######## handshake_protocol_monitor ########
`src/rtl/handshake_protocol_monitor.sv`:
```
// Passive ready/valid protocol monitor: per-channel transfer counters and sticky
// error flags. Define HANDSHAKE_MONITOR_ASSERT_EN to add concurrent assertions.
module handshake_protocol_monitor #(
   parameter int NUM_CH  = 3,
   parameter int DATA_W  = 4,
   parameter int CNT_W   = 8,
   parameter int TIMEOUT = 16
) (
   input  logic                     CLK,
   input  logic                     ASYNCRESET,
   input  logic                     clear,
   input  logic [NUM_CH-1:0]        valid,
   input  logic [NUM_CH-1:0]        ready,
   input  logic [NUM_CH*DATA_W-1:0] data,
   output logic [NUM_CH*CNT_W-1:0]  xfer_count,
   output logic [NUM_CH-1:0]        err_valid_drop,
   output logic [NUM_CH-1:0]        err_data_change,
   output logic [NUM_CH-1:0]        err_timeout,
   output logic                     any_error
);

   localparam int SAT = (TIMEOUT > 0) ? TIMEOUT : 1;
   localparam int SCW = $clog2(SAT + 1);

   typedef enum logic {IDLE, STALL} state_t;

   logic [NUM_CH-1:0] vd_nxt, dc_nxt, to_nxt;
   logic [NUM_CH-1:0] vd_q, dc_q, to_q;
   logic              any_q;

   for (genvar i = 0; i < NUM_CH; i++) begin : g_ch
      state_t            state;
      logic [DATA_W-1:0] cap;
      logic [SCW-1:0]    stall_cnt;
      logic [CNT_W-1:0]  cnt;
      logic              vd_r, dc_r, to_r;
      logic              v, r, xfer, stalled, drop_ev, dchg_ev, to_ev;
      logic [DATA_W-1:0] d;

      assign v       = valid[i];
      assign r       = ready[i];
      assign d       = data[i*DATA_W +: DATA_W];
      assign xfer    = v & r;
      assign stalled = v & ~r;
      assign drop_ev = (state == STALL) & ~v;
      assign dchg_ev = (state == STALL) & v & (d != cap);

      // Fires only on the transition into TIMEOUT; the saturated count cannot re-arm it.
      if (TIMEOUT > 0) begin : g_to
         assign to_ev = stalled & ((state == IDLE) ? (SAT == 1)
                                                   : (stall_cnt == SCW'(SAT - 1)));
      end else begin : g_no_to
         assign to_ev = 1'b0;
      end

      // Event wins over clear, so a same-cycle event leaves its bit set.
      assign vd_nxt[i] = drop_ev | (vd_r & ~clear);
      assign dc_nxt[i] = dchg_ev | (dc_r & ~clear);
      assign to_nxt[i] = to_ev   | (to_r & ~clear);

      always_ff @(posedge CLK or posedge ASYNCRESET) begin
         if (ASYNCRESET) begin
            state     <= IDLE;
            cap       <= '0;
            stall_cnt <= '0;
            cnt       <= '0;
            vd_r      <= 1'b0;
            dc_r      <= 1'b0;
            to_r      <= 1'b0;
         end else begin
            vd_r <= vd_nxt[i];
            dc_r <= dc_nxt[i];
            to_r <= to_nxt[i];
            if (clear)
               cnt <= '0;
            else if (xfer)
               cnt <= cnt + CNT_W'(1);
            case (state)
               IDLE: begin
                  if (stalled) begin
                     state     <= STALL;
                     cap       <= d;
                     stall_cnt <= SCW'(1);
                  end
               end
               STALL: begin
                  if (!v || r) begin
                     state     <= IDLE;
                     stall_cnt <= '0;
                  end else if (stall_cnt != SCW'(SAT)) begin
                     stall_cnt <= stall_cnt + SCW'(1);
                  end
               end
               default: state <= IDLE;
            endcase
         end
      end

      assign vd_q[i] = vd_r;
      assign dc_q[i] = dc_r;
      assign to_q[i] = to_r;
      assign xfer_count[i*CNT_W +: CNT_W] = cnt;

`ifdef HANDSHAKE_MONITOR_ASSERT_EN
      a_hold: assert property (@(posedge CLK) disable iff (ASYNCRESET) stalled |=> v)
         else $error("handshake monitor: valid dropped while stalled on channel %0d", i);
      a_stable: assert property (@(posedge CLK) disable iff (ASYNCRESET) stalled |=> $stable(d))
         else $error("handshake monitor: payload changed while stalled on channel %0d", i);
      if (TIMEOUT > 0) begin : g_to_assert
         a_tmo: assert property (@(posedge CLK) disable iff (ASYNCRESET)
                                 stalled [*TIMEOUT] |=> !stalled)
            else $error("handshake monitor: stall timeout on channel %0d", i);
      end
`endif
   end

   always_ff @(posedge CLK or posedge ASYNCRESET) begin
      if (ASYNCRESET)
         any_q <= 1'b0;
      else
         any_q <= |(vd_nxt | dc_nxt | to_nxt);
   end

   assign err_valid_drop  = vd_q;
   assign err_data_change = dc_q;
   assign err_timeout     = to_q;
   assign any_error       = any_q;

endmodule
```
`config.mk`:
```
export PLATFORM = sky130hd
export DESIGN_NAME = handshake_protocol_monitor
export DESIGN_NICKNAME = d
export VERILOG_FILES = /design/src/rtl/handshake_protocol_monitor.sv
export SDC_FILE = /design/constraint.sdc
export NUM_CORES = 1
export LEC_CHECK = 0
export CAP_MARGIN = 10
export CORE_MARGIN = 2
export CORE_UTILIZATION = 30
export DETAILED_ROUTE_END_ITERATION = 6
export GPL_TIMING_DRIVEN = 0
export PLACE_DENSITY = 0.53
export SYNTH_ARGS = -nofsm -noshare
export SYNTH_HDL_FRONTEND = slang
export SYNTH_SLANG_ARGS = --single-unit
export TNS_END_PERCENT = 5
```
`constraint.sdc`:
```
create_clock -name CLK -period 2.9 [get_ports CLK]
set_input_delay 0.29 -clock CLK [delete_from_list [all_inputs] [get_ports CLK]]
set_output_delay 0.29 -clock CLK [all_outputs]
set_load 0.005 [all_outputs]
```
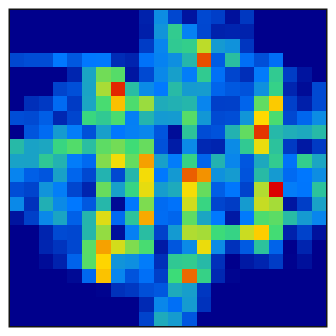
**Above:** handshake_protocol_monitor (routed metal per tile).
The die is cut into 22 by 22 equal tiles; dark blue is low, red is high, scaled to the fullest tile. Values are wire area over tile area, all layers added.
nearly empty tiles = 26%
emptiest ninth of the die = south-east
tiles over half the peak = 13%
densest ninth of the die = center
fullest tile = 0.38
mean over tiles = 0.088

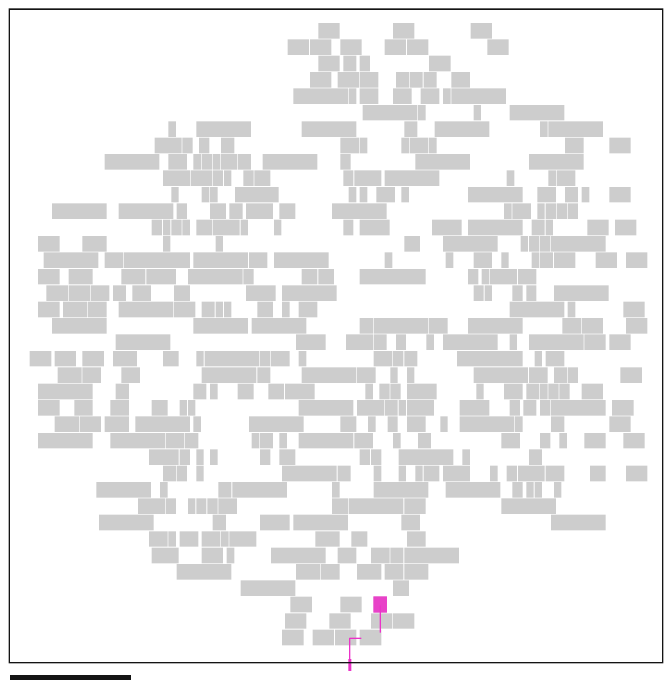
**Above:** handshake_protocol_monitor (port wiring).
Bar = 20 um.
`ASYNCRESET` -> magenta  # bits 1, direction input, end cells 1, buffers 1, wire 9.80 um
port bufs: 53
I/O pin cnt: 55

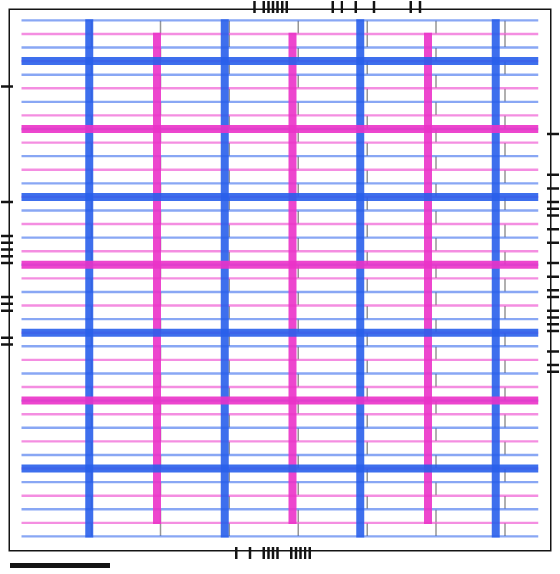
**Above:** handshake_protocol_monitor (PDN straps and rails).
Bar = 20 um. Pins as bars on the die edge. Tap cells in gray.
VSS -> blue
VDD -> magenta
met4 straps = 7
met1 rails = 39
tap cells = 140
rows = 38

==> GITHUB_STEP_SUMMARY <==
## PnR job results

| Metric | Value |
|---|---|
| Flop count | `64` |
| Area after DPL | `3963 sq um` |
| Fillcell total | `1084` |
| Die X | `108.2 um` |
| Register area share after synthesis | `0.4921` |
| FA/HA/MAJ Cells, Area Fraction | `0.04614` |
| Status | `completed` |
| Final hold vios | `0` |
| Inverters | `28` |
| GR Util met3 | `0.03556` |
| Ys flops | `64` |
| CP Cell Sequence | `ha_1 > and3_1 > ha_1 > inv_1 > o22ai_2 > or4_1 > or4_1` |
| Core footprint | `10700 sq um` |
| Clk ins delay skew pair | `340 ps` |
| Sequential cell area | `1602 sq um` |
| Final WL | `6597 um` |
| Simple-gate portion of the synthesized area | `0.1765` |
| WHS Endpoint | `g_ch[2].cnt[1]` |
| CTS Buf Count | `9` |
| Yosys Chip Area | `3254 sq um` |
| Peak supply drop | `0.0003915 V` |

######## regbank_access_arbiter ########
## config.mk

```make
export PLATFORM = sky130hd
export DESIGN_NAME = regbank_access_arbiter
export DESIGN_NICKNAME = d
export VERILOG_FILES = /design/src/rtl/regbank_access_arbiter.sv
export SDC_FILE = /design/constraint.sdc
export NUM_CORES = 1
export LEC_CHECK = 0
export ABC_AREA = 1
export ABC_CLOCK_PERIOD_IN_PS = 1170
export CAP_MARGIN = 5
export CORE_AREA = 2 2 102 104
export DETAILED_ROUTE_END_ITERATION = 10
export DIE_AREA = 0 0 104 106
export MAX_ROUTING_LAYER = met4
export PLACE_DENSITY = 0.75
export SLEW_MARGIN = 20
export SYNTH_ARGS = -nofsm -noshare
export SYNTH_HDL_FRONTEND = slang
export SYNTH_SLANG_ARGS = --single-unit
```

## constraint.sdc

```tcl
create_clock -name Clock -period 1.17 [get_ports Clock]
set_input_delay 0.234 -clock Clock [delete_from_list [all_inputs] [get_ports Clock]]
set_output_delay 0.234 -clock Clock [all_outputs]
set_load 0.01 [all_outputs]
```

## src/rtl/regbank_access_arbiter.sv

```systemverilog
// Two-requester access arbiter for a shared bank of tri-state-output registers.
// Requester 0 is CPU writeback, requester 1 is the debug/loader port. One
// transfer is in flight at a time; contention is resolved round-robin, and the
// FSM only advances on cycles where the global Tick enable is high.
module regbank_access_arbiter #(
   parameter int unsigned NrOfBits = 32,
   parameter int unsigned NrOfRegs = 8,
   parameter int unsigned AddrBits = 3
) (
   input  logic                Clock,
   input  logic                Reset,
   input  logic                Tick,
   input  logic [1:0]          req,
   input  logic [1:0]          we,
   input  logic [AddrBits-1:0] addr0,
   input  logic [AddrBits-1:0] addr1,
   input  logic [NrOfBits-1:0] wdata0,
   input  logic [NrOfBits-1:0] wdata1,
   input  logic [NrOfBits-1:0] bus_Q,
   output logic [1:0]          ack,
   output logic [NrOfBits-1:0] rdata,
   output logic                err,
   output logic [NrOfBits-1:0] bus_D,
   output logic [NrOfRegs-1:0] reg_ce,
   output logic [NrOfRegs-1:0] reg_cs,
   output logic                busy
);

   typedef enum logic [2:0] {
      IDLE,
      WRITE,
      RD_SEL,
      RD_CAP,
      DONE
   } state_t;

   state_t                state_q, state_d;
   logic                  ptr_q, ptr_d;
   logic                  id_q, id_d;
   logic                  we_q, we_d;
   logic [AddrBits-1:0]   addr_q, addr_d;
   logic [NrOfBits-1:0]   wdata_q, wdata_d;
   logic [NrOfBits-1:0]   rdata_q, rdata_d;
   logic                  gnt;
   logic                  in_range;

   assign in_range = ({1'b0, addr_q} < (AddrBits + 1)'(NrOfRegs));

   // Next-state, grant/latch and completion-pulse logic; nothing moves unless Tick=1.
   always_comb begin
      state_d = state_q;
      ptr_d   = ptr_q;
      id_d    = id_q;
      we_d    = we_q;
      addr_d  = addr_q;
      wdata_d = wdata_q;
      rdata_d = rdata_q;
      gnt     = 1'b0;
      ack     = '0;
      err     = 1'b0;
      case (state_q)
         IDLE: begin
            if (Tick && (req != 2'b00)) begin
               // Pointer only matters under contention; a lone requester always wins.
               gnt     = (req == 2'b11) ? ptr_q : req[1];
               id_d    = gnt;
               we_d    = we[gnt];
               addr_d  = gnt ? addr1 : addr0;
               wdata_d = gnt ? wdata1 : wdata0;
               state_d = we[gnt] ? WRITE : RD_SEL;
            end
         end
         WRITE: begin
            if (Tick) state_d = DONE;
         end
         RD_SEL: begin
            if (Tick) state_d = RD_CAP;
         end
         RD_CAP: begin
            if (Tick) begin
               rdata_d = in_range ? bus_Q : '0;
               state_d = DONE;
            end
         end
         DONE: begin
            if (Tick) begin
               ack[id_q] = 1'b1;
               err       = ~in_range;
               ptr_d     = ~id_q;
               state_d   = IDLE;
            end
         end
         default: state_d = IDLE;
      endcase
   end

   // Register-bank strobes: write enable only in WRITE, single cs-low only while reading.
   always_comb begin
      reg_ce = '0;
      reg_cs = '1;
      for (int unsigned i = 0; i < NrOfRegs; i++) begin
         if (addr_q == AddrBits'(i)) begin
            reg_ce[i] = (state_q == WRITE);
            reg_cs[i] = ~((state_q == RD_SEL) || (state_q == RD_CAP));
         end
      end
   end

   // State and latched-transfer registers with synchronous active-low reset.
   always_ff @(posedge Clock) begin
      if (!Reset) begin
         state_q <= IDLE;
         ptr_q   <= 1'b0;
         id_q    <= 1'b0;
         we_q    <= 1'b0;
         addr_q  <= '0;
         wdata_q <= '0;
         rdata_q <= '0;
      end else begin
         state_q <= state_d;
         ptr_q   <= ptr_d;
         id_q    <= id_d;
         we_q    <= we_d;
         addr_q  <= addr_d;
         wdata_q <= wdata_d;
         rdata_q <= rdata_d;
      end
   end

   assign rdata = rdata_q;
   assign bus_D = wdata_q;
   assign busy  = (state_q != IDLE);

   // Latched op is kept for debug visibility alongside the other transfer fields.
   logic unused_we;
   assign unused_we = we_q;

endmodule

```

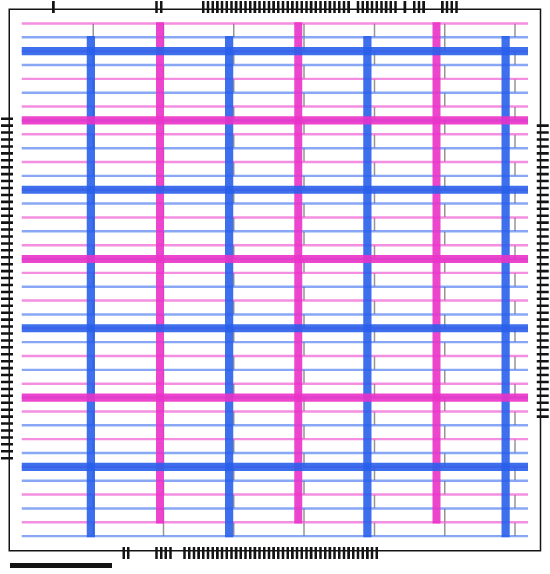
**Above:** regbank_access_arbiter (PDN straps and rails).
Bar = 20 um. Pins as bars on the die edge. Tap cells in gray.
VDD -> magenta
VSS -> blue
met5 straps = 7
rows = 37
met1 rails = 38

==> GITHUB_STEP_SUMMARY <==
## PnR job results

| Metric | Value |
|---|---|
| Top power group | `combinational logic` |
| Worst Slack Setup Final | `-426.6 ps` |
| Inverters | `15` |
| Post-synth top cells | `nand2_1, dfxtp_1, nor2_1, a21oi_1, nand3_1` |
| Critical Path AT | `1850 ps` |
| WL met3 | `610 um` |
| Status | `complete, but fails checks` |
| Port bufs | `191` |
| Post-synth EDFFs | `0` |
| Clk ins delay skew pair | `350 ps` |
| WHS Endpoint | `bus_D[22]` |
| Violated checks | `negative setup slack` |
| Die X | `104 um` |
| Reg2Reg Launch Point | `state_q[1]` |
| Final setup viols | `91` |
| GR Util met2 | `0.4539` |
| Largest net degree at the start of global routing | `36` |

######## delay_scheduler ########
## src/rtl/delay_scheduler.sv

```systemverilog
// delay_scheduler: shared delay timer for the BlackJack game FSMs.
// A free-running prescaler produces a tick strobe; one down-counter is
// time-multiplexed round-robin among three requesters, each of which gets a
// one-cycle completion pulse when its delay of N ticks has elapsed.
module delay_scheduler #(
    parameter int CLK_DIV = 25000,
    parameter int WIDTH   = 12
) (
    input  logic                 clk_50M,
    input  logic                 i_Reset,
    input  logic [2:0]           i_Req,
    input  logic [3*WIDTH-1:0]   i_Dur,
    input  logic                 i_Abort,
    output logic [2:0]           o_Grant,
    output logic [2:0]           o_Done,
    output logic                 o_Busy,
    output logic [WIDTH-1:0]     o_Remaining,
    output logic                 o_Tick
);

    localparam int PW = (CLK_DIV > 1) ? $clog2(CLK_DIV) : 1;

    typedef enum logic [1:0] {
        ST_IDLE,
        ST_RUN,
        ST_DONE
    } state_t;

    state_t            state_reg;
    logic [PW-1:0]     presc_reg;
    logic [2:0]        grant_reg;
    logic [2:0]        done_reg;
    logic              busy_reg;
    logic [WIDTH-1:0]  remaining_reg;
    logic [1:0]        last_reg;
    logic [1:0]        owner_reg;

    logic              tick;
    logic [WIDTH-1:0]  dur_arr [3];
    logic              win_valid;
    logic [1:0]        win_idx;
    logic [2:0]        win_onehot;
    logic [WIDTH-1:0]  win_dur;
    logic [2:0]        rr_sum;
    logic              owner_req;

    // Unpack the per-requester duration fields.
    generate
        for (genvar gi = 0; gi < 3; gi++) begin : g_dur
            assign dur_arr[gi] = i_Dur[gi*WIDTH +: WIDTH];
        end
    endgenerate

    // Tick is a pure decode of the prescaler, independent of FSM state.
    assign tick = (presc_reg == PW'(CLK_DIV - 1));

    // The owner keeps the counter only while it still holds its request.
    assign owner_req = |(i_Req & grant_reg);

    // Free-running prescaler 0..CLK_DIV-1.
    always_ff @(posedge clk_50M) begin
        if (i_Reset) begin
            presc_reg <= '0;
        end else if (tick) begin
            presc_reg <= '0;
        end else begin
            presc_reg <= presc_reg + 1'b1;
        end
    end

    // Round-robin winner: scan offsets 3..1 so the nearest (last+1) wins.
    always_comb begin
        win_valid = 1'b0;
        win_idx   = 2'd0;
        rr_sum    = 3'd0;
        for (int off = 3; off >= 1; off--) begin
            rr_sum = {1'b0, last_reg} + 3'(off);
            if (rr_sum >= 3'd3) begin
                rr_sum = rr_sum - 3'd3;
            end
            if (i_Req[rr_sum[1:0]]) begin
                win_valid = 1'b1;
                win_idx   = rr_sum[1:0];
            end
        end
    end

    // Duration and one-hot grant for the selected winner.
    always_comb begin
        win_onehot = 3'b001 << win_idx;
        case (win_idx)
            2'd0:    win_dur = dur_arr[0];
            2'd1:    win_dur = dur_arr[1];
            2'd2:    win_dur = dur_arr[2];
            default: win_dur = '0;
        endcase
    end

    // Arbitration / countdown FSM with registered outputs.
    always_ff @(posedge clk_50M) begin
        if (i_Reset) begin
            state_reg     <= ST_IDLE;
            grant_reg     <= 3'b000;
            done_reg      <= 3'b000;
            busy_reg      <= 1'b0;
            remaining_reg <= '0;
            last_reg      <= 2'd2;
            owner_reg     <= 2'd0;
        end else begin
            done_reg <= 3'b000;
            case (state_reg)
                ST_IDLE: begin
                    if (win_valid) begin
                        remaining_reg <= win_dur;
                        grant_reg     <= win_onehot;
                        owner_reg     <= win_idx;
                        busy_reg      <= 1'b1;
                        state_reg     <= ST_RUN;
                    end else begin
                        remaining_reg <= '0;
                    end
                end
                ST_RUN: begin
                    if (i_Abort || !owner_req) begin
                        // Cancelled or withdrawn: release silently.
                        grant_reg     <= 3'b000;
                        remaining_reg <= '0;
                        busy_reg      <= 1'b0;
                        last_reg      <= owner_reg;
                        state_reg     <= ST_IDLE;
                    end else if (remaining_reg == '0) begin
                        done_reg  <= grant_reg;
                        grant_reg <= 3'b000;
                        state_reg <= ST_DONE;
                    end else if (tick) begin
                        remaining_reg <= remaining_reg - 1'b1;
                    end
                end
                ST_DONE: begin
                    busy_reg  <= 1'b0;
                    last_reg  <= owner_reg;
                    state_reg <= ST_IDLE;
                end
                default: begin
                    state_reg <= ST_IDLE;
                end
            endcase
        end
    end

    assign o_Grant     = grant_reg;
    assign o_Done      = done_reg;
    assign o_Busy      = busy_reg;
    assign o_Remaining = remaining_reg;
    assign o_Tick      = tick;

endmodule

```

## config.mk

```make
export PLATFORM = sky130hd
export DESIGN_NAME = delay_scheduler
export DESIGN_NICKNAME = d
export VERILOG_FILES = /design/src/rtl/delay_scheduler.sv
export SDC_FILE = /design/constraint.sdc
export NUM_CORES = 1
export LEC_CHECK = 0
export CAP_MARGIN = 20
export CORE_MARGIN = 8
export CORE_UTILIZATION = 54
export DETAILED_ROUTE_END_ITERATION = 8
export HOLD_SLACK_MARGIN = 0.02
export PLACE_DENSITY = 0.87
export REMOVE_ABC_BUFFERS = 1
export SLEW_MARGIN = 40
export SYNTH_ARGS = -nofsm -noshare
export SYNTH_HDL_FRONTEND = slang
export SYNTH_SLANG_ARGS = --single-unit
```

## constraint.sdc

```tcl
create_clock -name clk_50M -period 4.6 [get_ports clk_50M]
set_input_delay 0.92 -clock clk_50M [delete_from_list [all_inputs] [get_ports clk_50M]]
set_output_delay 0.92 -clock clk_50M [all_outputs]
set_load 0.005 [all_outputs]
```

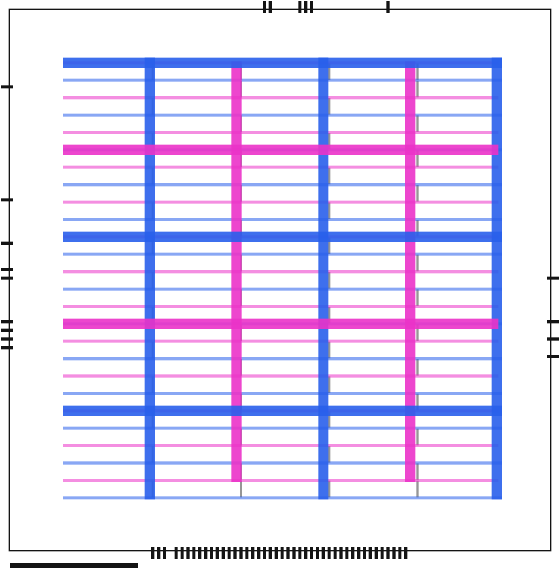
**Above:** delay_scheduler (PDN straps and rails).
Bar = 20 um. Pins as bars on the die edge. Tap cells in gray.
VSS -> blue
VDD -> magenta
met1 rails = 26
tap cells = 54
Die X: 84.43 um
Peak supply drop: 0.0003202 V
Die H: 84.43 um
core footprint: 4629 sq um

==> GITHUB_STEP_SUMMARY <==
## PnR job results

| Metric | Value |
|---|---|
| Status | `completed` |
| CP Cell Sequence | `ha_1 > and4b_1 > nand4_1 > inv_1 > clkdlybuf4s50_1` |
| Setup bufs post-CTS | `0` |
| Row cnt | `25` |
| Share of post-route cells with drive strength above 1 | `0.07082` |
| Antenna Nets Post-Route | `0` |
| Post-synth top cells | `dfxtp_1, nor2_1, nand2_1, a21oi_1, inv_1` |
| MUX area fraction | `0.02425` |
| Cell Area, Synth | `2529 sq um` |
| Clk slew on worst S/H paths | `70 ps` |
| CP endpoint | `o_Tick` |
| Post-Layout Cell Count | `407` |
| Mean area per synthesized cell | `8.543 sq um` |
| YS warnings | `0` |
| Logic power comb | `0.000581 W` |
| Layout area overhead | `29.64%` |
| Gate Area | `1613 sq um` |
| Cell area leaders | `dfxtp_1, nor2_1, ha_1` |
| CTS root buf | `clkbuf_8` |
| XORs/XNORs by Area | `0.04156` |

######## inst_fetch_unit ########
===== config.mk =====
export PLATFORM = sky130hd
export DESIGN_NAME = inst_fetch_unit
export DESIGN_NICKNAME = d
export VERILOG_FILES = /design/src/rtl/inst_fetch_unit.sv
export SDC_FILE = /design/constraint.sdc
export NUM_CORES = 1
export LEC_CHECK = 0
export ABC_AREA = 1
export CAP_MARGIN = 40
export CORE_MARGIN = 3
export CORE_UTILIZATION = 45
export CTS_CLUSTER_DIAMETER = 100
export DETAILED_ROUTE_END_ITERATION = 8
export GPL_TIMING_DRIVEN = 0
export PLACE_DENSITY = 0.76
export SETUP_SLACK_MARGIN = 0.4
export SLEW_MARGIN = 20
export SYNTH_ARGS = -nofsm -noshare
export SYNTH_HDL_FRONTEND = slang
export SYNTH_SLANG_ARGS = --single-unit

===== constraint.sdc =====
create_clock -name clk -period 6.9 [get_ports clk]
set_input_delay 1.725 -clock clk [delete_from_list [all_inputs] [get_ports clk]]
set_output_delay 1.725 -clock clk [all_outputs]
set_load 0.05 [all_outputs]

===== src/rtl/inst_fetch_unit.sv =====
// Instruction fetch front end: PC, instruction-memory read requests and a 2-entry decode queue.
// Optional misaligned-redirect trap (ERR state, sticky misalign) under FETCH_ALIGN_CHECK_EN.
module inst_fetch_unit #(
  parameter logic [31:0] RESET_PC = 32'h0000_0000
) (
  input  logic        clk,
  input  logic        rst,
  input  logic        start,
  input  logic        redirect,
  input  logic [31:0] redirect_pc,
  output logic [31:0] mem_addr,
  output logic        mem_re,
  input  logic [31:0] mem_data,
  output logic [31:0] inst,
  output logic [31:0] inst_pc,
  output logic        inst_valid,
  input  logic        inst_ready,
  output logic        misalign
);

`ifdef FETCH_ALIGN_CHECK_EN
  typedef enum logic [1:0] {IDLE = 2'd0, FETCH = 2'd1, ERR = 2'd2} state_t;
`else
  typedef enum logic [1:0] {IDLE = 2'd0, FETCH = 2'd1} state_t;
`endif

  state_t      state_reg, state_next;
  logic [31:0] pc_reg;
  logic [1:0]  count_reg;
  logic [31:0] q_inst [2];
  logic [31:0] q_pc   [2];
  logic        pop;
  logic        redirect_take;
  logic        bad_redirect;
  logic [1:0]  wr_idx;

  assign mem_addr   = {2'b00, pc_reg[31:2]};
  assign inst_valid = (count_reg != 2'd0);
  assign pop        = inst_valid && inst_ready;
  assign inst       = inst_valid ? q_inst[0] : 32'h0;
  assign inst_pc    = inst_valid ? q_pc[0]   : 32'h0;
  // Slot that receives a push once this cycle's pop has shifted the queue.
  assign wr_idx     = count_reg - {1'b0, pop};

`ifdef FETCH_ALIGN_CHECK_EN
  logic misalign_reg;
  assign misalign      = misalign_reg;
  assign redirect_take = redirect && (state_reg != ERR);
  assign bad_redirect  = redirect_take && (redirect_pc[1:0] != 2'b00);
`else
  assign misalign      = 1'b0;
  assign redirect_take = redirect;
  assign bad_redirect  = 1'b0;
`endif

  always_comb begin
    state_next = state_reg;
    mem_re     = 1'b0;
    case (state_reg)
      IDLE: begin
`ifdef FETCH_ALIGN_CHECK_EN
        if (bad_redirect)
          state_next = ERR;
        else
`endif
        if (start)
          state_next = FETCH;
      end
      FETCH: begin
        mem_re = !redirect && ((count_reg < 2'd2) || pop);
`ifdef FETCH_ALIGN_CHECK_EN
        if (bad_redirect)
          state_next = ERR;
`endif
      end
      default: state_next = state_reg;
    endcase
  end

  always_ff @(posedge clk) begin
    if (rst) begin
      state_reg <= IDLE;
      pc_reg    <= RESET_PC;
      count_reg <= 2'd0;
`ifdef FETCH_ALIGN_CHECK_EN
      misalign_reg <= 1'b0;
`endif
    end else begin
      state_reg <= state_next;
      if (bad_redirect) begin
        count_reg <= 2'd0;
`ifdef FETCH_ALIGN_CHECK_EN
        misalign_reg <= 1'b1;
`endif
      end else if (redirect_take) begin
        pc_reg    <= {redirect_pc[31:2], 2'b00};
        count_reg <= 2'd0;
      end else begin
        count_reg <= count_reg - {1'b0, pop} + {1'b0, mem_re};
        if (mem_re)
          pc_reg <= pc_reg + 32'd4;
      end
    end
  end

  // Queue storage needs no reset: outputs are gated by count.
  always_ff @(posedge clk) begin
    if (pop) begin
      q_inst[0] <= q_inst[1];
      q_pc[0]   <= q_pc[1];
    end
    if (mem_re) begin
      q_inst[wr_idx[0]] <= mem_data;
      q_pc[wr_idx[0]]   <= pc_reg;
    end
  end

endmodule


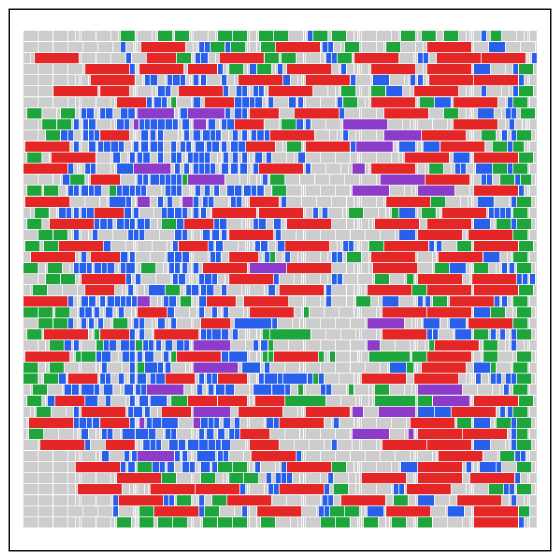
**Above:** inst_fetch_unit (cell classes on the final placement).
Fill, decap, tap and diode cells in gray.
flip-flops -> red  # cells 157, share of their area 46%
other buffers and delay cells -> green  # cells 195, share of their area 19%
all other logic -> blue  # cells 572, share of their area 29%
clock drivers and dummy loads -> purple  # cells 32, share of their area 6.5%

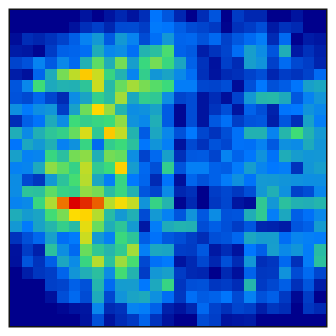
**Above:** inst_fetch_unit (routed metal per tile).
The die is cut into 27 by 27 equal tiles; dark blue is low, red is high, scaled to the fullest tile. Values are wire area over tile area, all layers added.
mean over tiles = 0.17
tiles over half the peak = 8.1%
fullest tile = 0.67

==> GITHUB_STEP_SUMMARY <==
## PnR job results

| Metric | Value |
|---|---|
| Net Sw Frac | `0.2561` |
| Number of warnings in the stage logs | `30` |
| Core footprint | `15480 sq um` |
| Routed via count | `5706` |
| Longest Clk Path Bufs | `2` |
| DRT met1 WL | `8039 um` |
| Ys flops | `157` |
| Place WS | `1179 ps` |
| Leak | `3.825 nW` |
| XORs/XNORs by Area | `0.008464` |
| Slew Viols, Final | `0` |
| GR Util met3 | `0.05057` |
| Status | `completed` |
| Yosys Chip Area | `7243 sq um` |
| Critical path origin | `inst_ready` |
| Clk pwr | `0.000989 W` |
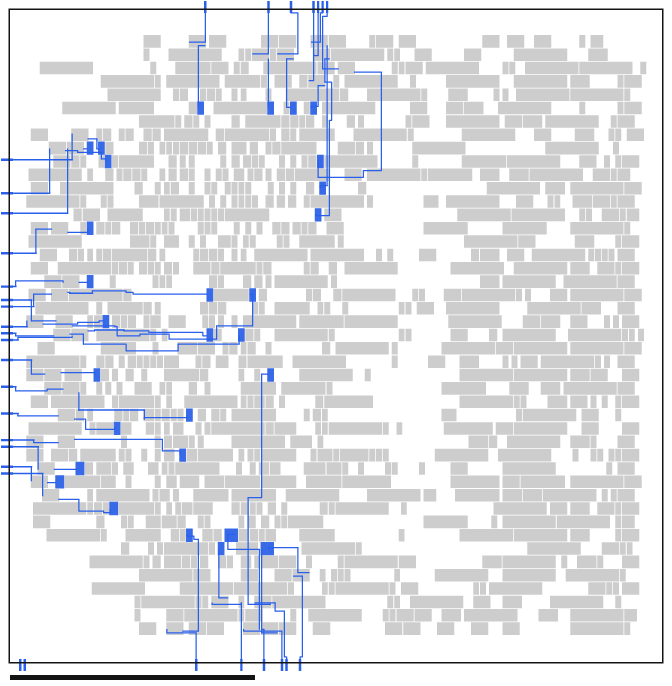
**Above:** inst_fetch_unit (port wiring).
Bar = 50 um.
`redirect_pc` -> blue  # bits 32, direction input, end cells 30, buffers 30, wire 958 um
I/O pin cnt: 168
port bufs: 159


######## fpga_pio_responder ########
**fpga_pio_responder: cell classes on the final placement**

Fill, decap, tap and diode cells in gray.
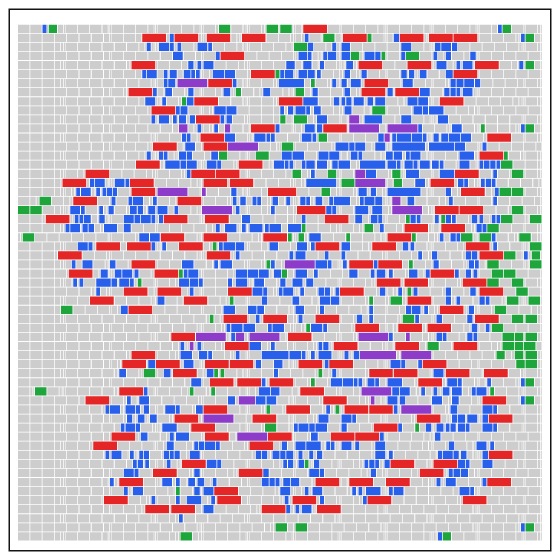
**fpga_pio_responder: port wiring**

Bar = 50 um.
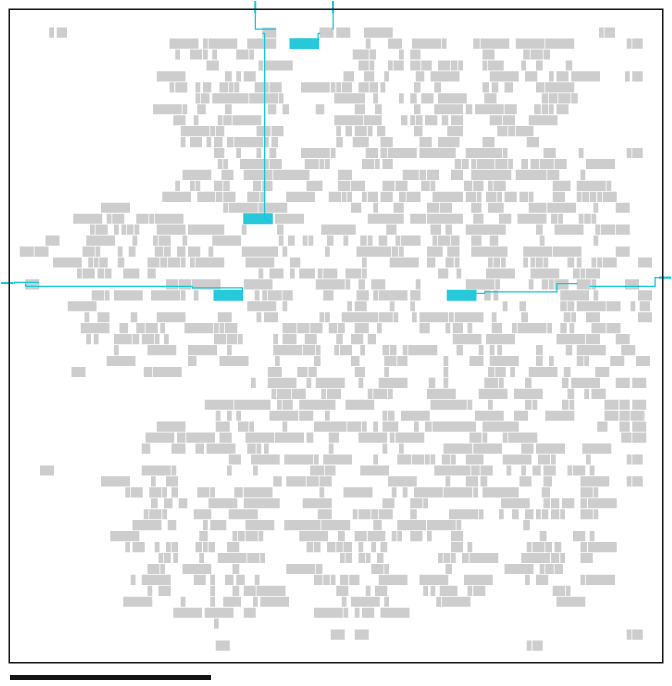
**src/rtl/fpga_pio_pkg.sv**
```systemverilog
// Shared register map and constants for the HPS-facing LED/switch responder.
// Word addresses, the default ID word and the blink period width.
package fpga_pio_pkg;

  localparam logic [2:0] ADDR_LED          = 3'd0;
  localparam logic [2:0] ADDR_SW           = 3'd1;
  localparam logic [2:0] ADDR_EDGE         = 3'd2;
  localparam logic [2:0] ADDR_MASK         = 3'd3;
  localparam logic [2:0] ADDR_BLINK_EN     = 3'd4;
  localparam logic [2:0] ADDR_BLINK_PERIOD = 3'd5;
  localparam logic [2:0] ADDR_ID           = 3'd6;

  localparam logic [31:0] ID_DEFAULT = 32'h4C45_4431;

  localparam int BLINK_PERIOD_W = 16;

endpackage

```
**src/rtl/fpga_pio_responder_sw_debounce.sv**
```systemverilog
// One switch bit: 2-flop synchroniser followed by a consecutive-cycle debounce counter.
// sw_chg pulses in the cycle whose closing edge updates sw_db.
module sw_debounce #(
  parameter int DEBOUNCE_CYCLES = 50000
) (
  input  logic clk,
  input  logic rst,
  input  logic sw_raw,
  output logic sw_db,
  output logic sw_chg
);

  localparam int CW = (DEBOUNCE_CYCLES > 1) ? $clog2(DEBOUNCE_CYCLES) : 1;
  localparam logic [CW-1:0] CNT_LAST = CW'(DEBOUNCE_CYCLES - 1);

  logic          sync_p0;
  logic          sync_p1;
  logic [CW-1:0] cnt_p2;

  assign sw_chg = (sync_p1 != sw_db) && (cnt_p2 == CNT_LAST);

  always_ff @(posedge clk) begin
    if (rst) begin
      sync_p0 <= 1'b0;
      sync_p1 <= 1'b0;
      cnt_p2  <= '0;
      sw_db   <= 1'b0;
    end else begin
      // synchroniser stages
      sync_p0 <= sw_raw;
      sync_p1 <= sync_p0;
      // debounce stage: any agreeing cycle restarts the count
      if (sync_p1 == sw_db) begin
        cnt_p2 <= '0;
      end else if (cnt_p2 == CNT_LAST) begin
        cnt_p2 <= '0;
        sw_db  <= sync_p1;
      end else begin
        cnt_p2 <= cnt_p2 + 1'b1;
      end
    end
  end

endmodule

```
**src/rtl/fpga_pio_responder.sv**
```systemverilog
// Avalon-MM responder on the lightweight h2f bridge: LED register with blink engine,
// debounced switches, switch edge capture and a maskable level interrupt.
module fpga_pio_responder
  import fpga_pio_pkg::*;
#(
  parameter int          N_LED           = 4,
  parameter int          N_SW            = 4,
  parameter int          DEBOUNCE_CYCLES = 50000,
  parameter int          PRESCALE        = 50000,
  parameter logic [31:0] ID_VALUE        = ID_DEFAULT
) (
  input  logic             clk_clk,
  input  logic             reset_reset,
  input  logic [2:0]       avs_address,
  input  logic             avs_read,
  input  logic             avs_write,
  input  logic [31:0]      avs_writedata,
  output logic [31:0]      avs_readdata,
  output logic             avs_readdatavalid,
  output logic             irq,
  input  logic [N_SW-1:0]  sw_in,
  output logic [N_LED-1:0] ledr_export
);

  localparam int PW = (PRESCALE > 1) ? $clog2(PRESCALE) : 1;
  localparam logic [PW-1:0] PRESCALE_LAST = PW'(PRESCALE - 1);

  logic [N_LED-1:0]          led_data;
  logic [N_SW-1:0]           sw_state;
  logic [N_SW-1:0]           sw_chg;
  logic [N_SW-1:0]           sw_edge;
  logic [N_SW-1:0]           mask;
  logic [N_LED-1:0]          blink_en;
  logic [BLINK_PERIOD_W-1:0] blink_period;
  logic [PW-1:0]             presc_cnt;
  logic [BLINK_PERIOD_W-1:0] per_cnt;
  logic                      phase;
  logic                      tick;
  logic [31:0]               rd_mux;
  logic [N_SW-1:0]           edge_nxt;
  logic                      wr_led, wr_edge, wr_mask, wr_blink_en, wr_period;
  logic                      unused_wdata;

  assign unused_wdata = &{1'b0, avs_writedata[31:BLINK_PERIOD_W]};

  for (genvar i = 0; i < N_SW; i++) begin : g_sw
    sw_debounce #(
      .DEBOUNCE_CYCLES(DEBOUNCE_CYCLES)
    ) u_db (
      .clk   (clk_clk),
      .rst   (reset_reset),
      .sw_raw(sw_in[i]),
      .sw_db (sw_state[i]),
      .sw_chg(sw_chg[i])
    );
  end

  assign wr_led      = avs_write && (avs_address == ADDR_LED);
  assign wr_edge     = avs_write && (avs_address == ADDR_EDGE);
  assign wr_mask     = avs_write && (avs_address == ADDR_MASK);
  assign wr_blink_en = avs_write && (avs_address == ADDR_BLINK_EN);
  assign wr_period   = avs_write && (avs_address == ADDR_BLINK_PERIOD);

  // A debounced edge in the same cycle as a W1C keeps the bit set.
  assign edge_nxt = (sw_edge & ~(wr_edge ? avs_writedata[N_SW-1:0] : '0)) | sw_chg;

  always_comb begin
    rd_mux = '0;
    case (avs_address)
      ADDR_LED:          rd_mux[N_LED-1:0]          = led_data;
      ADDR_SW:           rd_mux[N_SW-1:0]           = sw_state;
      ADDR_EDGE:         rd_mux[N_SW-1:0]           = sw_edge;
      ADDR_MASK:         rd_mux[N_SW-1:0]           = mask;
      ADDR_BLINK_EN:     rd_mux[N_LED-1:0]          = blink_en;
      ADDR_BLINK_PERIOD: rd_mux[BLINK_PERIOD_W-1:0] = blink_period;
      ADDR_ID:           rd_mux                     = ID_VALUE;
      default:           rd_mux                     = '0;
    endcase
  end

  always_ff @(posedge clk_clk) begin
    if (reset_reset) begin
      led_data          <= '0;
      sw_edge           <= '0;
      mask              <= '0;
      blink_en          <= '0;
      blink_period      <= '0;
      avs_readdata      <= '0;
      avs_readdatavalid <= 1'b0;
      irq               <= 1'b0;
      ledr_export       <= '0;
    end else begin
      if (wr_led)      led_data     <= avs_writedata[N_LED-1:0];
      if (wr_mask)     mask         <= avs_writedata[N_SW-1:0];
      if (wr_blink_en) blink_en     <= avs_writedata[N_LED-1:0];
      if (wr_period)   blink_period <= avs_writedata[BLINK_PERIOD_W-1:0];
      sw_edge <= edge_nxt;
      // read response stage: mux sees pre-write register values
      avs_readdatavalid <= avs_read;
      if (avs_read) avs_readdata <= rd_mux;
      // output stage
      irq         <= |(sw_edge & mask);
      ledr_export <= led_data & ~(blink_en & {N_LED{~phase}});
    end
  end

  assign tick = (presc_cnt == PRESCALE_LAST);

  always_ff @(posedge clk_clk) begin
    if (reset_reset || wr_period || (blink_period == '0)) begin
      presc_cnt <= '0;
      per_cnt   <= '0;
      phase     <= 1'b1;
    end else if (tick) begin
      presc_cnt <= '0;
      if (per_cnt == blink_period - 1'b1) begin
        per_cnt <= '0;
        phase   <= ~phase;
      end else begin
        per_cnt <= per_cnt + 1'b1;
      end
    end else begin
      presc_cnt <= presc_cnt + 1'b1;
    end
  end

endmodule

```
**config.mk**
```make
export PLATFORM = sky130hd
export DESIGN_NAME = fpga_pio_responder
export DESIGN_NICKNAME = d
export VERILOG_FILES = /design/src/rtl/fpga_pio_pkg.sv /design/src/rtl/fpga_pio_responder_sw_debounce.sv /design/src/rtl/fpga_pio_responder.sv
export SDC_FILE = /design/constraint.sdc
export NUM_CORES = 1
export LEC_CHECK = 0
export CAP_MARGIN = 20
export CORE_MARGIN = 2
export CORE_UTILIZATION = 30
export DETAILED_ROUTE_END_ITERATION = 16
export GPL_TIMING_DRIVEN = 0
export PLACE_DENSITY_LB_ADDON = 0.15
export SETUP_SLACK_MARGIN = 0.05
export SYNTH_ARGS = -nofsm -noshare
export SYNTH_HDL_FRONTEND = slang
export SYNTH_SLANG_ARGS = --single-unit
```
**constraint.sdc**
```tcl
create_clock -name clk_clk -period 2.8 [get_ports clk_clk]
set_input_delay 0.56 -clock clk_clk [delete_from_list [all_inputs] [get_ports clk_clk]]
set_output_delay 0.56 -clock clk_clk [all_outputs]
set_load 0.005 [all_outputs]
```
==> GITHUB_STEP_SUMMARY <==
## PnR job results

| Metric | Value |
|---|---|
| Routability cong. | `0.7506` |
| Clock Sinks | `164` |
| Worst slew pin tran | `756.7 ps` |
| Worst Hold Launch | `g_sw[2].u_db.sync_p0` |
| Drt wl/cell | `13.68 um` |
| CTS Buf Count | `17` |
| Net Sw Frac | `0.2331` |
| Max reg flops | `64` |
| Comb power frac | `0.068` |
| Simple-gate portion of the synthesized area | `0.2649` |
| Critical path origin | `blink_period[1]` |
| I/O pin cnt | `81` |
| Most frequent logic cell in the layout | `dfxtp_1` |
| Seq group | `0.00238 W` |
| # hold bufs at CTS | `0` |
| Fin Setup TNS | `0 ps` |
| Status | `completed` |
| Worst Slack Setup Final | `128.6 ps` |
| Clk pwr | `0.00217 W` |
| GR Util met3 | `0.02962` |
| Synth top cell by count | `dfxtp_1` |
| Int Pwr | `0.003746 W` |
| Final setup viols | `0` |
| Main logic family | `simple AND/OR/NAND/NOR gates` |
| Max transition margin | `0.4884` |
| Hold depth | `1` |
| Longest Clk Path Bufs | `2` |
| Die area | `26250 sq um` |
| Crit-path leading delay family | `simple AND/OR/NAND/NOR gates` |
Notes on 'cell classes on the final placement' of fpga_pio_responder above:
other buffers and delay cells -> green  # cells 121, share of their area 10%
all other logic -> blue  # cells 664, share of their area 46%
flip-flops -> red  # cells 164, share of their area 37%
clock drivers and dummy loads -> purple  # cells 30, share of their area 6.1%
core footprint: 24390 sq um
Final Instance Area: 9188 sq um

Notes on 'port wiring' of fpga_pio_responder above:
`ledr_export` -> cyan  # bits 4, direction output, end cells 4, buffers 4, wire 175 um


######## cam_sequencer ########
**cam_sequencer: routed metal per tile**

The die is cut into 17 by 17 equal tiles; dark blue is low, red is high, scaled to the fullest tile. Values are wire area over tile area, all layers added.
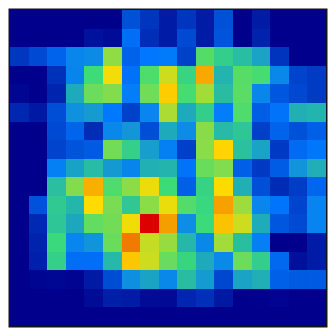
**cam_sequencer: cell classes on the final placement**

Fill, decap, tap and diode cells in gray.
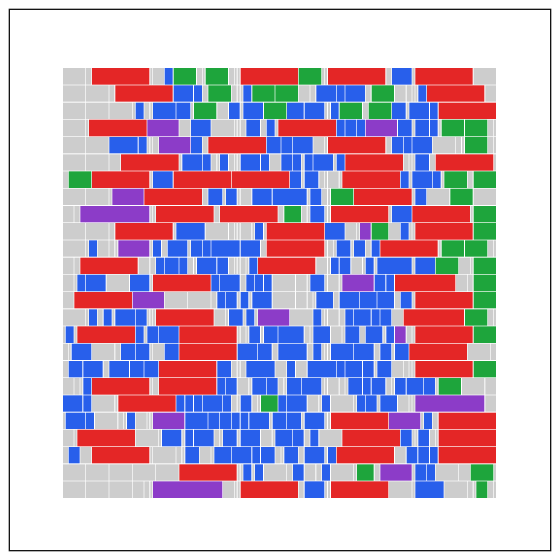
`src/rtl/cam_sequencer.sv`:
```
// cam_sequencer: OV7670 bring-up, SCCB config with retry-on-timeout, VSYNC-aligned capture gating
// Ports: i_clk/i_rstn clock and async active-low reset; i_go start/rearm pulse; i_mode 0=continuous 1=snapshot;
//        i_abort stop capture; i_vsync camera frame sync (async); i_cfg_done config engine done;
//        o_cam_reset/o_pwdn camera pins; o_cfg_rst/o_cfg_start config engine control;
//        o_capture_en capture gate; o_busy/o_error/o_frame_cnt/o_state status.
module cam_sequencer #(
    parameter int RESET_CYCLES       = 100_000,
    parameter int SETTLE_CYCLES      = 1_000_000,
    parameter int CFG_TIMEOUT_CYCLES = 10_000_000,
    parameter int MAX_RETRIES        = 3,
    parameter int FRAME_CNT_W        = 16
) (
    input  logic                   i_clk,
    input  logic                   i_rstn,
    input  logic                   i_go,
    input  logic                   i_mode,
    input  logic                   i_abort,
    input  logic                   i_vsync,
    input  logic                   i_cfg_done,
    output logic                   o_cam_reset,
    output logic                   o_pwdn,
    output logic                   o_cfg_rst,
    output logic                   o_cfg_start,
    output logic                   o_capture_en,
    output logic                   o_busy,
    output logic                   o_error,
    output logic [FRAME_CNT_W-1:0] o_frame_cnt,
    output logic [3:0]             o_state
);
    typedef enum logic [3:0] {
        S_IDLE      = 4'd0,
        S_RST_HOLD  = 4'd1,
        S_SETTLE    = 4'd2,
        S_CFG_START = 4'd3,
        S_CFG_WAIT  = 4'd4,
        S_ARM       = 4'd5,
        S_CAPTURE   = 4'd6,
        S_HOLD      = 4'd7,
        S_ERROR     = 4'd8
    } state_t;

    localparam int MAX_A   = (RESET_CYCLES > SETTLE_CYCLES) ? RESET_CYCLES : SETTLE_CYCLES;
    localparam int MAX_CYC = (MAX_A > CFG_TIMEOUT_CYCLES) ? MAX_A : CFG_TIMEOUT_CYCLES;
    localparam int TW      = $clog2(MAX_CYC + 1);
    localparam int RW      = $clog2(MAX_RETRIES + 1);

    state_t                 r_state, w_next;
    logic [TW-1:0]          r_timer, w_timer;
    logic [RW-1:0]          r_retry, w_retry;
    logic                   r_mode, w_mode;
    logic [FRAME_CNT_W-1:0] r_frame_cnt, w_frame_cnt;
    logic [1:0]             r_vs_sync;
    logic                   r_vs_prev, r_vs_rise;
    logic                   r_cam_reset, r_pwdn, r_cfg_rst, r_cfg_start, r_capture_en, r_busy, r_error;
    logic                   w_cam_off;

    // r_vs_rise is a registered one-cycle pulse, three clocks after i_vsync rises
    always_ff @(posedge i_clk or negedge i_rstn) begin
        if (!i_rstn) begin
            r_vs_sync <= '0;
            r_vs_prev <= 1'b0;
            r_vs_rise <= 1'b0;
        end else begin
            r_vs_sync <= {r_vs_sync[0], i_vsync};
            r_vs_prev <= r_vs_sync[1];
            r_vs_rise <= r_vs_sync[1] & ~r_vs_prev;
        end
    end

    // timer clears on every transition and in untimed states, so each timed state starts at 0
    always_comb begin
        w_next      = r_state;
        w_timer     = '0;
        w_retry     = r_retry;
        w_mode      = r_mode;
        w_frame_cnt = r_frame_cnt;
        case (r_state)
            S_IDLE: if (i_go) begin
                w_next  = S_RST_HOLD;
                w_retry = '0;
            end
            S_RST_HOLD: if (r_timer == TW'(RESET_CYCLES - 1)) w_next = S_SETTLE;
                        else w_timer = r_timer + TW'(1);
            S_SETTLE: if (r_timer == TW'(SETTLE_CYCLES - 1)) w_next = S_CFG_START;
                      else w_timer = r_timer + TW'(1);
            S_CFG_START: w_next = S_CFG_WAIT;
            S_CFG_WAIT: if (i_cfg_done) w_next = S_ARM;
                else if (r_timer == TW'(CFG_TIMEOUT_CYCLES - 1)) begin
                    w_retry = r_retry + RW'(1);
                    w_next  = (w_retry < RW'(MAX_RETRIES)) ? S_RST_HOLD : S_ERROR;
                end else w_timer = r_timer + TW'(1);
            S_ARM: if (i_abort) w_next = S_HOLD;
                   else if (r_vs_rise) w_next = S_CAPTURE;
            S_CAPTURE: if (i_abort) w_next = S_HOLD;
                else if (r_vs_rise) begin
                    w_frame_cnt = (&r_frame_cnt) ? r_frame_cnt : r_frame_cnt + FRAME_CNT_W'(1);
                    if (r_mode) w_next = S_HOLD;
                end
            S_HOLD: if (i_go) w_next = S_ARM;
            S_ERROR: if (i_go) begin
                w_next  = S_RST_HOLD;
                w_retry = '0;
            end
            default: w_next = S_IDLE;
        endcase
        if (w_next == S_ARM && r_state != S_ARM) begin
            w_mode      = i_mode;
            w_frame_cnt = '0;
        end
    end

    // outputs are decoded from the next state so they are valid in the first cycle of each state
    assign w_cam_off = (w_next == S_IDLE) || (w_next == S_RST_HOLD) || (w_next == S_ERROR);

    always_ff @(posedge i_clk or negedge i_rstn) begin
        if (!i_rstn) begin
            r_state      <= S_IDLE;
            r_timer      <= '0;
            r_retry      <= '0;
            r_mode       <= 1'b0;
            r_frame_cnt  <= '0;
            r_cam_reset  <= 1'b0;
            r_pwdn       <= 1'b1;
            r_cfg_rst    <= 1'b1;
            r_cfg_start  <= 1'b0;
            r_capture_en <= 1'b0;
            r_busy       <= 1'b0;
            r_error      <= 1'b0;
        end else begin
            r_state      <= w_next;
            r_timer      <= w_timer;
            r_retry      <= w_retry;
            r_mode       <= w_mode;
            r_frame_cnt  <= w_frame_cnt;
            r_cam_reset  <= ~w_cam_off;
            r_pwdn       <= (w_next == S_IDLE);
            r_cfg_rst    <= w_cam_off;
            r_cfg_start  <= (w_next == S_CFG_START);
            r_capture_en <= (w_next == S_CAPTURE);
            r_busy       <= ~((w_next == S_IDLE) || (w_next == S_HOLD) || (w_next == S_ERROR));
            r_error      <= (w_next == S_ERROR);
        end
    end

    assign o_cam_reset  = r_cam_reset;
    assign o_pwdn       = r_pwdn;
    assign o_cfg_rst    = r_cfg_rst;
    assign o_cfg_start  = r_cfg_start;
    assign o_capture_en = r_capture_en;
    assign o_busy       = r_busy;
    assign o_error      = r_error;
    assign o_frame_cnt  = r_frame_cnt;
    assign o_state      = r_state;
endmodule

```
`config.mk`:
```
export PLATFORM = sky130hd
export DESIGN_NAME = cam_sequencer
export DESIGN_NICKNAME = d
export VERILOG_FILES = /design/src/rtl/cam_sequencer.sv
export SDC_FILE = /design/constraint.sdc
export NUM_CORES = 1
export LEC_CHECK = 0
export CAP_MARGIN = 20
export CORE_MARGIN = 8
export CORE_UTILIZATION = 60
export CTS_BUF_LIST = sky130_fd_sc_hd__clkbuf_8
export DETAILED_ROUTE_END_ITERATION = 10
export HOLD_SLACK_MARGIN = 0.1
export PLACE_DENSITY_LB_ADDON = 0.3
export SYNTH_ARGS = -nofsm -noshare
export SYNTH_HDL_FRONTEND = slang
export SYNTH_SLANG_ARGS = --single-unit
```
`constraint.sdc`:
```
create_clock -name i_clk -period 3.4 [get_ports i_clk]
set_input_delay 0.68 -clock i_clk [delete_from_list [all_inputs] [get_ports i_clk]]
set_output_delay 0.68 -clock i_clk [all_outputs]
set_load 0.01 [all_outputs]
```
==> GITHUB_STEP_SUMMARY <==
## PnR job results

| Metric | Value |
|---|---|
| XORs/XNORs by Area | `0.1126` |
| Distinct lib cells used | `51` |
| Sequential Power Share | `0.385` |
| CTS root buf | `clkbuf_8` |
| Status | `completed` |
| Post-synth EDFFs | `0` |
| Initial Util | `0.6177` |
| GRT busiest layer | `met2` |
| Nets | `341` |
| YS warnings | `0` |
| Main flop type | `dfrtp_1` |
| Final WL | `5765 um` |
| Logic power comb | `0.000578 W` |
| Cell Area, Synth | `2879 sq um` |
| CTS Buf Count | `9` |
| Reg2reg end | `r_timer[2]` |
| Routed via count | `2199` |
| Cell area power density | `633.4 nW/um^2` |
| Final setup viols | `0` |
| Drt drc | `0` |
| H-tree depth | `3` |
| Die H | `85.27 um` |
## Picture notes: 'routed metal per tile' of cam_sequencer
mean over tiles = 0.13
nearly empty tiles = 24%
tiles over half the peak = 18%

## Picture notes: 'cell classes on the final placement' of cam_sequencer
flip-flops -> red  # cells 58, share of their area 42%
clock drivers and dummy loads -> purple  # cells 16, share of their area 7.3%
all other logic -> blue  # cells 225, share of their area 40%
other buffers and delay cells -> green  # cells 37, share of their area 10%
core footprint: 4661 sq um
post-layout util: 0.7514
Final Instance Area: 3502 sq um
sequential cell area share: 0.4151


######## player_cursor ########
**player_cursor: cell placement**

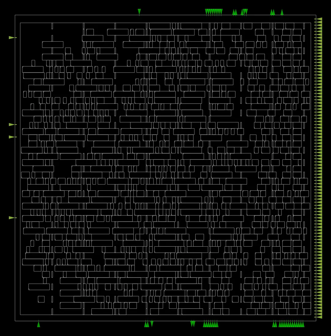
**player_cursor: port wiring**

Bar = 50 um.
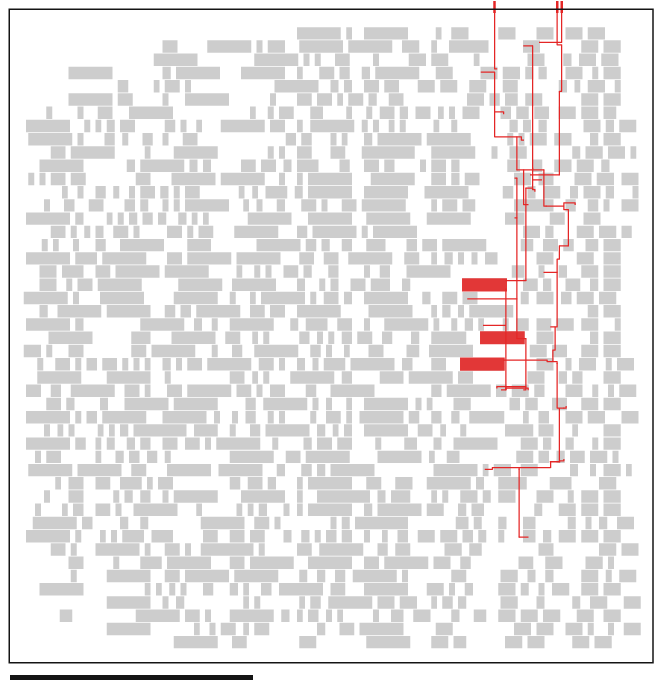
**player_cursor: cell classes on the final placement**

Fill, decap, tap and diode cells in gray.
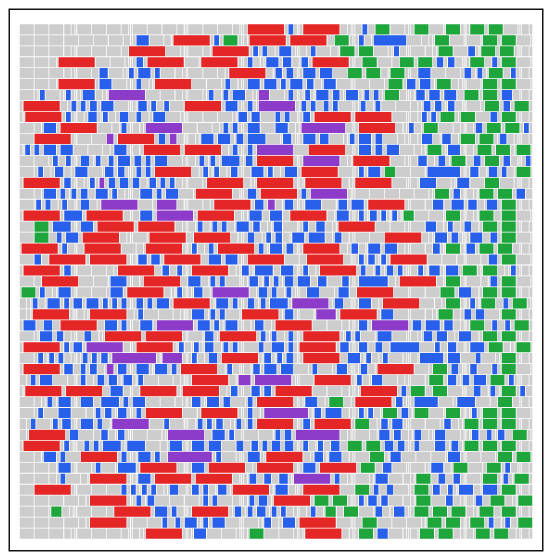
<file path="src/rtl/player_cursor.sv">
// player_cursor: push-button front end and 8x8 board cursor for the game Controller.
// Synchronises and debounces five raw keys. Moves the cursor with wrap-around.
// Commits a move (o_player_done) only while the Controller awaits a human move,
// and only to an empty cell. Confirms on an occupied cell pulse o_reject instead.
//
// Optional build macro: CURSOR_AUTOREPEAT_EN. When it is defined, a held direction
// key repeats after REPEAT_DELAY cycles and then every REPEAT_RATE cycles.
//
// Ports:
//   i_clk, i_rst_n         clock, asynchronous active-low reset
//   i_key_up/down/left/right/ok  raw active-high buttons (asynchronous)
//   i_enable               Controller is waiting for a player move
//   i_board[127:0]         2 bits per cell, index 8*row+col, 2'b00 = empty
//   o_row, o_col           cursor position
//   o_player_done          one-cycle commit pulse
//   o_reject               one-cycle pulse: confirm on an occupied cell
//   o_busy                 high while selecting ("your turn" LED)
module player_cursor #(
  parameter int unsigned DEBOUNCE_CYC = 500_000,
  parameter int unsigned REPEAT_DELAY = 25_000_000,
  parameter int unsigned REPEAT_RATE  = 5_000_000
) (
  input  logic         i_clk,
  input  logic         i_rst_n,
  input  logic         i_key_up,
  input  logic         i_key_down,
  input  logic         i_key_left,
  input  logic         i_key_right,
  input  logic         i_key_ok,
  input  logic         i_enable,
  input  logic [127:0] i_board,
  output logic [2:0]   o_row,
  output logic [2:0]   o_col,
  output logic         o_player_done,
  output logic         o_reject,
  output logic         o_busy
);

  localparam int unsigned NK = 5;
  localparam int unsigned DW = (DEBOUNCE_CYC < 2) ? 1 : $clog2(DEBOUNCE_CYC + 1);

  typedef enum logic [1:0] {S_WAIT, S_SELECT, S_DONE, S_HOLD} state_e;

  state_e          state;
  logic [NK-1:0]   raw;
  logic [NK-1:0]   sync1;
  logic [NK-1:0]   sync2;
  logic [NK-1:0]   deb;
  logic [NK-1:0]   deb_d;
  logic [DW-1:0]   db_cnt [NK];
  logic [NK-1:0]   press_c;
  logic [3:0]      move_c;
  logic            ok_c;
  logic            cell_empty_c;
  logic            cursor_live_c;

  // Key order: bit 0 up, 1 down, 2 left, 3 right, 4 ok.
  assign raw = {i_key_ok, i_key_right, i_key_left, i_key_down, i_key_up};

  // Two-flop synchroniser, debounce counters and a delayed copy for edge detect.
  always_ff @(posedge i_clk or negedge i_rst_n) begin
    if (!i_rst_n) begin
      sync1 <= '0;
      sync2 <= '0;
      deb   <= '0;
      deb_d <= '0;
      for (int i = 0; i < NK; i++) db_cnt[i] <= '0;
    end else begin
      sync1 <= raw;
      sync2 <= sync1;
      deb_d <= deb;
      for (int i = 0; i < NK; i++) begin
        if (sync2[i] == deb[i]) begin
          db_cnt[i] <= '0;
        end else if (db_cnt[i] == DW'(DEBOUNCE_CYC)) begin
          deb[i]    <= sync2[i];
          db_cnt[i] <= '0;
        end else begin
          db_cnt[i] <= db_cnt[i] + DW'(1);
        end
      end
    end
  end

  // Press event: debounced rising edge, one cycle wide.
  assign press_c = deb & ~deb_d;
  assign ok_c    = press_c[4];

`ifdef CURSOR_AUTOREPEAT_EN
  localparam int unsigned RW = (REPEAT_DELAY < 2) ? 1 : $clog2(REPEAT_DELAY + 1);

  logic [RW-1:0] rep_cnt [4];
  logic [3:0]    rep_fire_c;

  // rep_cnt counts cycles since the press; after the first repeat it is reloaded
  // so that it hits REPEAT_DELAY again exactly REPEAT_RATE cycles later.
  always_ff @(posedge i_clk or negedge i_rst_n) begin
    if (!i_rst_n) begin
      for (int i = 0; i < 4; i++) rep_cnt[i] <= '0;
    end else begin
      for (int i = 0; i < 4; i++) begin
        if (!deb[i]) begin
          rep_cnt[i] <= '0;
        end else if (rep_fire_c[i]) begin
          rep_cnt[i] <= RW'(REPEAT_DELAY - REPEAT_RATE + 1);
        end else begin
          rep_cnt[i] <= rep_cnt[i] + RW'(1);
        end
      end
    end
  end

  always_comb begin
    rep_fire_c = '0;
    for (int i = 0; i < 4; i++) begin
      rep_fire_c[i] = deb[i] && (rep_cnt[i] == RW'(REPEAT_DELAY));
    end
  end

  assign move_c = press_c[3:0] | rep_fire_c;
`else
  logic unused_repeat;
  assign unused_repeat = ^{32'(REPEAT_DELAY), 32'(REPEAT_RATE)};
  assign move_c = press_c[3:0];
`endif

  assign cell_empty_c = (i_board[{o_row, o_col, 1'b0} +: 2] == 2'b00);

  // Cursor is frozen in DONE/HOLD; a move coinciding with an evaluated ok is dropped.
  assign cursor_live_c = ((state == S_WAIT) || (state == S_SELECT)) &&
                         !((state == S_SELECT) && ok_c);

  // FSM, registered outputs and cursor.
  always_ff @(posedge i_clk or negedge i_rst_n) begin
    if (!i_rst_n) begin
      state         <= S_WAIT;
      o_row         <= '0;
      o_col         <= '0;
      o_player_done <= 1'b0;
      o_reject      <= 1'b0;
      o_busy        <= 1'b0;
    end else begin
      o_player_done <= 1'b0;
      o_reject      <= 1'b0;
      case (state)
        S_WAIT: begin
          if (i_enable) begin
            state  <= S_SELECT;
            o_busy <= 1'b1;
          end
        end
        S_SELECT: begin
          if (!i_enable) begin
            state  <= S_WAIT;
            o_busy <= 1'b0;
          end else if (ok_c) begin
            if (cell_empty_c) begin
              state         <= S_DONE;
              o_busy        <= 1'b0;
              o_player_done <= 1'b1;
            end else begin
              o_reject <= 1'b1;
            end
          end
        end
        S_DONE: state <= S_HOLD;
        S_HOLD: begin
          if (!i_enable) state <= S_WAIT;
        end
        default: begin
          state  <= S_WAIT;
          o_busy <= 1'b0;
        end
      endcase

      if (cursor_live_c) begin
        if (move_c[0])      o_row <= o_row - 3'd1;
        else if (move_c[1]) o_row <= o_row + 3'd1;
        else if (move_c[2]) o_col <= o_col - 3'd1;
        else if (move_c[3]) o_col <= o_col + 3'd1;
      end
    end
  end

endmodule

</file>
<file path="config.mk">
export PLATFORM = sky130hd
export DESIGN_NAME = player_cursor
export DESIGN_NICKNAME = d
export VERILOG_FILES = /design/src/rtl/player_cursor.sv
export SDC_FILE = /design/constraint.sdc
export NUM_CORES = 1
export LEC_CHECK = 0
export CELL_PAD_IN_SITES_DETAIL_PLACEMENT = 1
export CELL_PAD_IN_SITES_GLOBAL_PLACEMENT = 1
export CORE_AREA = 2 2 130 132
export DETAILED_ROUTE_END_ITERATION = 8
export DIE_AREA = 0 0 132 134
export PLACE_DENSITY_LB_ADDON = 0.1
export SETUP_SLACK_MARGIN = 0.15
export SYNTH_ARGS = -nofsm -noshare
export SYNTH_HDL_FRONTEND = slang
export SYNTH_SLANG_ARGS = --single-unit
</file>
<file path="constraint.sdc">
create_clock -name i_clk -period 5.4 [get_ports i_clk]
set_input_delay 1.08 -clock i_clk [delete_from_list [all_inputs] [get_ports i_clk]]
set_output_delay 1.08 -clock i_clk [all_outputs]
set_load 0.005 [all_outputs]
</file>
==> GITHUB_STEP_SUMMARY <==
## PnR job results

| Metric | Value |
|---|---|
| Status | `completed` |
| Most frequent logic cell in the layout | `nor2_1` |
| Worst reg-to-reg path cell count | `7` |
| Critical Path AT | `1820 ps` |
| GR met1 Demand/Resource | `0.2672` |
| Compound-Gate Fraction of Synth Area | `0.07077` |
| Time the worst path needs with I/O delays and setup | `2899 ps` |
| Post-Layout Cell Count | `1099` |
| Clock Sinks | `126` |
| Worst Slack Setup Final | `2501 ps` |
| Non-clock buffering overhead | `0.1630` |
| MUX area fraction | `0.01348` |
| Crit Path Class | `reg2out` |
| Tap Count | `220` |
| WL met3 | `950 um` |
| Main logic family | `simple AND/OR/NAND/NOR gates` |
| Flop count | `126` |
| Share of post-route cells with drive strength above 1 | `0.06257` |
| Clk slew on worst S/H paths | `60 ps` |
| Overall global routing resource usage | `0.2335` |
| Yosys Chip Area | `6683 sq um` |
| Crit-path max FO | `19` |
## Picture notes: 'cell placement' of player_cursor
row cnt: 47
fillcell total: 1867
core footprint: 16290 sq um

## Picture notes: 'port wiring' of player_cursor
`o_row` -> red  # bits 3, direction output, end cells 3, buffers 3, wire 386 um
I/O pin cnt: 145
port bufs: 144

## Picture notes: 'cell classes on the final placement' of player_cursor
other buffers and delay cells -> green  # cells 147, share of their area 17%
clock drivers and dummy loads -> purple  # cells 32, share of their area 7.6%
all other logic -> blue  # cells 574, share of their area 39%
flip-flops -> red  # cells 126, share of their area 36%


######## unsigned_16by8_seq_div_flat ########
==> src/rtl/unsigned_16by8_seq_div_if.sv <==
// unsigned_16by8_seq_div_if: operand/result handshake bundle for the sequential divider
interface unsigned_16by8_seq_div_if #(parameter int N = 8);
    logic           in_valid;
    logic           in_ready;
    logic [2*N-1:0] z;
    logic [N-1:0]   y;
    logic           out_valid;
    logic           out_ready;
    logic [N-1:0]   x;
    logic [N-1:0]   r;
    logic           ovf;
    logic           div0;
    modport master (
        output in_valid, z, y, out_ready,
        input  in_ready, out_valid, x, r, ovf, div0
    );
    modport slave (
        input  in_valid, z, y, out_ready,
        output in_ready, out_valid, x, r, ovf, div0
    );
endinterface

==> src/rtl/unsigned_16by8_seq_div.sv <==
// unsigned_16by8_seq_div: radix-2 restoring divider, 2N-bit dividend by N-bit divisor,
// one quotient bit per cycle, one operation in flight.
module unsigned_16by8_seq_div #(parameter int N = 8) (
    input logic clk,
    input logic rst_n,
    unsigned_16by8_seq_div_if.slave bus
);
    localparam int CW = (N > 1) ? $clog2(N) : 1;
    typedef enum logic [1:0] {IDLE, RUN, DONE} state_t;
    state_t state, next;
    logic [CW-1:0] cnt;
    logic [N-1:0] rem, lo, q, yr, rem_nx;
    logic [N+1:0] trial;
    logic neg, last, accept, consume, ovf_chk;
    // Trial is one bit wider than {rem,bit} so its MSB is a true sign
    always_comb begin
        accept  = bus.in_valid && bus.in_ready;
        consume = bus.out_valid && bus.out_ready;
        ovf_chk = bus.z[2*N-1:N] >= bus.y;
        trial   = {1'b0, rem, lo[N-1]} - {2'b0, yr};
        neg     = trial[N+1];
        rem_nx  = neg ? {rem[N-2:0], lo[N-1]} : trial[N-1:0];
        last    = cnt == CW'(N-1);
        next    = state;
        case (state)
            IDLE:    next = accept ? (ovf_chk ? DONE : RUN) : IDLE;
            RUN:     next = last ? DONE : RUN;
            DONE:    next = consume ? IDLE : DONE;
            default: next = IDLE;
        endcase
    end
    always_ff @(posedge clk or negedge rst_n) begin
        if (!rst_n) state <= IDLE;
        else        state <= next;
    end
    always_ff @(posedge clk or negedge rst_n) begin
        if (!rst_n) begin
            cnt           <= '0;
            rem           <= '0;
            lo            <= '0;
            q             <= '0;
            yr            <= '0;
            bus.in_ready  <= 1'b0;
            bus.out_valid <= 1'b0;
            bus.x         <= '0;
            bus.r         <= '0;
            bus.ovf       <= 1'b0;
            bus.div0      <= 1'b0;
        end else begin
            bus.in_ready  <= state == IDLE && next == IDLE;
            // Overflow results reach DONE one edge early; out_valid follows a cycle later
            bus.out_valid <= (state == RUN && last) || (state == DONE && !consume);
            if (state == IDLE && accept) begin
                yr  <= bus.y;
                rem <= bus.z[2*N-1:N];
                lo  <= bus.z[N-1:0];
                cnt <= '0;
                if (ovf_chk) begin
                    bus.x    <= '1;
                    bus.r    <= '0;
                    bus.ovf  <= 1'b1;
                    bus.div0 <= bus.y == '0;
                end
            end
            if (state == RUN) begin
                rem <= rem_nx;
                lo  <= {lo[N-2:0], 1'b0};
                q   <= {q[N-2:0], ~neg};
                cnt <= cnt + 1'b1;
                if (last) begin
                    bus.x    <= {q[N-2:0], ~neg};
                    bus.r    <= rem_nx;
                    bus.ovf  <= 1'b0;
                    bus.div0 <= 1'b0;
                end
            end
        end
    end
endmodule
==> src/flat_wrapper.sv <==
// flat-port wrapper written by rule: the top's interface ports become plain ports
module unsigned_16by8_seq_div_flat 
#(parameter int N = 8)
  (clk, rst_n, bus_in_valid, bus_z, bus_y, bus_out_ready, bus_in_ready, bus_out_valid, bus_x, bus_r, bus_ovf, bus_div0);
  unsigned_16by8_seq_div_if #(.N(N)) bus_i ();
  input logic clk;
  input logic rst_n;
  input wire logic [$bits(bus_i.in_valid)-1:0] bus_in_valid;
  input wire logic [$bits(bus_i.z)-1:0] bus_z;
  input wire logic [$bits(bus_i.y)-1:0] bus_y;
  input wire logic [$bits(bus_i.out_ready)-1:0] bus_out_ready;
  output wire logic [$bits(bus_i.in_ready)-1:0] bus_in_ready;
  output wire logic [$bits(bus_i.out_valid)-1:0] bus_out_valid;
  output wire logic [$bits(bus_i.x)-1:0] bus_x;
  output wire logic [$bits(bus_i.r)-1:0] bus_r;
  output wire logic [$bits(bus_i.ovf)-1:0] bus_ovf;
  output wire logic [$bits(bus_i.div0)-1:0] bus_div0;
  assign bus_i.in_valid = bus_in_valid;
  assign bus_i.z = bus_z;
  assign bus_i.y = bus_y;
  assign bus_i.out_ready = bus_out_ready;
  assign bus_in_ready = bus_i.in_ready;
  assign bus_out_valid = bus_i.out_valid;
  assign bus_x = bus_i.x;
  assign bus_r = bus_i.r;
  assign bus_ovf = bus_i.ovf;
  assign bus_div0 = bus_i.div0;
  unsigned_16by8_seq_div #(.N(N)) u_core (.clk(clk), .rst_n(rst_n), .bus(bus_i));
endmodule
==> config.mk <==
export PLATFORM = sky130hd
export DESIGN_NAME = unsigned_16by8_seq_div_flat
export DESIGN_NICKNAME = d
export VERILOG_FILES = /design/src/rtl/unsigned_16by8_seq_div_if.sv /design/src/rtl/unsigned_16by8_seq_div.sv /design/src/flat_wrapper.sv
export SDC_FILE = /design/constraint.sdc
export NUM_CORES = 1
export LEC_CHECK = 0
export ABC_AREA = 0
export CORE_MARGIN = 2
export CORE_UTILIZATION = 38
export DETAILED_ROUTE_END_ITERATION = 7
export SLEW_MARGIN = 5
export SYNTH_ARGS = -nofsm -noshare
export SYNTH_HDL_FRONTEND = slang
export SYNTH_SLANG_ARGS = --single-unit
==> constraint.sdc <==
create_clock -name clk -period 2.25 [get_ports clk]
set_clock_uncertainty 0.15 [all_clocks]
set_input_delay 0.45 -clock clk [delete_from_list [all_inputs] [get_ports clk]]
set_output_delay 0.45 -clock clk [all_outputs]
set_load 0.05 [all_outputs]
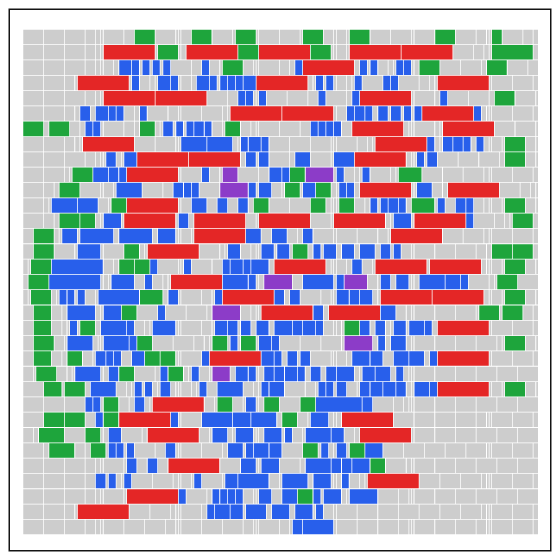
**Above:** unsigned_16by8_seq_div_flat (cell classes on the final placement).
Fill, decap, tap and diode cells in gray.
clock drivers and dummy loads -> purple  # cells 8, share of their area 2.3%
flip-flops -> red  # cells 56, share of their area 34%
other buffers and delay cells -> green  # cells 89, share of their area 20%
all other logic -> blue  # cells 298, share of their area 44%

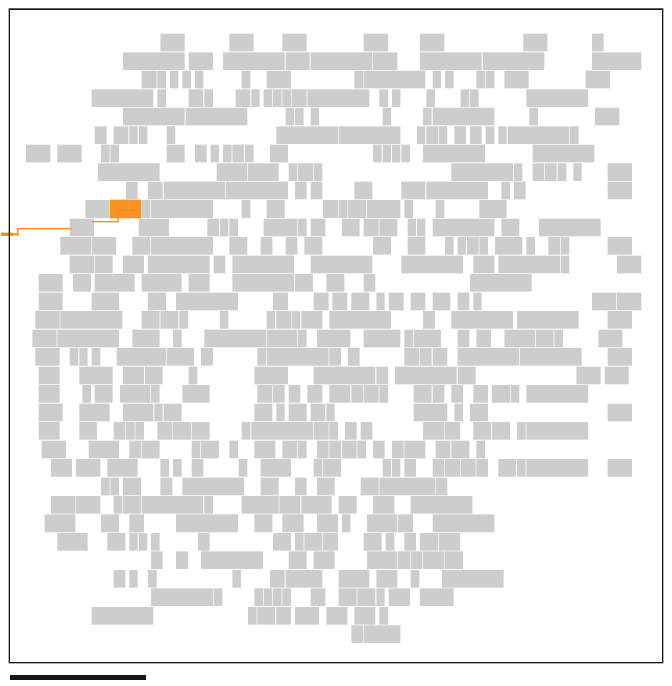
**Above:** unsigned_16by8_seq_div_flat (port wiring).
Bar = 20 um.
`bus_in_valid` -> orange  # bits 1, direction input, end cells 2, buffers 1, wire 17.8 um
I/O pin cnt: 48
port bufs: 47

==> GITHUB_STEP_SUMMARY <==
## PnR job results

| Metric | Value |
|---|---|
| Antenna Nets Post-Route | `0` |
| Tap Count | `105` |
| Status | `completed` |
| Post-layout util | `0.5173` |
| Worst Setup End Kind | `register` |
| CP Cell Sequence | `inv_1 > ha_1 > nor2b_2 > o2111ai_2 > a31oi_1 > buf_4 > a211o_1 > o22ai_2` |
| Final Instance Area | `4250 sq um` |
| MUX area fraction | `0.003118` |
| Flop count | `56` |
| Placed Cells | `543` |
| Non-clock buffering overhead | `0.1899` |
| Logic power comb | `0.00426 W` |
| Main logic family | `simple AND/OR/NAND/NOR gates` |
| Sequential Power Share | `0.267` |
| Fillcell total | `786` |
| Gate Area | `1750 sq um` |

######## dm_access_ctrl ########
**dm_access_ctrl: cell placement**

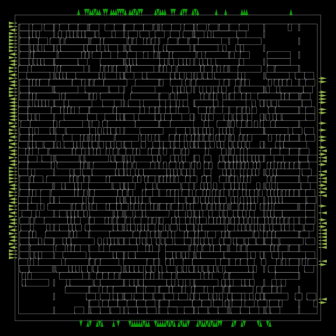
**dm_access_ctrl: port wiring**

Bar = 20 um.
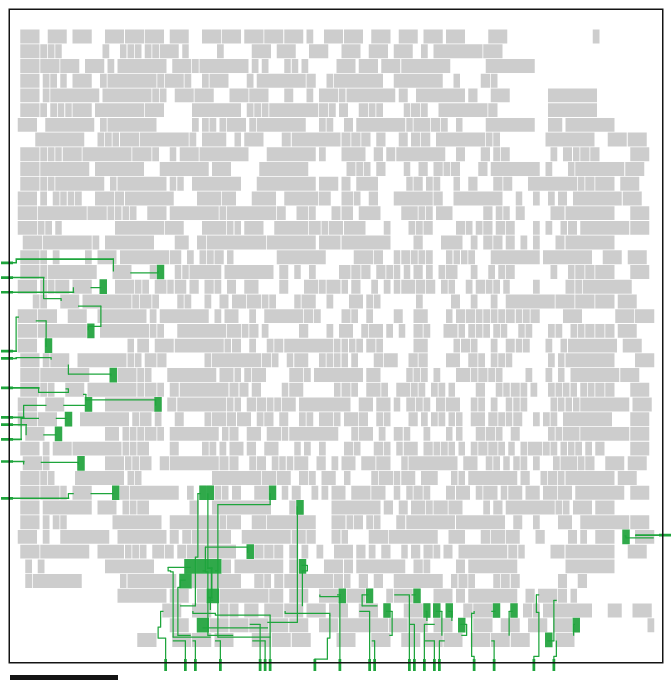
### src/rtl/dm_access_ctrl.sv
// Load/store controller between the CPU datapath and a word-wide data memory.
// Optional DM_MISALIGN_CHECK_EN: misaligned LW/SW/LH/LHU/SH skip DM and respond with err=1.
module dm_access_ctrl #(
    parameter int unsigned ADDR_W        = 32,
    parameter int unsigned DM_WORDS_LOG2 = 10
) (
    input  logic              clk,
    input  logic              reset,
    input  logic              req,
    input  logic [2:0]        op,
    input  logic [ADDR_W-1:0] addr,
    input  logic [31:0]       wdata,
    output logic              ready,
    output logic              done,
    output logic [31:0]       rdata,
    output logic              err,
    output logic [ADDR_W-1:0] dm_addr,
    output logic [31:0]       dm_wdata,
    output logic              dm_we,
    input  logic [31:0]       dm_rdata
);

    localparam logic [2:0] OP_LW  = 3'b000;
    localparam logic [2:0] OP_LB  = 3'b001;
    localparam logic [2:0] OP_LBU = 3'b010;
    localparam logic [2:0] OP_LH  = 3'b011;
    localparam logic [2:0] OP_LHU = 3'b100;
    localparam logic [2:0] OP_SW  = 3'b101;
    localparam logic [2:0] OP_SB  = 3'b110;
    localparam logic [2:0] OP_SH  = 3'b111;

    typedef enum logic [1:0] {IDLE, RD, WR, RESP} state_t;

    if (ADDR_W < DM_WORDS_LOG2 + 2) begin : g_cfg_check
        $error("ADDR_W is too narrow to hold the DM word index");
    end

    state_t      state, state_nxt;
    logic [2:0]  op_q;
    logic [1:0]  lane_q;
    logic [15:0] wdata_q;
    logic        misaligned;
    logic        accept;
    logic        op_is_load;
    logic [7:0]  byte_sel;
    logic [15:0] half_sel;
    logic [31:0] load_val;
    logic [31:0] merge_val;

`ifdef DM_MISALIGN_CHECK_EN
    always_comb begin
        misaligned = 1'b0;
        case (op)
            OP_LW, OP_SW:         misaligned = (addr[1:0] != 2'b00);
            OP_LH, OP_LHU, OP_SH: misaligned = addr[0];
            default:              misaligned = 1'b0;
        endcase
    end
`else
    assign misaligned = 1'b0;
`endif

    assign ready      = (state == IDLE);
    assign done       = (state == RESP);
    assign dm_we      = (state == WR);
    assign accept     = (state == IDLE) && req;
    assign op_is_load = (op_q <= OP_LHU);

    // Lane extraction from the word the DM returns during RD.
    always_comb begin
        case (lane_q)
            2'd0:    byte_sel = dm_rdata[7:0];
            2'd1:    byte_sel = dm_rdata[15:8];
            2'd2:    byte_sel = dm_rdata[23:16];
            default: byte_sel = dm_rdata[31:24];
        endcase
        half_sel = lane_q[1] ? dm_rdata[31:16] : dm_rdata[15:0];

        case (op_q)
            OP_LB:   load_val = {{24{byte_sel[7]}}, byte_sel};
            OP_LBU:  load_val = {24'h000000, byte_sel};
            OP_LH:   load_val = {{16{half_sel[15]}}, half_sel};
            OP_LHU:  load_val = {16'h0000, half_sel};
            default: load_val = dm_rdata;
        endcase

        merge_val = dm_rdata;
        if (op_q == OP_SB) begin
            case (lane_q)
                2'd0:    merge_val[7:0]   = wdata_q[7:0];
                2'd1:    merge_val[15:8]  = wdata_q[7:0];
                2'd2:    merge_val[23:16] = wdata_q[7:0];
                default: merge_val[31:24] = wdata_q[7:0];
            endcase
        end else if (lane_q[1]) begin
            merge_val[31:16] = wdata_q;
        end else begin
            merge_val[15:0] = wdata_q;
        end
    end

    always_comb begin
        state_nxt = state;
        case (state)
            IDLE: begin
                if (req) begin
                    if (misaligned)      state_nxt = RESP;
                    else if (op == OP_SW) state_nxt = WR;
                    else                 state_nxt = RD;
                end
            end
            RD:      state_nxt = op_is_load ? RESP : WR;
            WR:      state_nxt = RESP;
            default: state_nxt = IDLE;
        endcase
    end

    always_ff @(posedge clk or negedge reset) begin
        if (!reset) state <= IDLE;
        else        state <= state_nxt;
    end

    // dm_addr/dm_wdata are registered ahead of RD/WR so they are stable for the whole DM cycle.
    always_ff @(posedge clk or negedge reset) begin
        if (!reset) begin
            op_q     <= '0;
            lane_q   <= '0;
            wdata_q  <= '0;
            rdata    <= '0;
            err      <= 1'b0;
            dm_addr  <= '0;
            dm_wdata <= '0;
        end else begin
            if (accept) begin
                op_q    <= op;
                lane_q  <= addr[1:0];
                wdata_q <= wdata[15:0];
                rdata   <= '0;
                err     <= misaligned;
                if (!misaligned) begin
                    dm_addr <= {addr[ADDR_W-1:2], 2'b00};
                    if (op == OP_SW) dm_wdata <= wdata;
                end
            end
            if (state == RD) begin
                if (op_is_load) rdata    <= load_val;
                else            dm_wdata <= merge_val;
            end
        end
    end

endmodule
### config.mk
export PLATFORM = sky130hd
export DESIGN_NAME = dm_access_ctrl
export DESIGN_NICKNAME = d
export VERILOG_FILES = /design/src/rtl/dm_access_ctrl.sv
export SDC_FILE = /design/constraint.sdc
export NUM_CORES = 1
export LEC_CHECK = 0
export ABC_AREA = 1
export CORE_UTILIZATION = 50
export CTS_CLUSTER_DIAMETER = 60
export CTS_CLUSTER_SIZE = 8
export DETAILED_ROUTE_END_ITERATION = 16
export GPL_ROUTABILITY_DRIVEN = 0
export PLACE_DENSITY = 0.83
export SLEW_MARGIN = 20
export SYNTH_ARGS = -nofsm -noshare
export SYNTH_HDL_FRONTEND = slang
export SYNTH_SLANG_ARGS = --single-unit
### constraint.sdc
create_clock -name clk -period 3 [get_ports clk]
set_input_delay 0.3 -clock clk [delete_from_list [all_inputs] [get_ports clk]]
set_output_delay 0.3 -clock clk [all_outputs]
set_load 0.02 [all_outputs]
==> GITHUB_STEP_SUMMARY <==
## PnR job results

| Metric | Value |
|---|---|
| Status | `completed` |
| Simple-gate portion of the synthesized area | `0.2983` |
| Peak supply drop | `0.0006140 V` |
| # clk buffers | `18` |
| Worst slew pin tran | `752.6 ps` |
| H-tree depth | `4` |
| Antenna Nets Post-Route | `0` |
| Worst path slowest cell | `clkdlybuf4s50_1` |
| Most numerous logic cells after layout | `nand2_1, clkdlybuf4s50_1, dfrtp_1` |
| Top-area cell share | `0.4170` |
| Reg2reg end | `dm_wdata[27]` |
| Yosys Chip Area | `7022 sq um` |
| Drt wl/cell | `16.76 um` |
| GRT busiest layer | `met2` |
| Time the worst path needs with I/O delays and setup | `2188 ps` |
| Post-DP HPWL | `16020 um` |
| Worst reg-to-reg path cell count | `8` |
| Clock network area share | `0.06392` |
About 'cell placement' of dm_access_ctrl:
Post-Layout Cell Count: 1339
core footprint: 13450 sq um
sequential cell area share: 0.3047
post-layout util: 0.7145
row cnt: 42

About 'port wiring' of dm_access_ctrl:
`wdata` -> green  # bits 32, direction input, end cells 36, buffers 32, wire 632 um
port bufs: 198
I/O pin cnt: 202


######## uart_rx_flat ########
<file path="config.mk">
export PLATFORM = sky130hd
export DESIGN_NAME = uart_rx_flat
export DESIGN_NICKNAME = d
export VERILOG_FILES = /design/src/rtl/uart_rx_if.sv /design/src/rtl/uart_rx.sv /design/src/flat_wrapper.sv
export SDC_FILE = /design/constraint.sdc
export NUM_CORES = 1
export LEC_CHECK = 0
export ABC_AREA = 1
export CORE_UTILIZATION = 40
export CTS_BUF_LIST = sky130_fd_sc_hd__clkbuf_8
export DETAILED_ROUTE_END_ITERATION = 12
export HOLD_SLACK_MARGIN = 0.06
export SYNTH_ARGS = -nofsm -noshare
export SYNTH_HDL_FRONTEND = slang
export SYNTH_SLANG_ARGS = --single-unit
</file>
<file path="constraint.sdc">
create_clock -name clk -period 1.8 [get_ports clk]
set_input_delay 0.27 -clock clk [delete_from_list [all_inputs] [get_ports clk]]
set_output_delay 0.27 -clock clk [all_outputs]
set_load 0.01 [all_outputs]
</file>
<file path="src/rtl/uart_rx_if.sv">
// Receive-side output bundle of uart_rx: recovered byte, strobe and status flags.
// UART_RX_PARITY_EN adds the parity_err strobe.
interface uart_rx_if;
   logic [7:0] data;
   logic       valid;
   logic       busy;
   logic       frame_err;
`ifdef UART_RX_PARITY_EN
   logic       parity_err;
`endif

`ifdef UART_RX_PARITY_EN
   modport master (output data, valid, busy, frame_err, parity_err);
   modport slave  (input  data, valid, busy, frame_err, parity_err);
`else
   modport master (output data, valid, busy, frame_err);
   modport slave  (input  data, valid, busy, frame_err);
`endif
endinterface

</file>
<file path="src/rtl/uart_rx.sv">
// 8N1 UART receiver with mid-bit sampling from a bit-period counter.
// Define UART_RX_PARITY_EN to expect one even-parity bit after data bit 7.
module uart_rx #(
   parameter int unsigned CLKS_PER_BIT = 435,
   parameter int unsigned HALF_BIT     = CLKS_PER_BIT / 2
) (
   input  logic       clk,
   input  logic       rst,
   input  logic       rx,
   uart_rx_if.master  out_if
);

   localparam logic [8:0] LastCnt = 9'(CLKS_PER_BIT - 1);
   localparam logic [8:0] HalfCnt = 9'(HALF_BIT - 1);

   typedef enum logic [2:0] {
      StIdle, StStart, StData, StParity, StStop, StBreak
   } state_e;

   state_e     state_q, state_d;
   logic [8:0] cnt_q, cnt_d;
   logic [2:0] bit_idx_q, bit_idx_d;
   logic [7:0] shift_q, shift_d;
   logic [7:0] data_q, data_d;
   logic       valid_q, valid_d;
   logic       busy_q, busy_d;
   logic       ferr_q, ferr_d;
   logic       rx_s1_q, rx_s2_q;
`ifdef UART_RX_PARITY_EN
   logic       par_bit_q, par_bit_d;
   logic       perr_q, perr_d;
`endif

   always_comb begin
      state_d   = state_q;
      cnt_d     = cnt_q + 9'd1;
      bit_idx_d = bit_idx_q;
      shift_d   = shift_q;
      data_d    = data_q;
      valid_d   = 1'b0;
      busy_d    = busy_q;
      ferr_d    = ferr_q;
`ifdef UART_RX_PARITY_EN
      par_bit_d = par_bit_q;
      perr_d    = 1'b0;
`endif
      unique case (state_q)
         StIdle: begin
            cnt_d  = '0;
            busy_d = 1'b0;
            if (!rx_s2_q) begin
               state_d = StStart;
               busy_d  = 1'b1;
            end
         end
         StStart: begin
            if (cnt_q == HalfCnt) begin
               cnt_d = '0;
               if (!rx_s2_q) begin
                  state_d   = StData;
                  bit_idx_d = '0;
               end else begin
                  // Line already back high at mid start bit: a glitch, not a frame.
                  state_d = StIdle;
                  busy_d  = 1'b0;
               end
            end
         end
         StData: begin
            if (cnt_q == LastCnt) begin
               cnt_d     = '0;
               shift_d   = {rx_s2_q, shift_q[7:1]};
               bit_idx_d = bit_idx_q + 3'd1;
               if (bit_idx_q == 3'd7) begin
`ifdef UART_RX_PARITY_EN
                  state_d = StParity;
`else
                  state_d = StStop;
`endif
               end
            end
         end
`ifdef UART_RX_PARITY_EN
         StParity: begin
            if (cnt_q == LastCnt) begin
               cnt_d     = '0;
               par_bit_d = rx_s2_q;
               state_d   = StStop;
            end
         end
`endif
         StStop: begin
            if (cnt_q == LastCnt) begin
               cnt_d = '0;
               if (rx_s2_q) begin
                  ferr_d  = 1'b0;
                  state_d = StIdle;
                  busy_d  = 1'b0;
`ifdef UART_RX_PARITY_EN
                  if ((^shift_q) ^ par_bit_q) begin
                     perr_d = 1'b1;
                  end else begin
                     data_d  = shift_q;
                     valid_d = 1'b1;
                  end
`else
                  data_d  = shift_q;
                  valid_d = 1'b1;
`endif
               end else begin
                  ferr_d  = 1'b1;
                  state_d = StBreak;
               end
            end
         end
         StBreak: begin
            // Hold off start detection until a held-low line releases.
            cnt_d  = '0;
            busy_d = 1'b1;
            if (rx_s2_q) begin
               state_d = StIdle;
               busy_d  = 1'b0;
            end
         end
         default: begin
            state_d = StIdle;
            cnt_d   = '0;
         end
      endcase
   end

   always_ff @(posedge clk or negedge rst) begin
      if (!rst) begin
         state_q   <= StIdle;
         cnt_q     <= '0;
         bit_idx_q <= '0;
         shift_q   <= '0;
         data_q    <= '0;
         valid_q   <= 1'b0;
         busy_q    <= 1'b0;
         ferr_q    <= 1'b0;
         rx_s1_q   <= 1'b1;
         rx_s2_q   <= 1'b1;
`ifdef UART_RX_PARITY_EN
         par_bit_q <= 1'b0;
         perr_q    <= 1'b0;
`endif
      end else begin
         state_q   <= state_d;
         cnt_q     <= cnt_d;
         bit_idx_q <= bit_idx_d;
         shift_q   <= shift_d;
         data_q    <= data_d;
         valid_q   <= valid_d;
         busy_q    <= busy_d;
         ferr_q    <= ferr_d;
         rx_s1_q   <= rx;
         rx_s2_q   <= rx_s1_q;
`ifdef UART_RX_PARITY_EN
         par_bit_q <= par_bit_d;
         perr_q    <= perr_d;
`endif
      end
   end

   assign out_if.data      = data_q;
   assign out_if.valid     = valid_q;
   assign out_if.busy      = busy_q;
   assign out_if.frame_err = ferr_q;
`ifdef UART_RX_PARITY_EN
   assign out_if.parity_err = perr_q;
`endif

endmodule

</file>
<file path="src/flat_wrapper.sv">
// flat-port wrapper written by rule: the top's interface ports become plain ports
module uart_rx_flat 
#(
   parameter int unsigned CLKS_PER_BIT = 435,
   parameter int unsigned HALF_BIT     = CLKS_PER_BIT / 2
)
  (clk, rst, rx, out_if_data, out_if_valid, out_if_busy, out_if_frame_err);
  uart_rx_if out_if_i ();
  input  logic clk;
  input  logic rst;
  input  logic rx;
  output wire logic [$bits(out_if_i.data)-1:0] out_if_data;
  output wire logic [$bits(out_if_i.valid)-1:0] out_if_valid;
  output wire logic [$bits(out_if_i.busy)-1:0] out_if_busy;
  output wire logic [$bits(out_if_i.frame_err)-1:0] out_if_frame_err;
  assign out_if_data = out_if_i.data;
  assign out_if_valid = out_if_i.valid;
  assign out_if_busy = out_if_i.busy;
  assign out_if_frame_err = out_if_i.frame_err;
  uart_rx #(.CLKS_PER_BIT(CLKS_PER_BIT), .HALF_BIT(HALF_BIT)) u_core (.clk(clk), .rst(rst), .rx(rx), .out_if(out_if_i));
endmodule
</file>
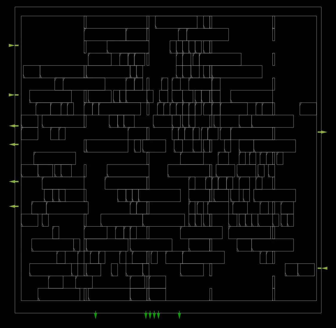
**Above:** uart_rx_flat (cell placement).
fillcell total: 378
row cnt: 23

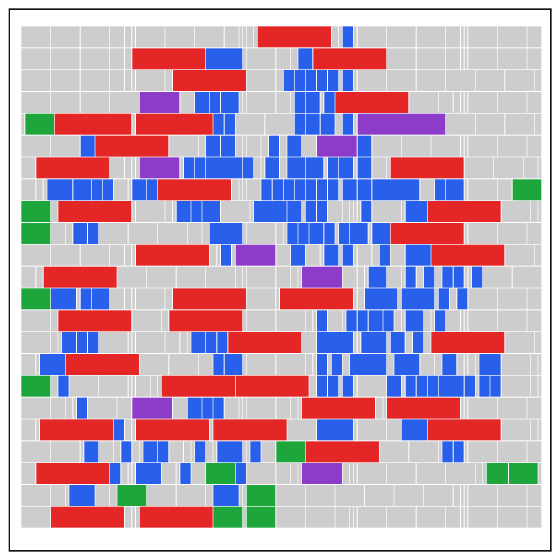
**Above:** uart_rx_flat (cell classes on the final placement).
Fill, decap, tap and diode cells in gray.
all other logic -> blue  # cells 153, share of their area 41%
clock drivers and dummy loads -> purple  # cells 8, share of their area 6.4%
other buffers and delay cells -> green  # cells 14, share of their area 7.0%
flip-flops -> red  # cells 36, share of their area 46%

==> GITHUB_STEP_SUMMARY <==
## PnR job results

| Metric | Value |
|---|---|
| Status | `completed` |
| Asr flop ratio synth | `1.000` |
| Clock Sinks | `36` |
| Cell taking the most area after synthesis | `dfrtp_1` |
| GR met1 Demand/Resource | `0.1824` |
| Drt first-iter violations | `63` |
| Number of warnings in the stage logs | `28` |
| Worst Path Buf+Inv | `2` |
| Final WL | `3263 um` |
| Ant. Diodes | `0` |
| DR WL met2 | `1692 um` |
| Drt drc | `0` |
| Final Instance Area | `2027 sq um` |
| Hold depth | `0` |
| GR Util met2 | `0.2975` |
| Sequential Power Share | `0.508` |
| CP required | `1970 ps` |
| Drt via density | `4.862` |
| Most used cell, CP | `nand2_1` |
| Cycle use final | `0.9124` |
| CP Cell Sequence | `inv_1 > ha_1 > nand2_1 > nor3_1 > nand2_1 > nand2_1 > nand2_1 > inv_1 > nand2_1 > nand2_1 > nand2_1` |
| Leak | `0.9533 nW` |
| Synth top cell by count | `nand2_1` |
| Inverters | `24` |
| CP endpoint | `u_core.state_q[2]` |
| Die area | `4525 sq um` |

######## sort4_ctrl ########
File: config.mk
export PLATFORM = sky130hd
export DESIGN_NAME = sort4_ctrl
export DESIGN_NICKNAME = d
export VERILOG_FILES = /design/src/rtl/sort4_ctrl.sv
export SDC_FILE = /design/constraint.sdc
export NUM_CORES = 1
export LEC_CHECK = 0
export CAP_MARGIN = 5
export CORE_MARGIN = 2
export CORE_UTILIZATION = 53
export CTS_BUF_LIST = sky130_fd_sc_hd__clkbuf_8
export DETAILED_ROUTE_END_ITERATION = 12
export PLACE_DENSITY = 0.86
export SLEW_MARGIN = 0
export SYNTH_ARGS = -nofsm -noshare
export SYNTH_HDL_FRONTEND = slang
export SYNTH_SLANG_ARGS = --single-unit
File: constraint.sdc
create_clock -name clk -period 3.8 [get_ports clk]
set_clock_uncertainty 0.2 [all_clocks]
set_input_delay 0.38 -clock clk [delete_from_list [all_inputs] [get_ports clk]]
set_output_delay 0.38 -clock clk [all_outputs]
set_load 0.03 [all_outputs]
File: src/rtl/sort4_ctrl.sv
// Four-operand bubble sorter sharing one 4-bit magnitude comparator, one compare-and-swap per clock.
// Optional early exit on a swap-free pass is enabled by defining SORT4_EARLY_EXIT_EN.
module sort4_ctrl #(
  parameter bit DESCENDING = 1'b0
) (
  input  logic        clk,
  input  logic        rst,
  input  logic        in_valid,
  output logic        in_ready,
  input  logic [15:0] in_data,
  output logic        out_valid,
  input  logic        out_ready,
  output logic [15:0] out_data,
  output logic        busy,
  output logic [2:0]  swap_cnt
);

  typedef enum logic [1:0] {StIdle, StSort, StDone} state_e;

  state_e     state;
  logic [3:0] r [4];
  logic [1:0] pass;
  logic [1:0] pair;

  // Shared comparator: a = r[pair], b = r[pair+1]
  logic [3:0] cmp_a, cmp_b;
  logic       agtb, altb;
  logic       do_swap;
  logic       last_pair;
  logic       sort_end;

  assign cmp_a = r[pair];
  assign cmp_b = r[pair + 2'd1];
  assign agtb  = cmp_a > cmp_b;
  assign altb  = cmp_a < cmp_b;

  // Equal operands never swap, which keeps the sort stable.
  assign do_swap   = DESCENDING ? altb : agtb;
  assign last_pair = (pair == (2'd3 - pass));

`ifdef SORT4_EARLY_EXIT_EN
  logic pass_swapped;
  assign sort_end = last_pair && ((pass == 2'd3) || !(pass_swapped || do_swap));
`else
  assign sort_end = last_pair && (pass == 2'd3);
`endif

  assign in_ready = (state == StIdle);
  assign busy     = (state != StIdle);
  assign out_data = {r[3], r[2], r[1], r[0]};

  always_ff @(posedge clk or posedge rst) begin
    if (rst) begin
      state     <= StIdle;
      for (int i = 0; i < 4; i++) r[i] <= 4'd0;
      pass      <= 2'd0;
      pair      <= 2'd0;
      swap_cnt  <= 3'd0;
      out_valid <= 1'b0;
`ifdef SORT4_EARLY_EXIT_EN
      pass_swapped <= 1'b0;
`endif
    end else begin
      case (state)
        StIdle: begin
          if (in_valid) begin
            r[0]     <= in_data[3:0];
            r[1]     <= in_data[7:4];
            r[2]     <= in_data[11:8];
            r[3]     <= in_data[15:12];
            swap_cnt <= 3'd0;
            pass     <= 2'd1;
            pair     <= 2'd0;
            state    <= StSort;
`ifdef SORT4_EARLY_EXIT_EN
            pass_swapped <= 1'b0;
`endif
          end
        end
        StSort: begin
          if (do_swap) begin
            r[pair]         <= cmp_b;
            r[pair + 2'd1]  <= cmp_a;
            swap_cnt        <= swap_cnt + 3'd1;
          end
          if (sort_end) begin
            state     <= StDone;
            out_valid <= 1'b1;
          end else if (last_pair) begin
            pass <= pass + 2'd1;
            pair <= 2'd0;
`ifdef SORT4_EARLY_EXIT_EN
            pass_swapped <= 1'b0;
`endif
          end else begin
            pair <= pair + 2'd1;
`ifdef SORT4_EARLY_EXIT_EN
            if (do_swap) pass_swapped <= 1'b1;
`endif
          end
        end
        StDone: begin
          if (out_ready) begin
            state     <= StIdle;
            out_valid <= 1'b0;
          end
        end
        default: state <= StIdle;
      endcase
    end
  end

endmodule

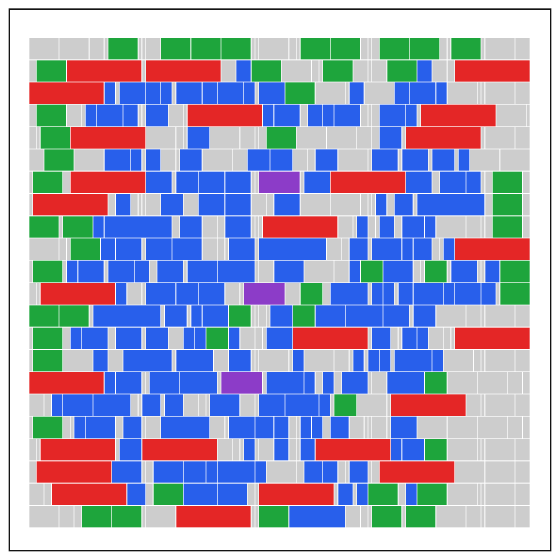
**Above:** sort4_ctrl (cell classes on the final placement).
Fill, decap, tap and diode cells in gray.
cells driving clock nets -> purple  # cells 3, share of their area 1.7%
all other logic -> blue  # cells 179, share of their area 53%
other buffers and delay cells -> green  # cells 50, share of their area 19%
flip-flops -> red  # cells 26, share of their area 26%

==> GITHUB_STEP_SUMMARY <==
## PnR job results

| Metric | Value |
|---|---|
| Worst Setup End Kind | `register` |
| Clk ins delay skew pair | `270 ps` |
| Die H | `65.92 um` |
| Register area share after synthesis | `0.3202` |
| Gate Area | `1222 sq um` |
| Total gr overflow | `0` |
| Distinct lib cells used | `37` |
| Die X | `65.92 um` |
| Most numerous logic cells after layout | `clkdlybuf4s50_1, inv_1, dfrtp_1` |
| MUX area fraction | `0.1195` |
| CTS root buf | `clkbuf_8` |
| Simple-gate portion of the synthesized area | `0.1041` |
| Worst Slack Setup Final | `304.0 ps` |
| Time the worst path needs with I/O delays and setup | `3496 ps` |
| Min Hold Slack | `282.8 ps` |
| Routed via count | `2000` |
| Slowest stage delay, CP | `660 ps` |
| Core footprint | `3661 sq um` |
| CP required | `3790 ps` |
| I/O pin cnt | `42` |
| Status | `completed` |
| Overall global routing resource usage | `0.2921` |
| Sequential cell area | `650.6 sq um` |

######## game_ctrl ########
**game_ctrl: cell placement**

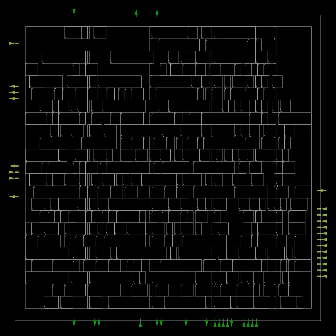
**game_ctrl: cell classes on the final placement**

Fill, decap, tap and diode cells in gray.
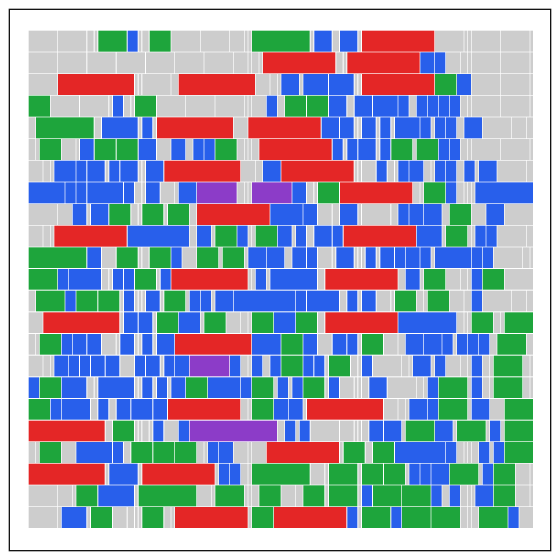
**src/rtl/pong_pkg.sv**
```systemverilog
`default_nettype none
// ============================================================================
// Module      : pong_pkg
// Description : Shared types and constants for the pong game controller:
//               FSM state encoding, raster geometry and scoring defaults.
// Revision    : 1.0 - initial release
// ============================================================================
package pong_pkg;

    // Game FSM state encoding, also exported on the debug state port
    typedef enum logic [2:0] {
        ST_IDLE  = 3'd0,
        ST_SERVE = 3'd1,
        ST_PLAY  = 3'd2,
        ST_POINT = 3'd3,
        ST_OVER  = 3'd4
    } state_e;

    // Raster coordinate width
    localparam int c_coord_w = 10;

    // Raster position that marks the end of a frame (first pixel of line 481)
    localparam logic [c_coord_w-1:0] c_frame_end_x = 10'd0;
    localparam logic [c_coord_w-1:0] c_frame_end_y = 10'd481;

    // Default winning score
    localparam int c_default_win_score = 9;

    // Frame counter width
    localparam int c_frame_cnt_w = 8;

    // Score increment that sticks at the limit instead of wrapping
    function automatic logic [3:0] sat_inc(input logic [3:0] value,
                                           input logic [3:0] limit);
        return (value >= limit) ? limit : value + 4'd1;
    endfunction

endpackage : pong_pkg
`default_nettype wire

```
**src/rtl/frame_timer.sv**
```systemverilog
`default_nettype none
// ============================================================================
// Module      : frame_timer
// Description : Counts frame ticks while enabled. A load clears the count and
//               latches a new target; done flags the tick that matches the
//               target (i.e. the TARGET+1-th tick since the load).
// Revision    : 1.0 - initial release
// ============================================================================
module frame_timer #(
    parameter int CNT_W = 8
) (
    input  logic             clk,
    input  logic             rst,
    input  logic             load,
    input  logic [CNT_W-1:0] target,
    input  logic             enable,
    input  logic             tick,
    output logic             done
);

    logic [CNT_W-1:0] r_count;
    logic [CNT_W-1:0] r_target;

    // Count ticks; a load wins over a coincident tick so the entry tick is dropped
    always_ff @(posedge clk or posedge rst) begin
        if (rst) begin
            r_count  <= '0;
            r_target <= '0;
        end else if (load) begin
            r_count  <= '0;
            r_target <= target;
        end else if (enable && tick) begin
            r_count  <= r_count + 1'b1;
        end
    end

    assign done = enable && tick && (r_count == r_target);

endmodule : frame_timer
`default_nettype wire

```
**src/rtl/game_ctrl.sv**
```systemverilog
`default_nettype none
// ============================================================================
// Module      : game_ctrl
// Description : Pong game sequencer. Holds the ball during serve and point
//               pauses, launches it after a fixed number of frames, keeps the
//               score and declares a winner.
// Revision    : 1.0 - initial release
// ============================================================================
module game_ctrl
    import pong_pkg::*;
#(
    parameter int WIN_SCORE    = c_default_win_score,
    parameter int SERVE_FRAMES = 60,
    parameter int POINT_FRAMES = 30
) (
    input  logic                 clk25M,
    input  logic                 reset,
    input  logic [c_coord_w-1:0] x,
    input  logic [c_coord_w-1:0] y,
    input  logic                 start_btn,
    input  logic                 miss_left,
    input  logic                 miss_right,
    output logic                 ball_hold,
    output logic                 ball_launch,
    output logic                 serve_dir,
    output logic [3:0]           score_l,
    output logic [3:0]           score_r,
    output logic                 game_over,
    output logic                 winner,
    output logic [2:0]           state
);

    localparam logic [3:0]               c_win       = 4'(WIN_SCORE);
    localparam logic [c_frame_cnt_w-1:0] c_serve_tgt = c_frame_cnt_w'(SERVE_FRAMES - 1);
    localparam logic [c_frame_cnt_w-1:0] c_point_tgt = c_frame_cnt_w'(POINT_FRAMES - 1);

    state_e                   r_state;
    state_e                   w_state_nxt;
    logic                     r_start_q;
    logic                     w_start_rise;
    logic                     w_frame_tick;
    logic [3:0]               r_score_l;
    logic [3:0]               r_score_r;
    logic [3:0]               w_score_l_nxt;
    logic [3:0]               w_score_r_nxt;
    logic                     r_serve_dir;
    logic                     w_serve_dir_nxt;
    logic                     r_hold;
    logic                     r_launch;
    logic                     w_launch_nxt;
    logic                     r_over;
    logic                     r_winner;
    logic                     w_timer_load;
    logic [c_frame_cnt_w-1:0] w_timer_tgt;
    logic                     w_timer_en;
    logic                     w_timer_done;

    assign w_start_rise = start_btn & ~r_start_q;
    assign w_frame_tick = (x == c_frame_end_x) && (y == c_frame_end_y);
    assign w_timer_en   = (r_state == ST_SERVE) || (r_state == ST_POINT);

    frame_timer #(
        .CNT_W (c_frame_cnt_w)
    ) u_frame_timer (
        .clk    (clk25M),
        .rst    (reset),
        .load   (w_timer_load),
        .target (w_timer_tgt),
        .enable (w_timer_en),
        .tick   (w_frame_tick),
        .done   (w_timer_done)
    );

    // Next-state, score and launch decisions
    always_comb begin
        w_state_nxt     = r_state;
        w_score_l_nxt   = r_score_l;
        w_score_r_nxt   = r_score_r;
        w_serve_dir_nxt = r_serve_dir;
        w_launch_nxt    = 1'b0;

        case (r_state)
            ST_IDLE, ST_OVER: begin
                if (w_start_rise) begin
                    w_state_nxt     = ST_SERVE;
                    w_score_l_nxt   = 4'd0;
                    w_score_r_nxt   = 4'd0;
                    w_serve_dir_nxt = 1'b1;
                end
            end
            ST_SERVE: begin
                if (w_timer_done) begin
                    w_state_nxt  = ST_PLAY;
                    w_launch_nxt = 1'b1;
                end
            end
            ST_PLAY: begin
                // A double miss is a void rally: pause, but nobody scores
                if (miss_left && miss_right) begin
                    w_state_nxt     = ST_POINT;
                end else if (miss_left) begin
                    w_state_nxt     = ST_POINT;
                    w_score_r_nxt   = sat_inc(r_score_r, c_win);
                    w_serve_dir_nxt = 1'b0;
                end else if (miss_right) begin
                    w_state_nxt     = ST_POINT;
                    w_score_l_nxt   = sat_inc(r_score_l, c_win);
                    w_serve_dir_nxt = 1'b1;
                end
            end
            ST_POINT: begin
                if (w_timer_done) begin
                    if ((r_score_l == c_win) || (r_score_r == c_win)) begin
                        w_state_nxt = ST_OVER;
                    end else begin
                        w_state_nxt = ST_SERVE;
                    end
                end
            end
            default: begin
                w_state_nxt = ST_IDLE;
            end
        endcase

        // Every state change restarts the frame timer for the new state
        w_timer_load = (w_state_nxt != r_state);
        w_timer_tgt  = (w_state_nxt == ST_POINT) ? c_point_tgt : c_serve_tgt;
    end

    // State, score and registered output updates
    always_ff @(posedge clk25M or posedge reset) begin
        if (reset) begin
            r_state     <= ST_IDLE;
            r_start_q   <= 1'b0;
            r_score_l   <= 4'd0;
            r_score_r   <= 4'd0;
            r_serve_dir <= 1'b1;
            r_hold      <= 1'b1;
            r_launch    <= 1'b0;
            r_over      <= 1'b0;
            r_winner    <= 1'b0;
        end else begin
            r_state     <= w_state_nxt;
            r_start_q   <= start_btn;
            r_score_l   <= w_score_l_nxt;
            r_score_r   <= w_score_r_nxt;
            r_serve_dir <= w_serve_dir_nxt;
            r_hold      <= (w_state_nxt != ST_PLAY);
            r_launch    <= w_launch_nxt;
            r_over      <= (w_state_nxt == ST_OVER);
            r_winner    <= (w_state_nxt == ST_OVER) && (w_score_r_nxt == c_win);
        end
    end

    assign ball_hold   = r_hold;
    assign ball_launch = r_launch;
    assign serve_dir   = r_serve_dir;
    assign score_l     = r_score_l;
    assign score_r     = r_score_r;
    assign game_over   = r_over;
    assign winner      = r_winner;
    assign state       = r_state;

endmodule : game_ctrl
`default_nettype wire

```
**config.mk**
```make
export PLATFORM = sky130hd
export DESIGN_NAME = game_ctrl
export DESIGN_NICKNAME = d
export VERILOG_FILES = /design/src/rtl/pong_pkg.sv /design/src/rtl/frame_timer.sv /design/src/rtl/game_ctrl.sv
export SDC_FILE = /design/constraint.sdc
export NUM_CORES = 1
export LEC_CHECK = 0
export ABC_AREA = 1
export ABC_CLOCK_PERIOD_IN_PS = 1600
export CAP_MARGIN = 20
export CORE_MARGIN = 2
export CORE_UTILIZATION = 45
export CTS_CLUSTER_SIZE = 16
export DETAILED_ROUTE_END_ITERATION = 10
export PLACE_DENSITY_LB_ADDON = 0.3
export SLEW_MARGIN = 20
export SYNTH_ARGS = -nofsm -noshare
export SYNTH_HDL_FRONTEND = slang
export SYNTH_SLANG_ARGS = --single-unit
export TNS_END_PERCENT = 10
```
**constraint.sdc**
```tcl
create_clock -name clk25M -period 1.6 [get_ports clk25M]
set_input_delay 0.24 -clock clk25M [delete_from_list [all_inputs] [get_ports clk25M]]
set_output_delay 0.24 -clock clk25M [all_outputs]
set_load 0.05 [all_outputs]
```
==> GITHUB_STEP_SUMMARY <==
## PnR job results

| Metric | Value |
|---|---|
| Violated checks | `negative setup slack` |
| Nonclk buf count | `95` |
| Comb power frac | `0.410` |
| Max reg flops | `8` |
| Routability cong. | `0.8584` |
| Worst Slack Setup Final | `-163.0 ps` |
| Max_cap viols | `0` |
| Status | `complete, but fails checks` |
| R2R Setup Slk | `-160 ps` |
| Slew Viols, Final | `0` |
| Worst reg-to-reg path cell count | `12` |
| Total gr overflow | `0` |
| Non-clock buffering overhead | `0.2897` |
| RSZ-0062 raised after global routing | `true` |
| Layout area overhead | `57.30%` |
| Nets | `376` |
| Share of post-route cells with drive strength above 1 | `0.3965` |
| Longest Clk Path Bufs | `2` |
| Fin Setup TNS | `-1440 ps` |
| Yosys Chip Area | `1834 sq um` |
| Reg2Reg Launch Point | `u_frame_timer.r_target[4]` |
| Initial antenna violation count | `0` |
| Most used cell, CP | `nand2_2` |
| Simple-gate portion of the synthesized area | `0.3452` |
| Final setup viols | `12` |
About 'cell placement' of game_ctrl:
fillcell total: 325
row cnt: 23
flop count: 28

About 'cell classes on the final placement' of game_ctrl:
all other logic -> blue  # cells 216, share of their area 43%
clock drivers and dummy loads -> purple  # cells 4, share of their area 2.5%
other buffers and delay cells -> green  # cells 95, share of their area 30%
flip-flops -> red  # cells 28, share of their area 25%
sequential cell area share: 0.2472
post-layout util: 0.7265
core footprint: 3971 sq um


######## sync_fifo_prog ########
**sync_fifo_prog: cell classes on the final placement**

Fill, decap, tap and diode cells in gray.
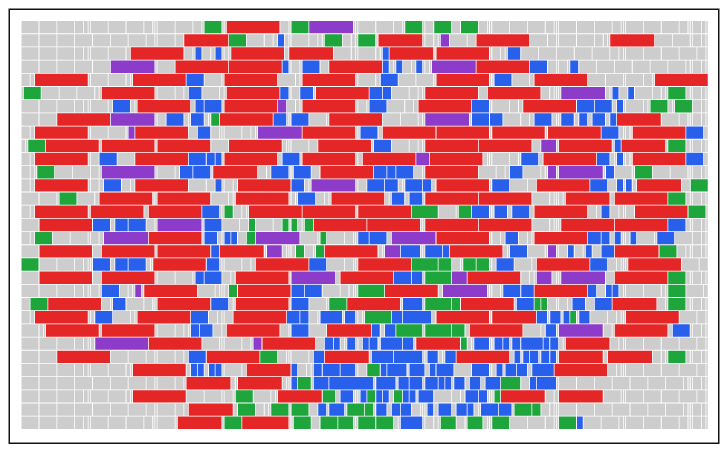
**sync_fifo_prog: routed metal per tile**

The die is cut into 29 by 18 equal tiles; dark blue is low, red is high, scaled to the fullest tile. Values are wire area over tile area, all layers added.
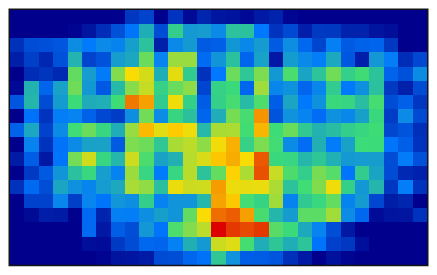
**sync_fifo_prog: port wiring**

Bar = 50 um.
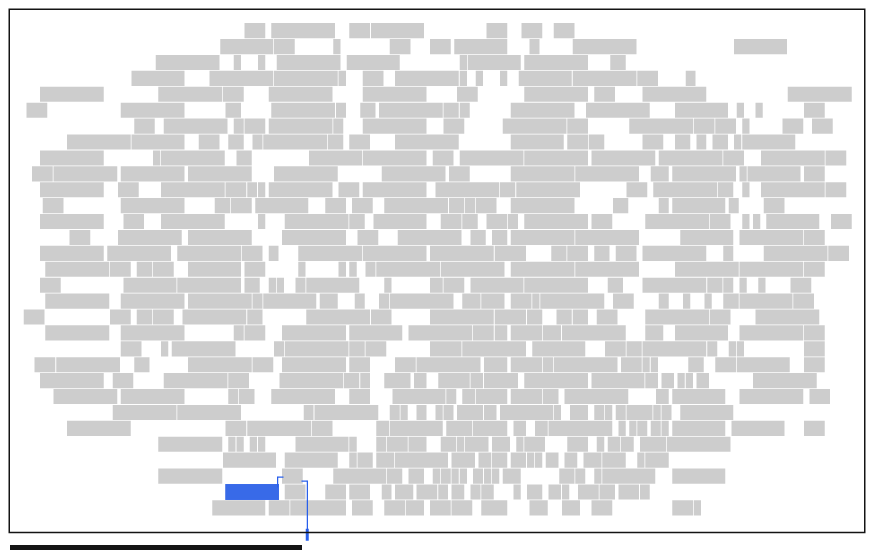
$ cat src/rtl/fifo_pkg.sv
// Shared types, defaults and sizing helper for the programmable synchronous FIFO.
package fifo_pkg;

    typedef enum logic [0:0] {
        RD_REGISTERED = 1'b0,
        RD_FWFT       = 1'b1
    } rd_mode_e;

    localparam int DEF_DATA_WIDTH = 16;
    localparam int DEF_DEPTH      = 8;
    localparam int DEF_AEMPTY_TH  = 1;
    localparam int DEF_FWFT       = 0;

    // Occupancy needs to represent 0..depth inclusive.
    function automatic int cnt_w(input int depth);
        return $clog2(depth + 1);
    endfunction

endpackage

$ cat src/rtl/fifo_flag_gen.sv
// Status flags derived purely from the occupancy count; no input can affect them.
module fifo_flag_gen
    import fifo_pkg::*;
#(
    parameter int DEPTH     = DEF_DEPTH,
    parameter int AFULL_TH  = DEF_DEPTH - 1,
    parameter int AEMPTY_TH = DEF_AEMPTY_TH,
    parameter int CNT_W     = cnt_w(DEF_DEPTH)
) (
    input  logic [CNT_W-1:0] count,
    output logic             full,
    output logic             empty,
    output logic             almostfull,
    output logic             almostempty
);

    // Threshold comparisons against the registered occupancy.
    always_comb begin
        full        = (count == CNT_W'(DEPTH));
        empty       = (count == {CNT_W{1'b0}});
        almostfull  = (count >= CNT_W'(AFULL_TH)) && (count < CNT_W'(DEPTH));
        almostempty = (count != {CNT_W{1'b0}}) && (count <= CNT_W'(AEMPTY_TH));
    end

endmodule

$ cat src/rtl/sync_fifo_prog_chk.sv
// Parameter legality and structural invariants for sync_fifo_prog.
module sync_fifo_prog_chk
    import fifo_pkg::*;
#(
    parameter int DEPTH     = DEF_DEPTH,
    parameter int AFULL_TH  = DEF_DEPTH - 1,
    parameter int AEMPTY_TH = DEF_AEMPTY_TH,
    parameter int CNT_W     = cnt_w(DEF_DEPTH)
) (
    input logic             clk,
    input logic             rst,
    input logic [CNT_W-1:0] count,
    input logic             full,
    input logic             empty,
    input logic             wr_ack,
    input logic             overflow
);

    if (DEPTH < 2) begin : g_bad_depth
        $error("sync_fifo_prog: DEPTH must be at least 2");
    end
    if ((AFULL_TH < 1) || (AFULL_TH > DEPTH - 1)) begin : g_bad_afull
        $error("sync_fifo_prog: AFULL_TH outside 1..DEPTH-1");
    end
    if ((AEMPTY_TH < 1) || (AEMPTY_TH > DEPTH - 1)) begin : g_bad_aempty
        $error("sync_fifo_prog: AEMPTY_TH outside 1..DEPTH-1");
    end

    a_count_range: assert property (@(posedge clk) disable iff (rst)
        count <= CNT_W'(DEPTH));

    a_full_empty_excl: assert property (@(posedge clk) disable iff (rst)
        !(full && empty));

    a_ack_ovf_excl: assert property (@(posedge clk) disable iff (rst)
        !(wr_ack && overflow));

endmodule

$ cat src/rtl/sync_fifo_prog.sv
// Single-clock FIFO with programmable thresholds, flush and selectable FWFT read mode.
module sync_fifo_prog
    import fifo_pkg::*;
#(
    parameter int DATA_WIDTH = DEF_DATA_WIDTH,
    parameter int DEPTH      = DEF_DEPTH,
    parameter int AFULL_TH   = DEPTH - 1,
    parameter int AEMPTY_TH  = DEF_AEMPTY_TH,
    parameter int FWFT       = DEF_FWFT
) (
    input  logic                       clk,
    input  logic                       rst,
    input  logic                       flush,
    input  logic                       wr_en,
    input  logic [DATA_WIDTH-1:0]      data_in,
    input  logic                       rd_en,
    output logic [DATA_WIDTH-1:0]      data_out,
    output logic                       wr_ack,
    output logic                       overflow,
    output logic                       underflow,
    output logic                       full,
    output logic                       empty,
    output logic                       almostfull,
    output logic                       almostempty,
    output logic [cnt_w(DEPTH)-1:0]    count
);

    localparam int CNT_W = cnt_w(DEPTH);
    localparam int PTR_W = (DEPTH > 1) ? $clog2(DEPTH) : 1;

    logic [DATA_WIDTH-1:0] mem_r [DEPTH];
    logic [PTR_W-1:0]      wr_ptr_r;
    logic [PTR_W-1:0]      rd_ptr_r;
    logic                  write_ok_s;
    logic                  rd_ok_s;

    // Depth need not be a power of two, so wrap is an explicit compare.
    function automatic logic [PTR_W-1:0] next_ptr(input logic [PTR_W-1:0] ptr);
        if (ptr == PTR_W'(DEPTH - 1)) begin
            return {PTR_W{1'b0}};
        end else begin
            return ptr + PTR_W'(1);
        end
    endfunction

    // Acceptance decisions; a full FIFO still takes a write when a read frees a slot.
    always_comb begin
        rd_ok_s    = rd_en && !empty;
        write_ok_s = wr_en && (!full || rd_ok_s);
    end

    // Storage array is deliberately left unreset.
    always_ff @(posedge clk) begin
        if (!flush && write_ok_s) begin
            mem_r[wr_ptr_r] <= data_in;
        end else begin
            mem_r[wr_ptr_r] <= mem_r[wr_ptr_r];
        end
    end

    // Pointers, occupancy and registered status; flush outranks both requests.
    always_ff @(posedge clk or posedge rst) begin
        if (rst) begin
            wr_ptr_r  <= {PTR_W{1'b0}};
            rd_ptr_r  <= {PTR_W{1'b0}};
            count     <= {CNT_W{1'b0}};
            wr_ack    <= 1'b0;
            overflow  <= 1'b0;
            underflow <= 1'b0;
        end else if (flush) begin
            wr_ptr_r  <= {PTR_W{1'b0}};
            rd_ptr_r  <= {PTR_W{1'b0}};
            count     <= {CNT_W{1'b0}};
            wr_ack    <= 1'b0;
            overflow  <= 1'b0;
            underflow <= 1'b0;
        end else begin
            if (write_ok_s) begin
                wr_ptr_r <= next_ptr(wr_ptr_r);
            end else begin
                wr_ptr_r <= wr_ptr_r;
            end
            if (rd_ok_s) begin
                rd_ptr_r <= next_ptr(rd_ptr_r);
            end else begin
                rd_ptr_r <= rd_ptr_r;
            end
            case ({write_ok_s, rd_ok_s})
                2'b10:   count <= count + CNT_W'(1);
                2'b01:   count <= count - CNT_W'(1);
                default: count <= count;
            endcase
            wr_ack    <= write_ok_s;
            overflow  <= wr_en && !write_ok_s;
            underflow <= rd_en && !rd_ok_s;
        end
    end

    if (FWFT == int'(RD_FWFT)) begin : g_fwft
        // Head word is presented directly; zero while nothing is stored.
        always_comb begin
            if (empty) begin
                data_out = {DATA_WIDTH{1'b0}};
            end else begin
                data_out = mem_r[rd_ptr_r];
            end
        end
    end else begin : g_registered
        // Read data lands one cycle after an accepted read and holds otherwise.
        always_ff @(posedge clk or posedge rst) begin
            if (rst) begin
                data_out <= {DATA_WIDTH{1'b0}};
            end else if (!flush && rd_ok_s) begin
                data_out <= mem_r[rd_ptr_r];
            end else begin
                data_out <= data_out;
            end
        end
    end

    fifo_flag_gen #(
        .DEPTH     (DEPTH),
        .AFULL_TH  (AFULL_TH),
        .AEMPTY_TH (AEMPTY_TH),
        .CNT_W     (CNT_W)
    ) u_flags (
        .count       (count),
        .full        (full),
        .empty       (empty),
        .almostfull  (almostfull),
        .almostempty (almostempty)
    );

    sync_fifo_prog_chk #(
        .DEPTH     (DEPTH),
        .AFULL_TH  (AFULL_TH),
        .AEMPTY_TH (AEMPTY_TH),
        .CNT_W     (CNT_W)
    ) u_chk (
        .clk      (clk),
        .rst      (rst),
        .count    (count),
        .full     (full),
        .empty    (empty),
        .wr_ack   (wr_ack),
        .overflow (overflow)
    );

endmodule

$ cat config.mk
export PLATFORM = sky130hd
export DESIGN_NAME = sync_fifo_prog
export DESIGN_NICKNAME = d
export VERILOG_FILES = /design/src/rtl/fifo_pkg.sv /design/src/rtl/fifo_flag_gen.sv /design/src/rtl/sync_fifo_prog_chk.sv /design/src/rtl/sync_fifo_prog.sv
export SDC_FILE = /design/constraint.sdc
export NUM_CORES = 1
export LEC_CHECK = 0
export ABC_CLOCK_PERIOD_IN_PS = 2550
export CORE_ASPECT_RATIO = 0.6
export CORE_MARGIN = 2
export CORE_UTILIZATION = 52
export CTS_CLUSTER_DIAMETER = 50
export DETAILED_ROUTE_END_ITERATION = 7
export GPL_TIMING_DRIVEN = 0
export PLACE_DENSITY = 0.75
export SLEW_MARGIN = 10
export SYNTH_ARGS = -nofsm -noshare
export SYNTH_HDL_FRONTEND = slang
export SYNTH_SLANG_ARGS = --single-unit
$ cat constraint.sdc
create_clock -name clk -period 2.55 [get_ports clk]
set_input_delay 0.765 -clock clk [delete_from_list [all_inputs] [get_ports clk]]
set_output_delay 0.765 -clock clk [all_outputs]
set_load 0.005 [all_outputs]
==> GITHUB_STEP_SUMMARY <==
## PnR job results

| Metric | Value |
|---|---|
| Status | `complete, but fails checks` |
| Violated checks | `negative setup slack` |
| CP endpoint | `mem_r[1][9]` |
| Time the worst path needs with I/O delays and setup | `2600 ps` |
| Core footprint | `11950 sq um` |
| CTS tree | `built` |
| Worst Setup End Kind | `register` |
| Worst Slack Setup Final | `-49.91 ps` |
| Non-clock buffering overhead | `0.09528` |
| Post-DP HPWL | `9071 um` |
| Final setup viols | `30` |
| Routed via count | `3825` |
| Top-area cell share | `0.6107` |
| Post-synth EDFFs | `128` |
| # clk buffers | `17` |
| CP Cell Sequence | `clkdlybuf4s50_1 > nand4bb_1 > and3_1 > nand2b_1 > nor2_2 > buf_8` |
| Share of post-route cells with drive strength above 1 | `0.1485` |
| WHS Endpoint | `data_out[12]` |
| Clk pwr | `0.00244 W` |
| Overall global routing resource usage | `0.2290` |
| Cell area power density | `821.6 nW/um^2` |
| DR WL met2 | `6128 um` |
| CTS Buf Count | `17` |
| I/O pin cnt | `48` |
| Tap Count | `165` |
| CP required | `2680 ps` |
## Picture notes: 'cell classes on the final placement' of sync_fifo_prog
clock drivers and dummy loads -> purple  # cells 32, share of their area 7.5%
all other logic -> blue  # cells 232, share of their area 22%
other buffers and delay cells -> green  # cells 84, share of their area 9.8%
flip-flops -> red  # cells 157, share of their area 60%

## Picture notes: 'routed metal per tile' of sync_fifo_prog
nearly empty tiles = 14%
tiles over half the peak = 21%
emptiest ninth of the die = south-west

## Picture notes: 'port wiring' of sync_fifo_prog
`overflow` -> blue  # bits 1, direction output, end cells 1, buffers 1, wire 11.9 um



==> layout pictures side by side <==
Cell placement.
panel A
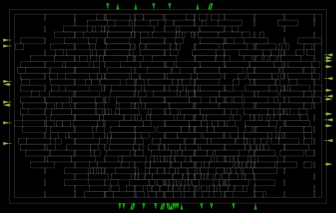
panel B
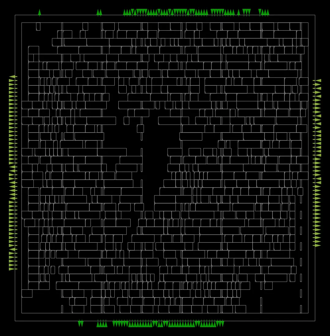
panel C
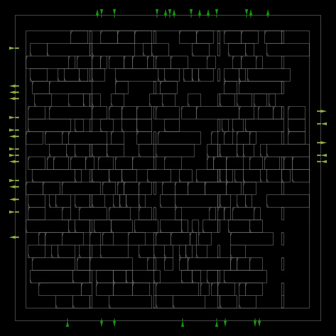
panel D
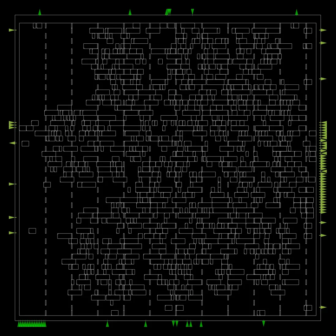
panel E
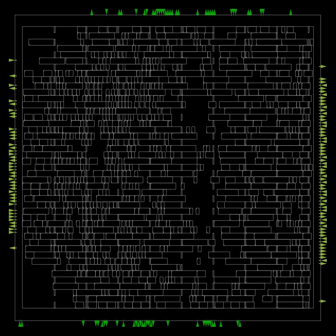
panel F
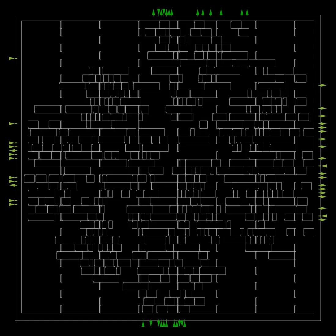
For fpga_pio_responder, see panel D.
For inst_fetch_unit, see panel E.
For regbank_access_arbiter, see panel B.
For handshake_protocol_monitor, see panel F.
For sync_fifo_prog, see panel A.
For sort4_ctrl, see panel C.
Of these, fewest cells: panel C
Of these, fewest sequential cells: panel C


==> layout pictures side by side <==
Cell classes on the final placement.
Fill, decap, tap and diode cells in gray.
picture 1
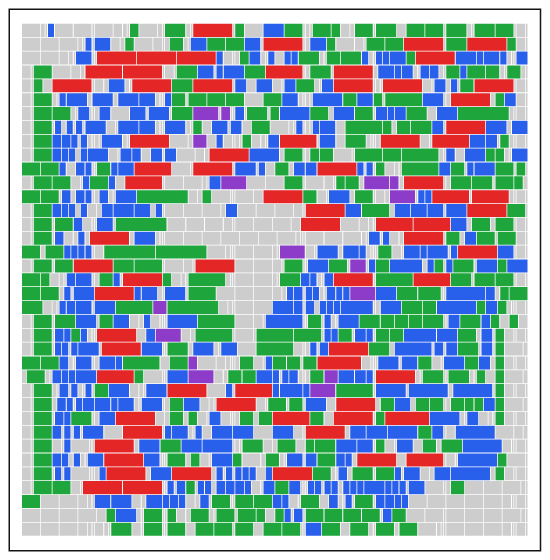
picture 2
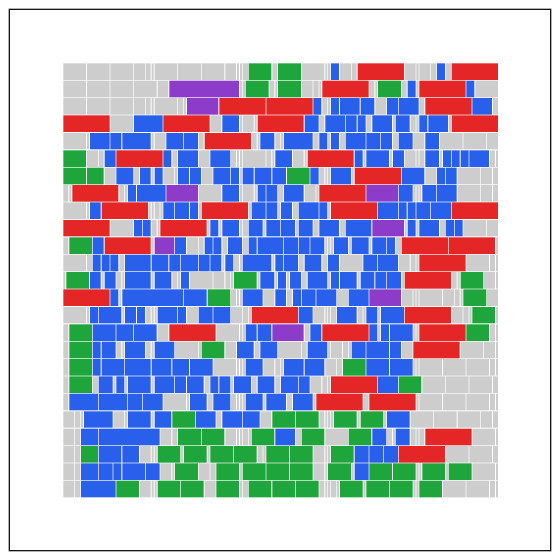
picture 3
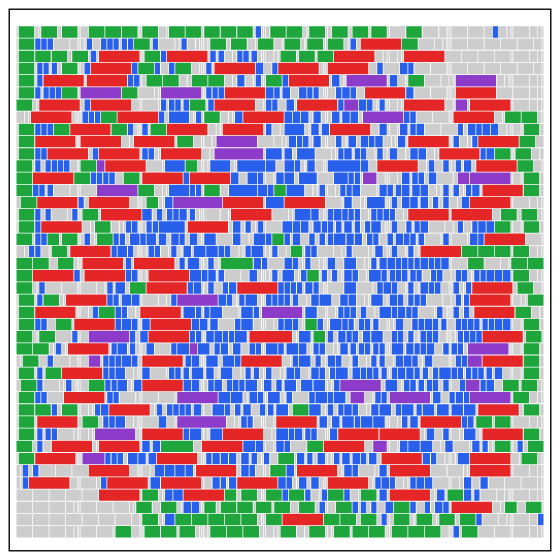
picture 4
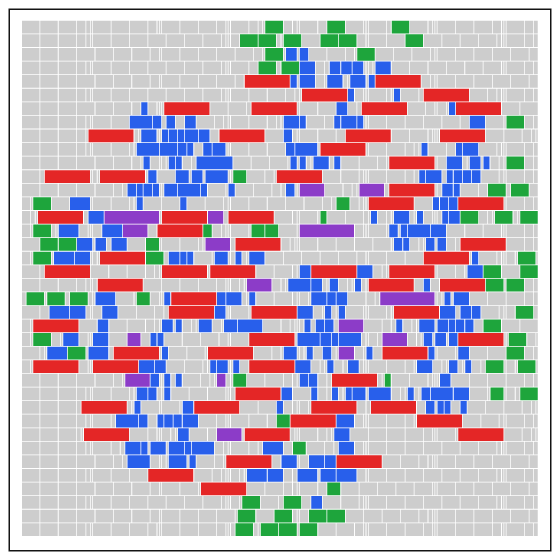
For delay_scheduler, see picture 2.
For dm_access_ctrl, see picture 3.
For handshake_protocol_monitor, see picture 4.
For regbank_access_arbiter, see picture 1.

Power figures rest on the tool's default switching activity, not on a simulated workload.
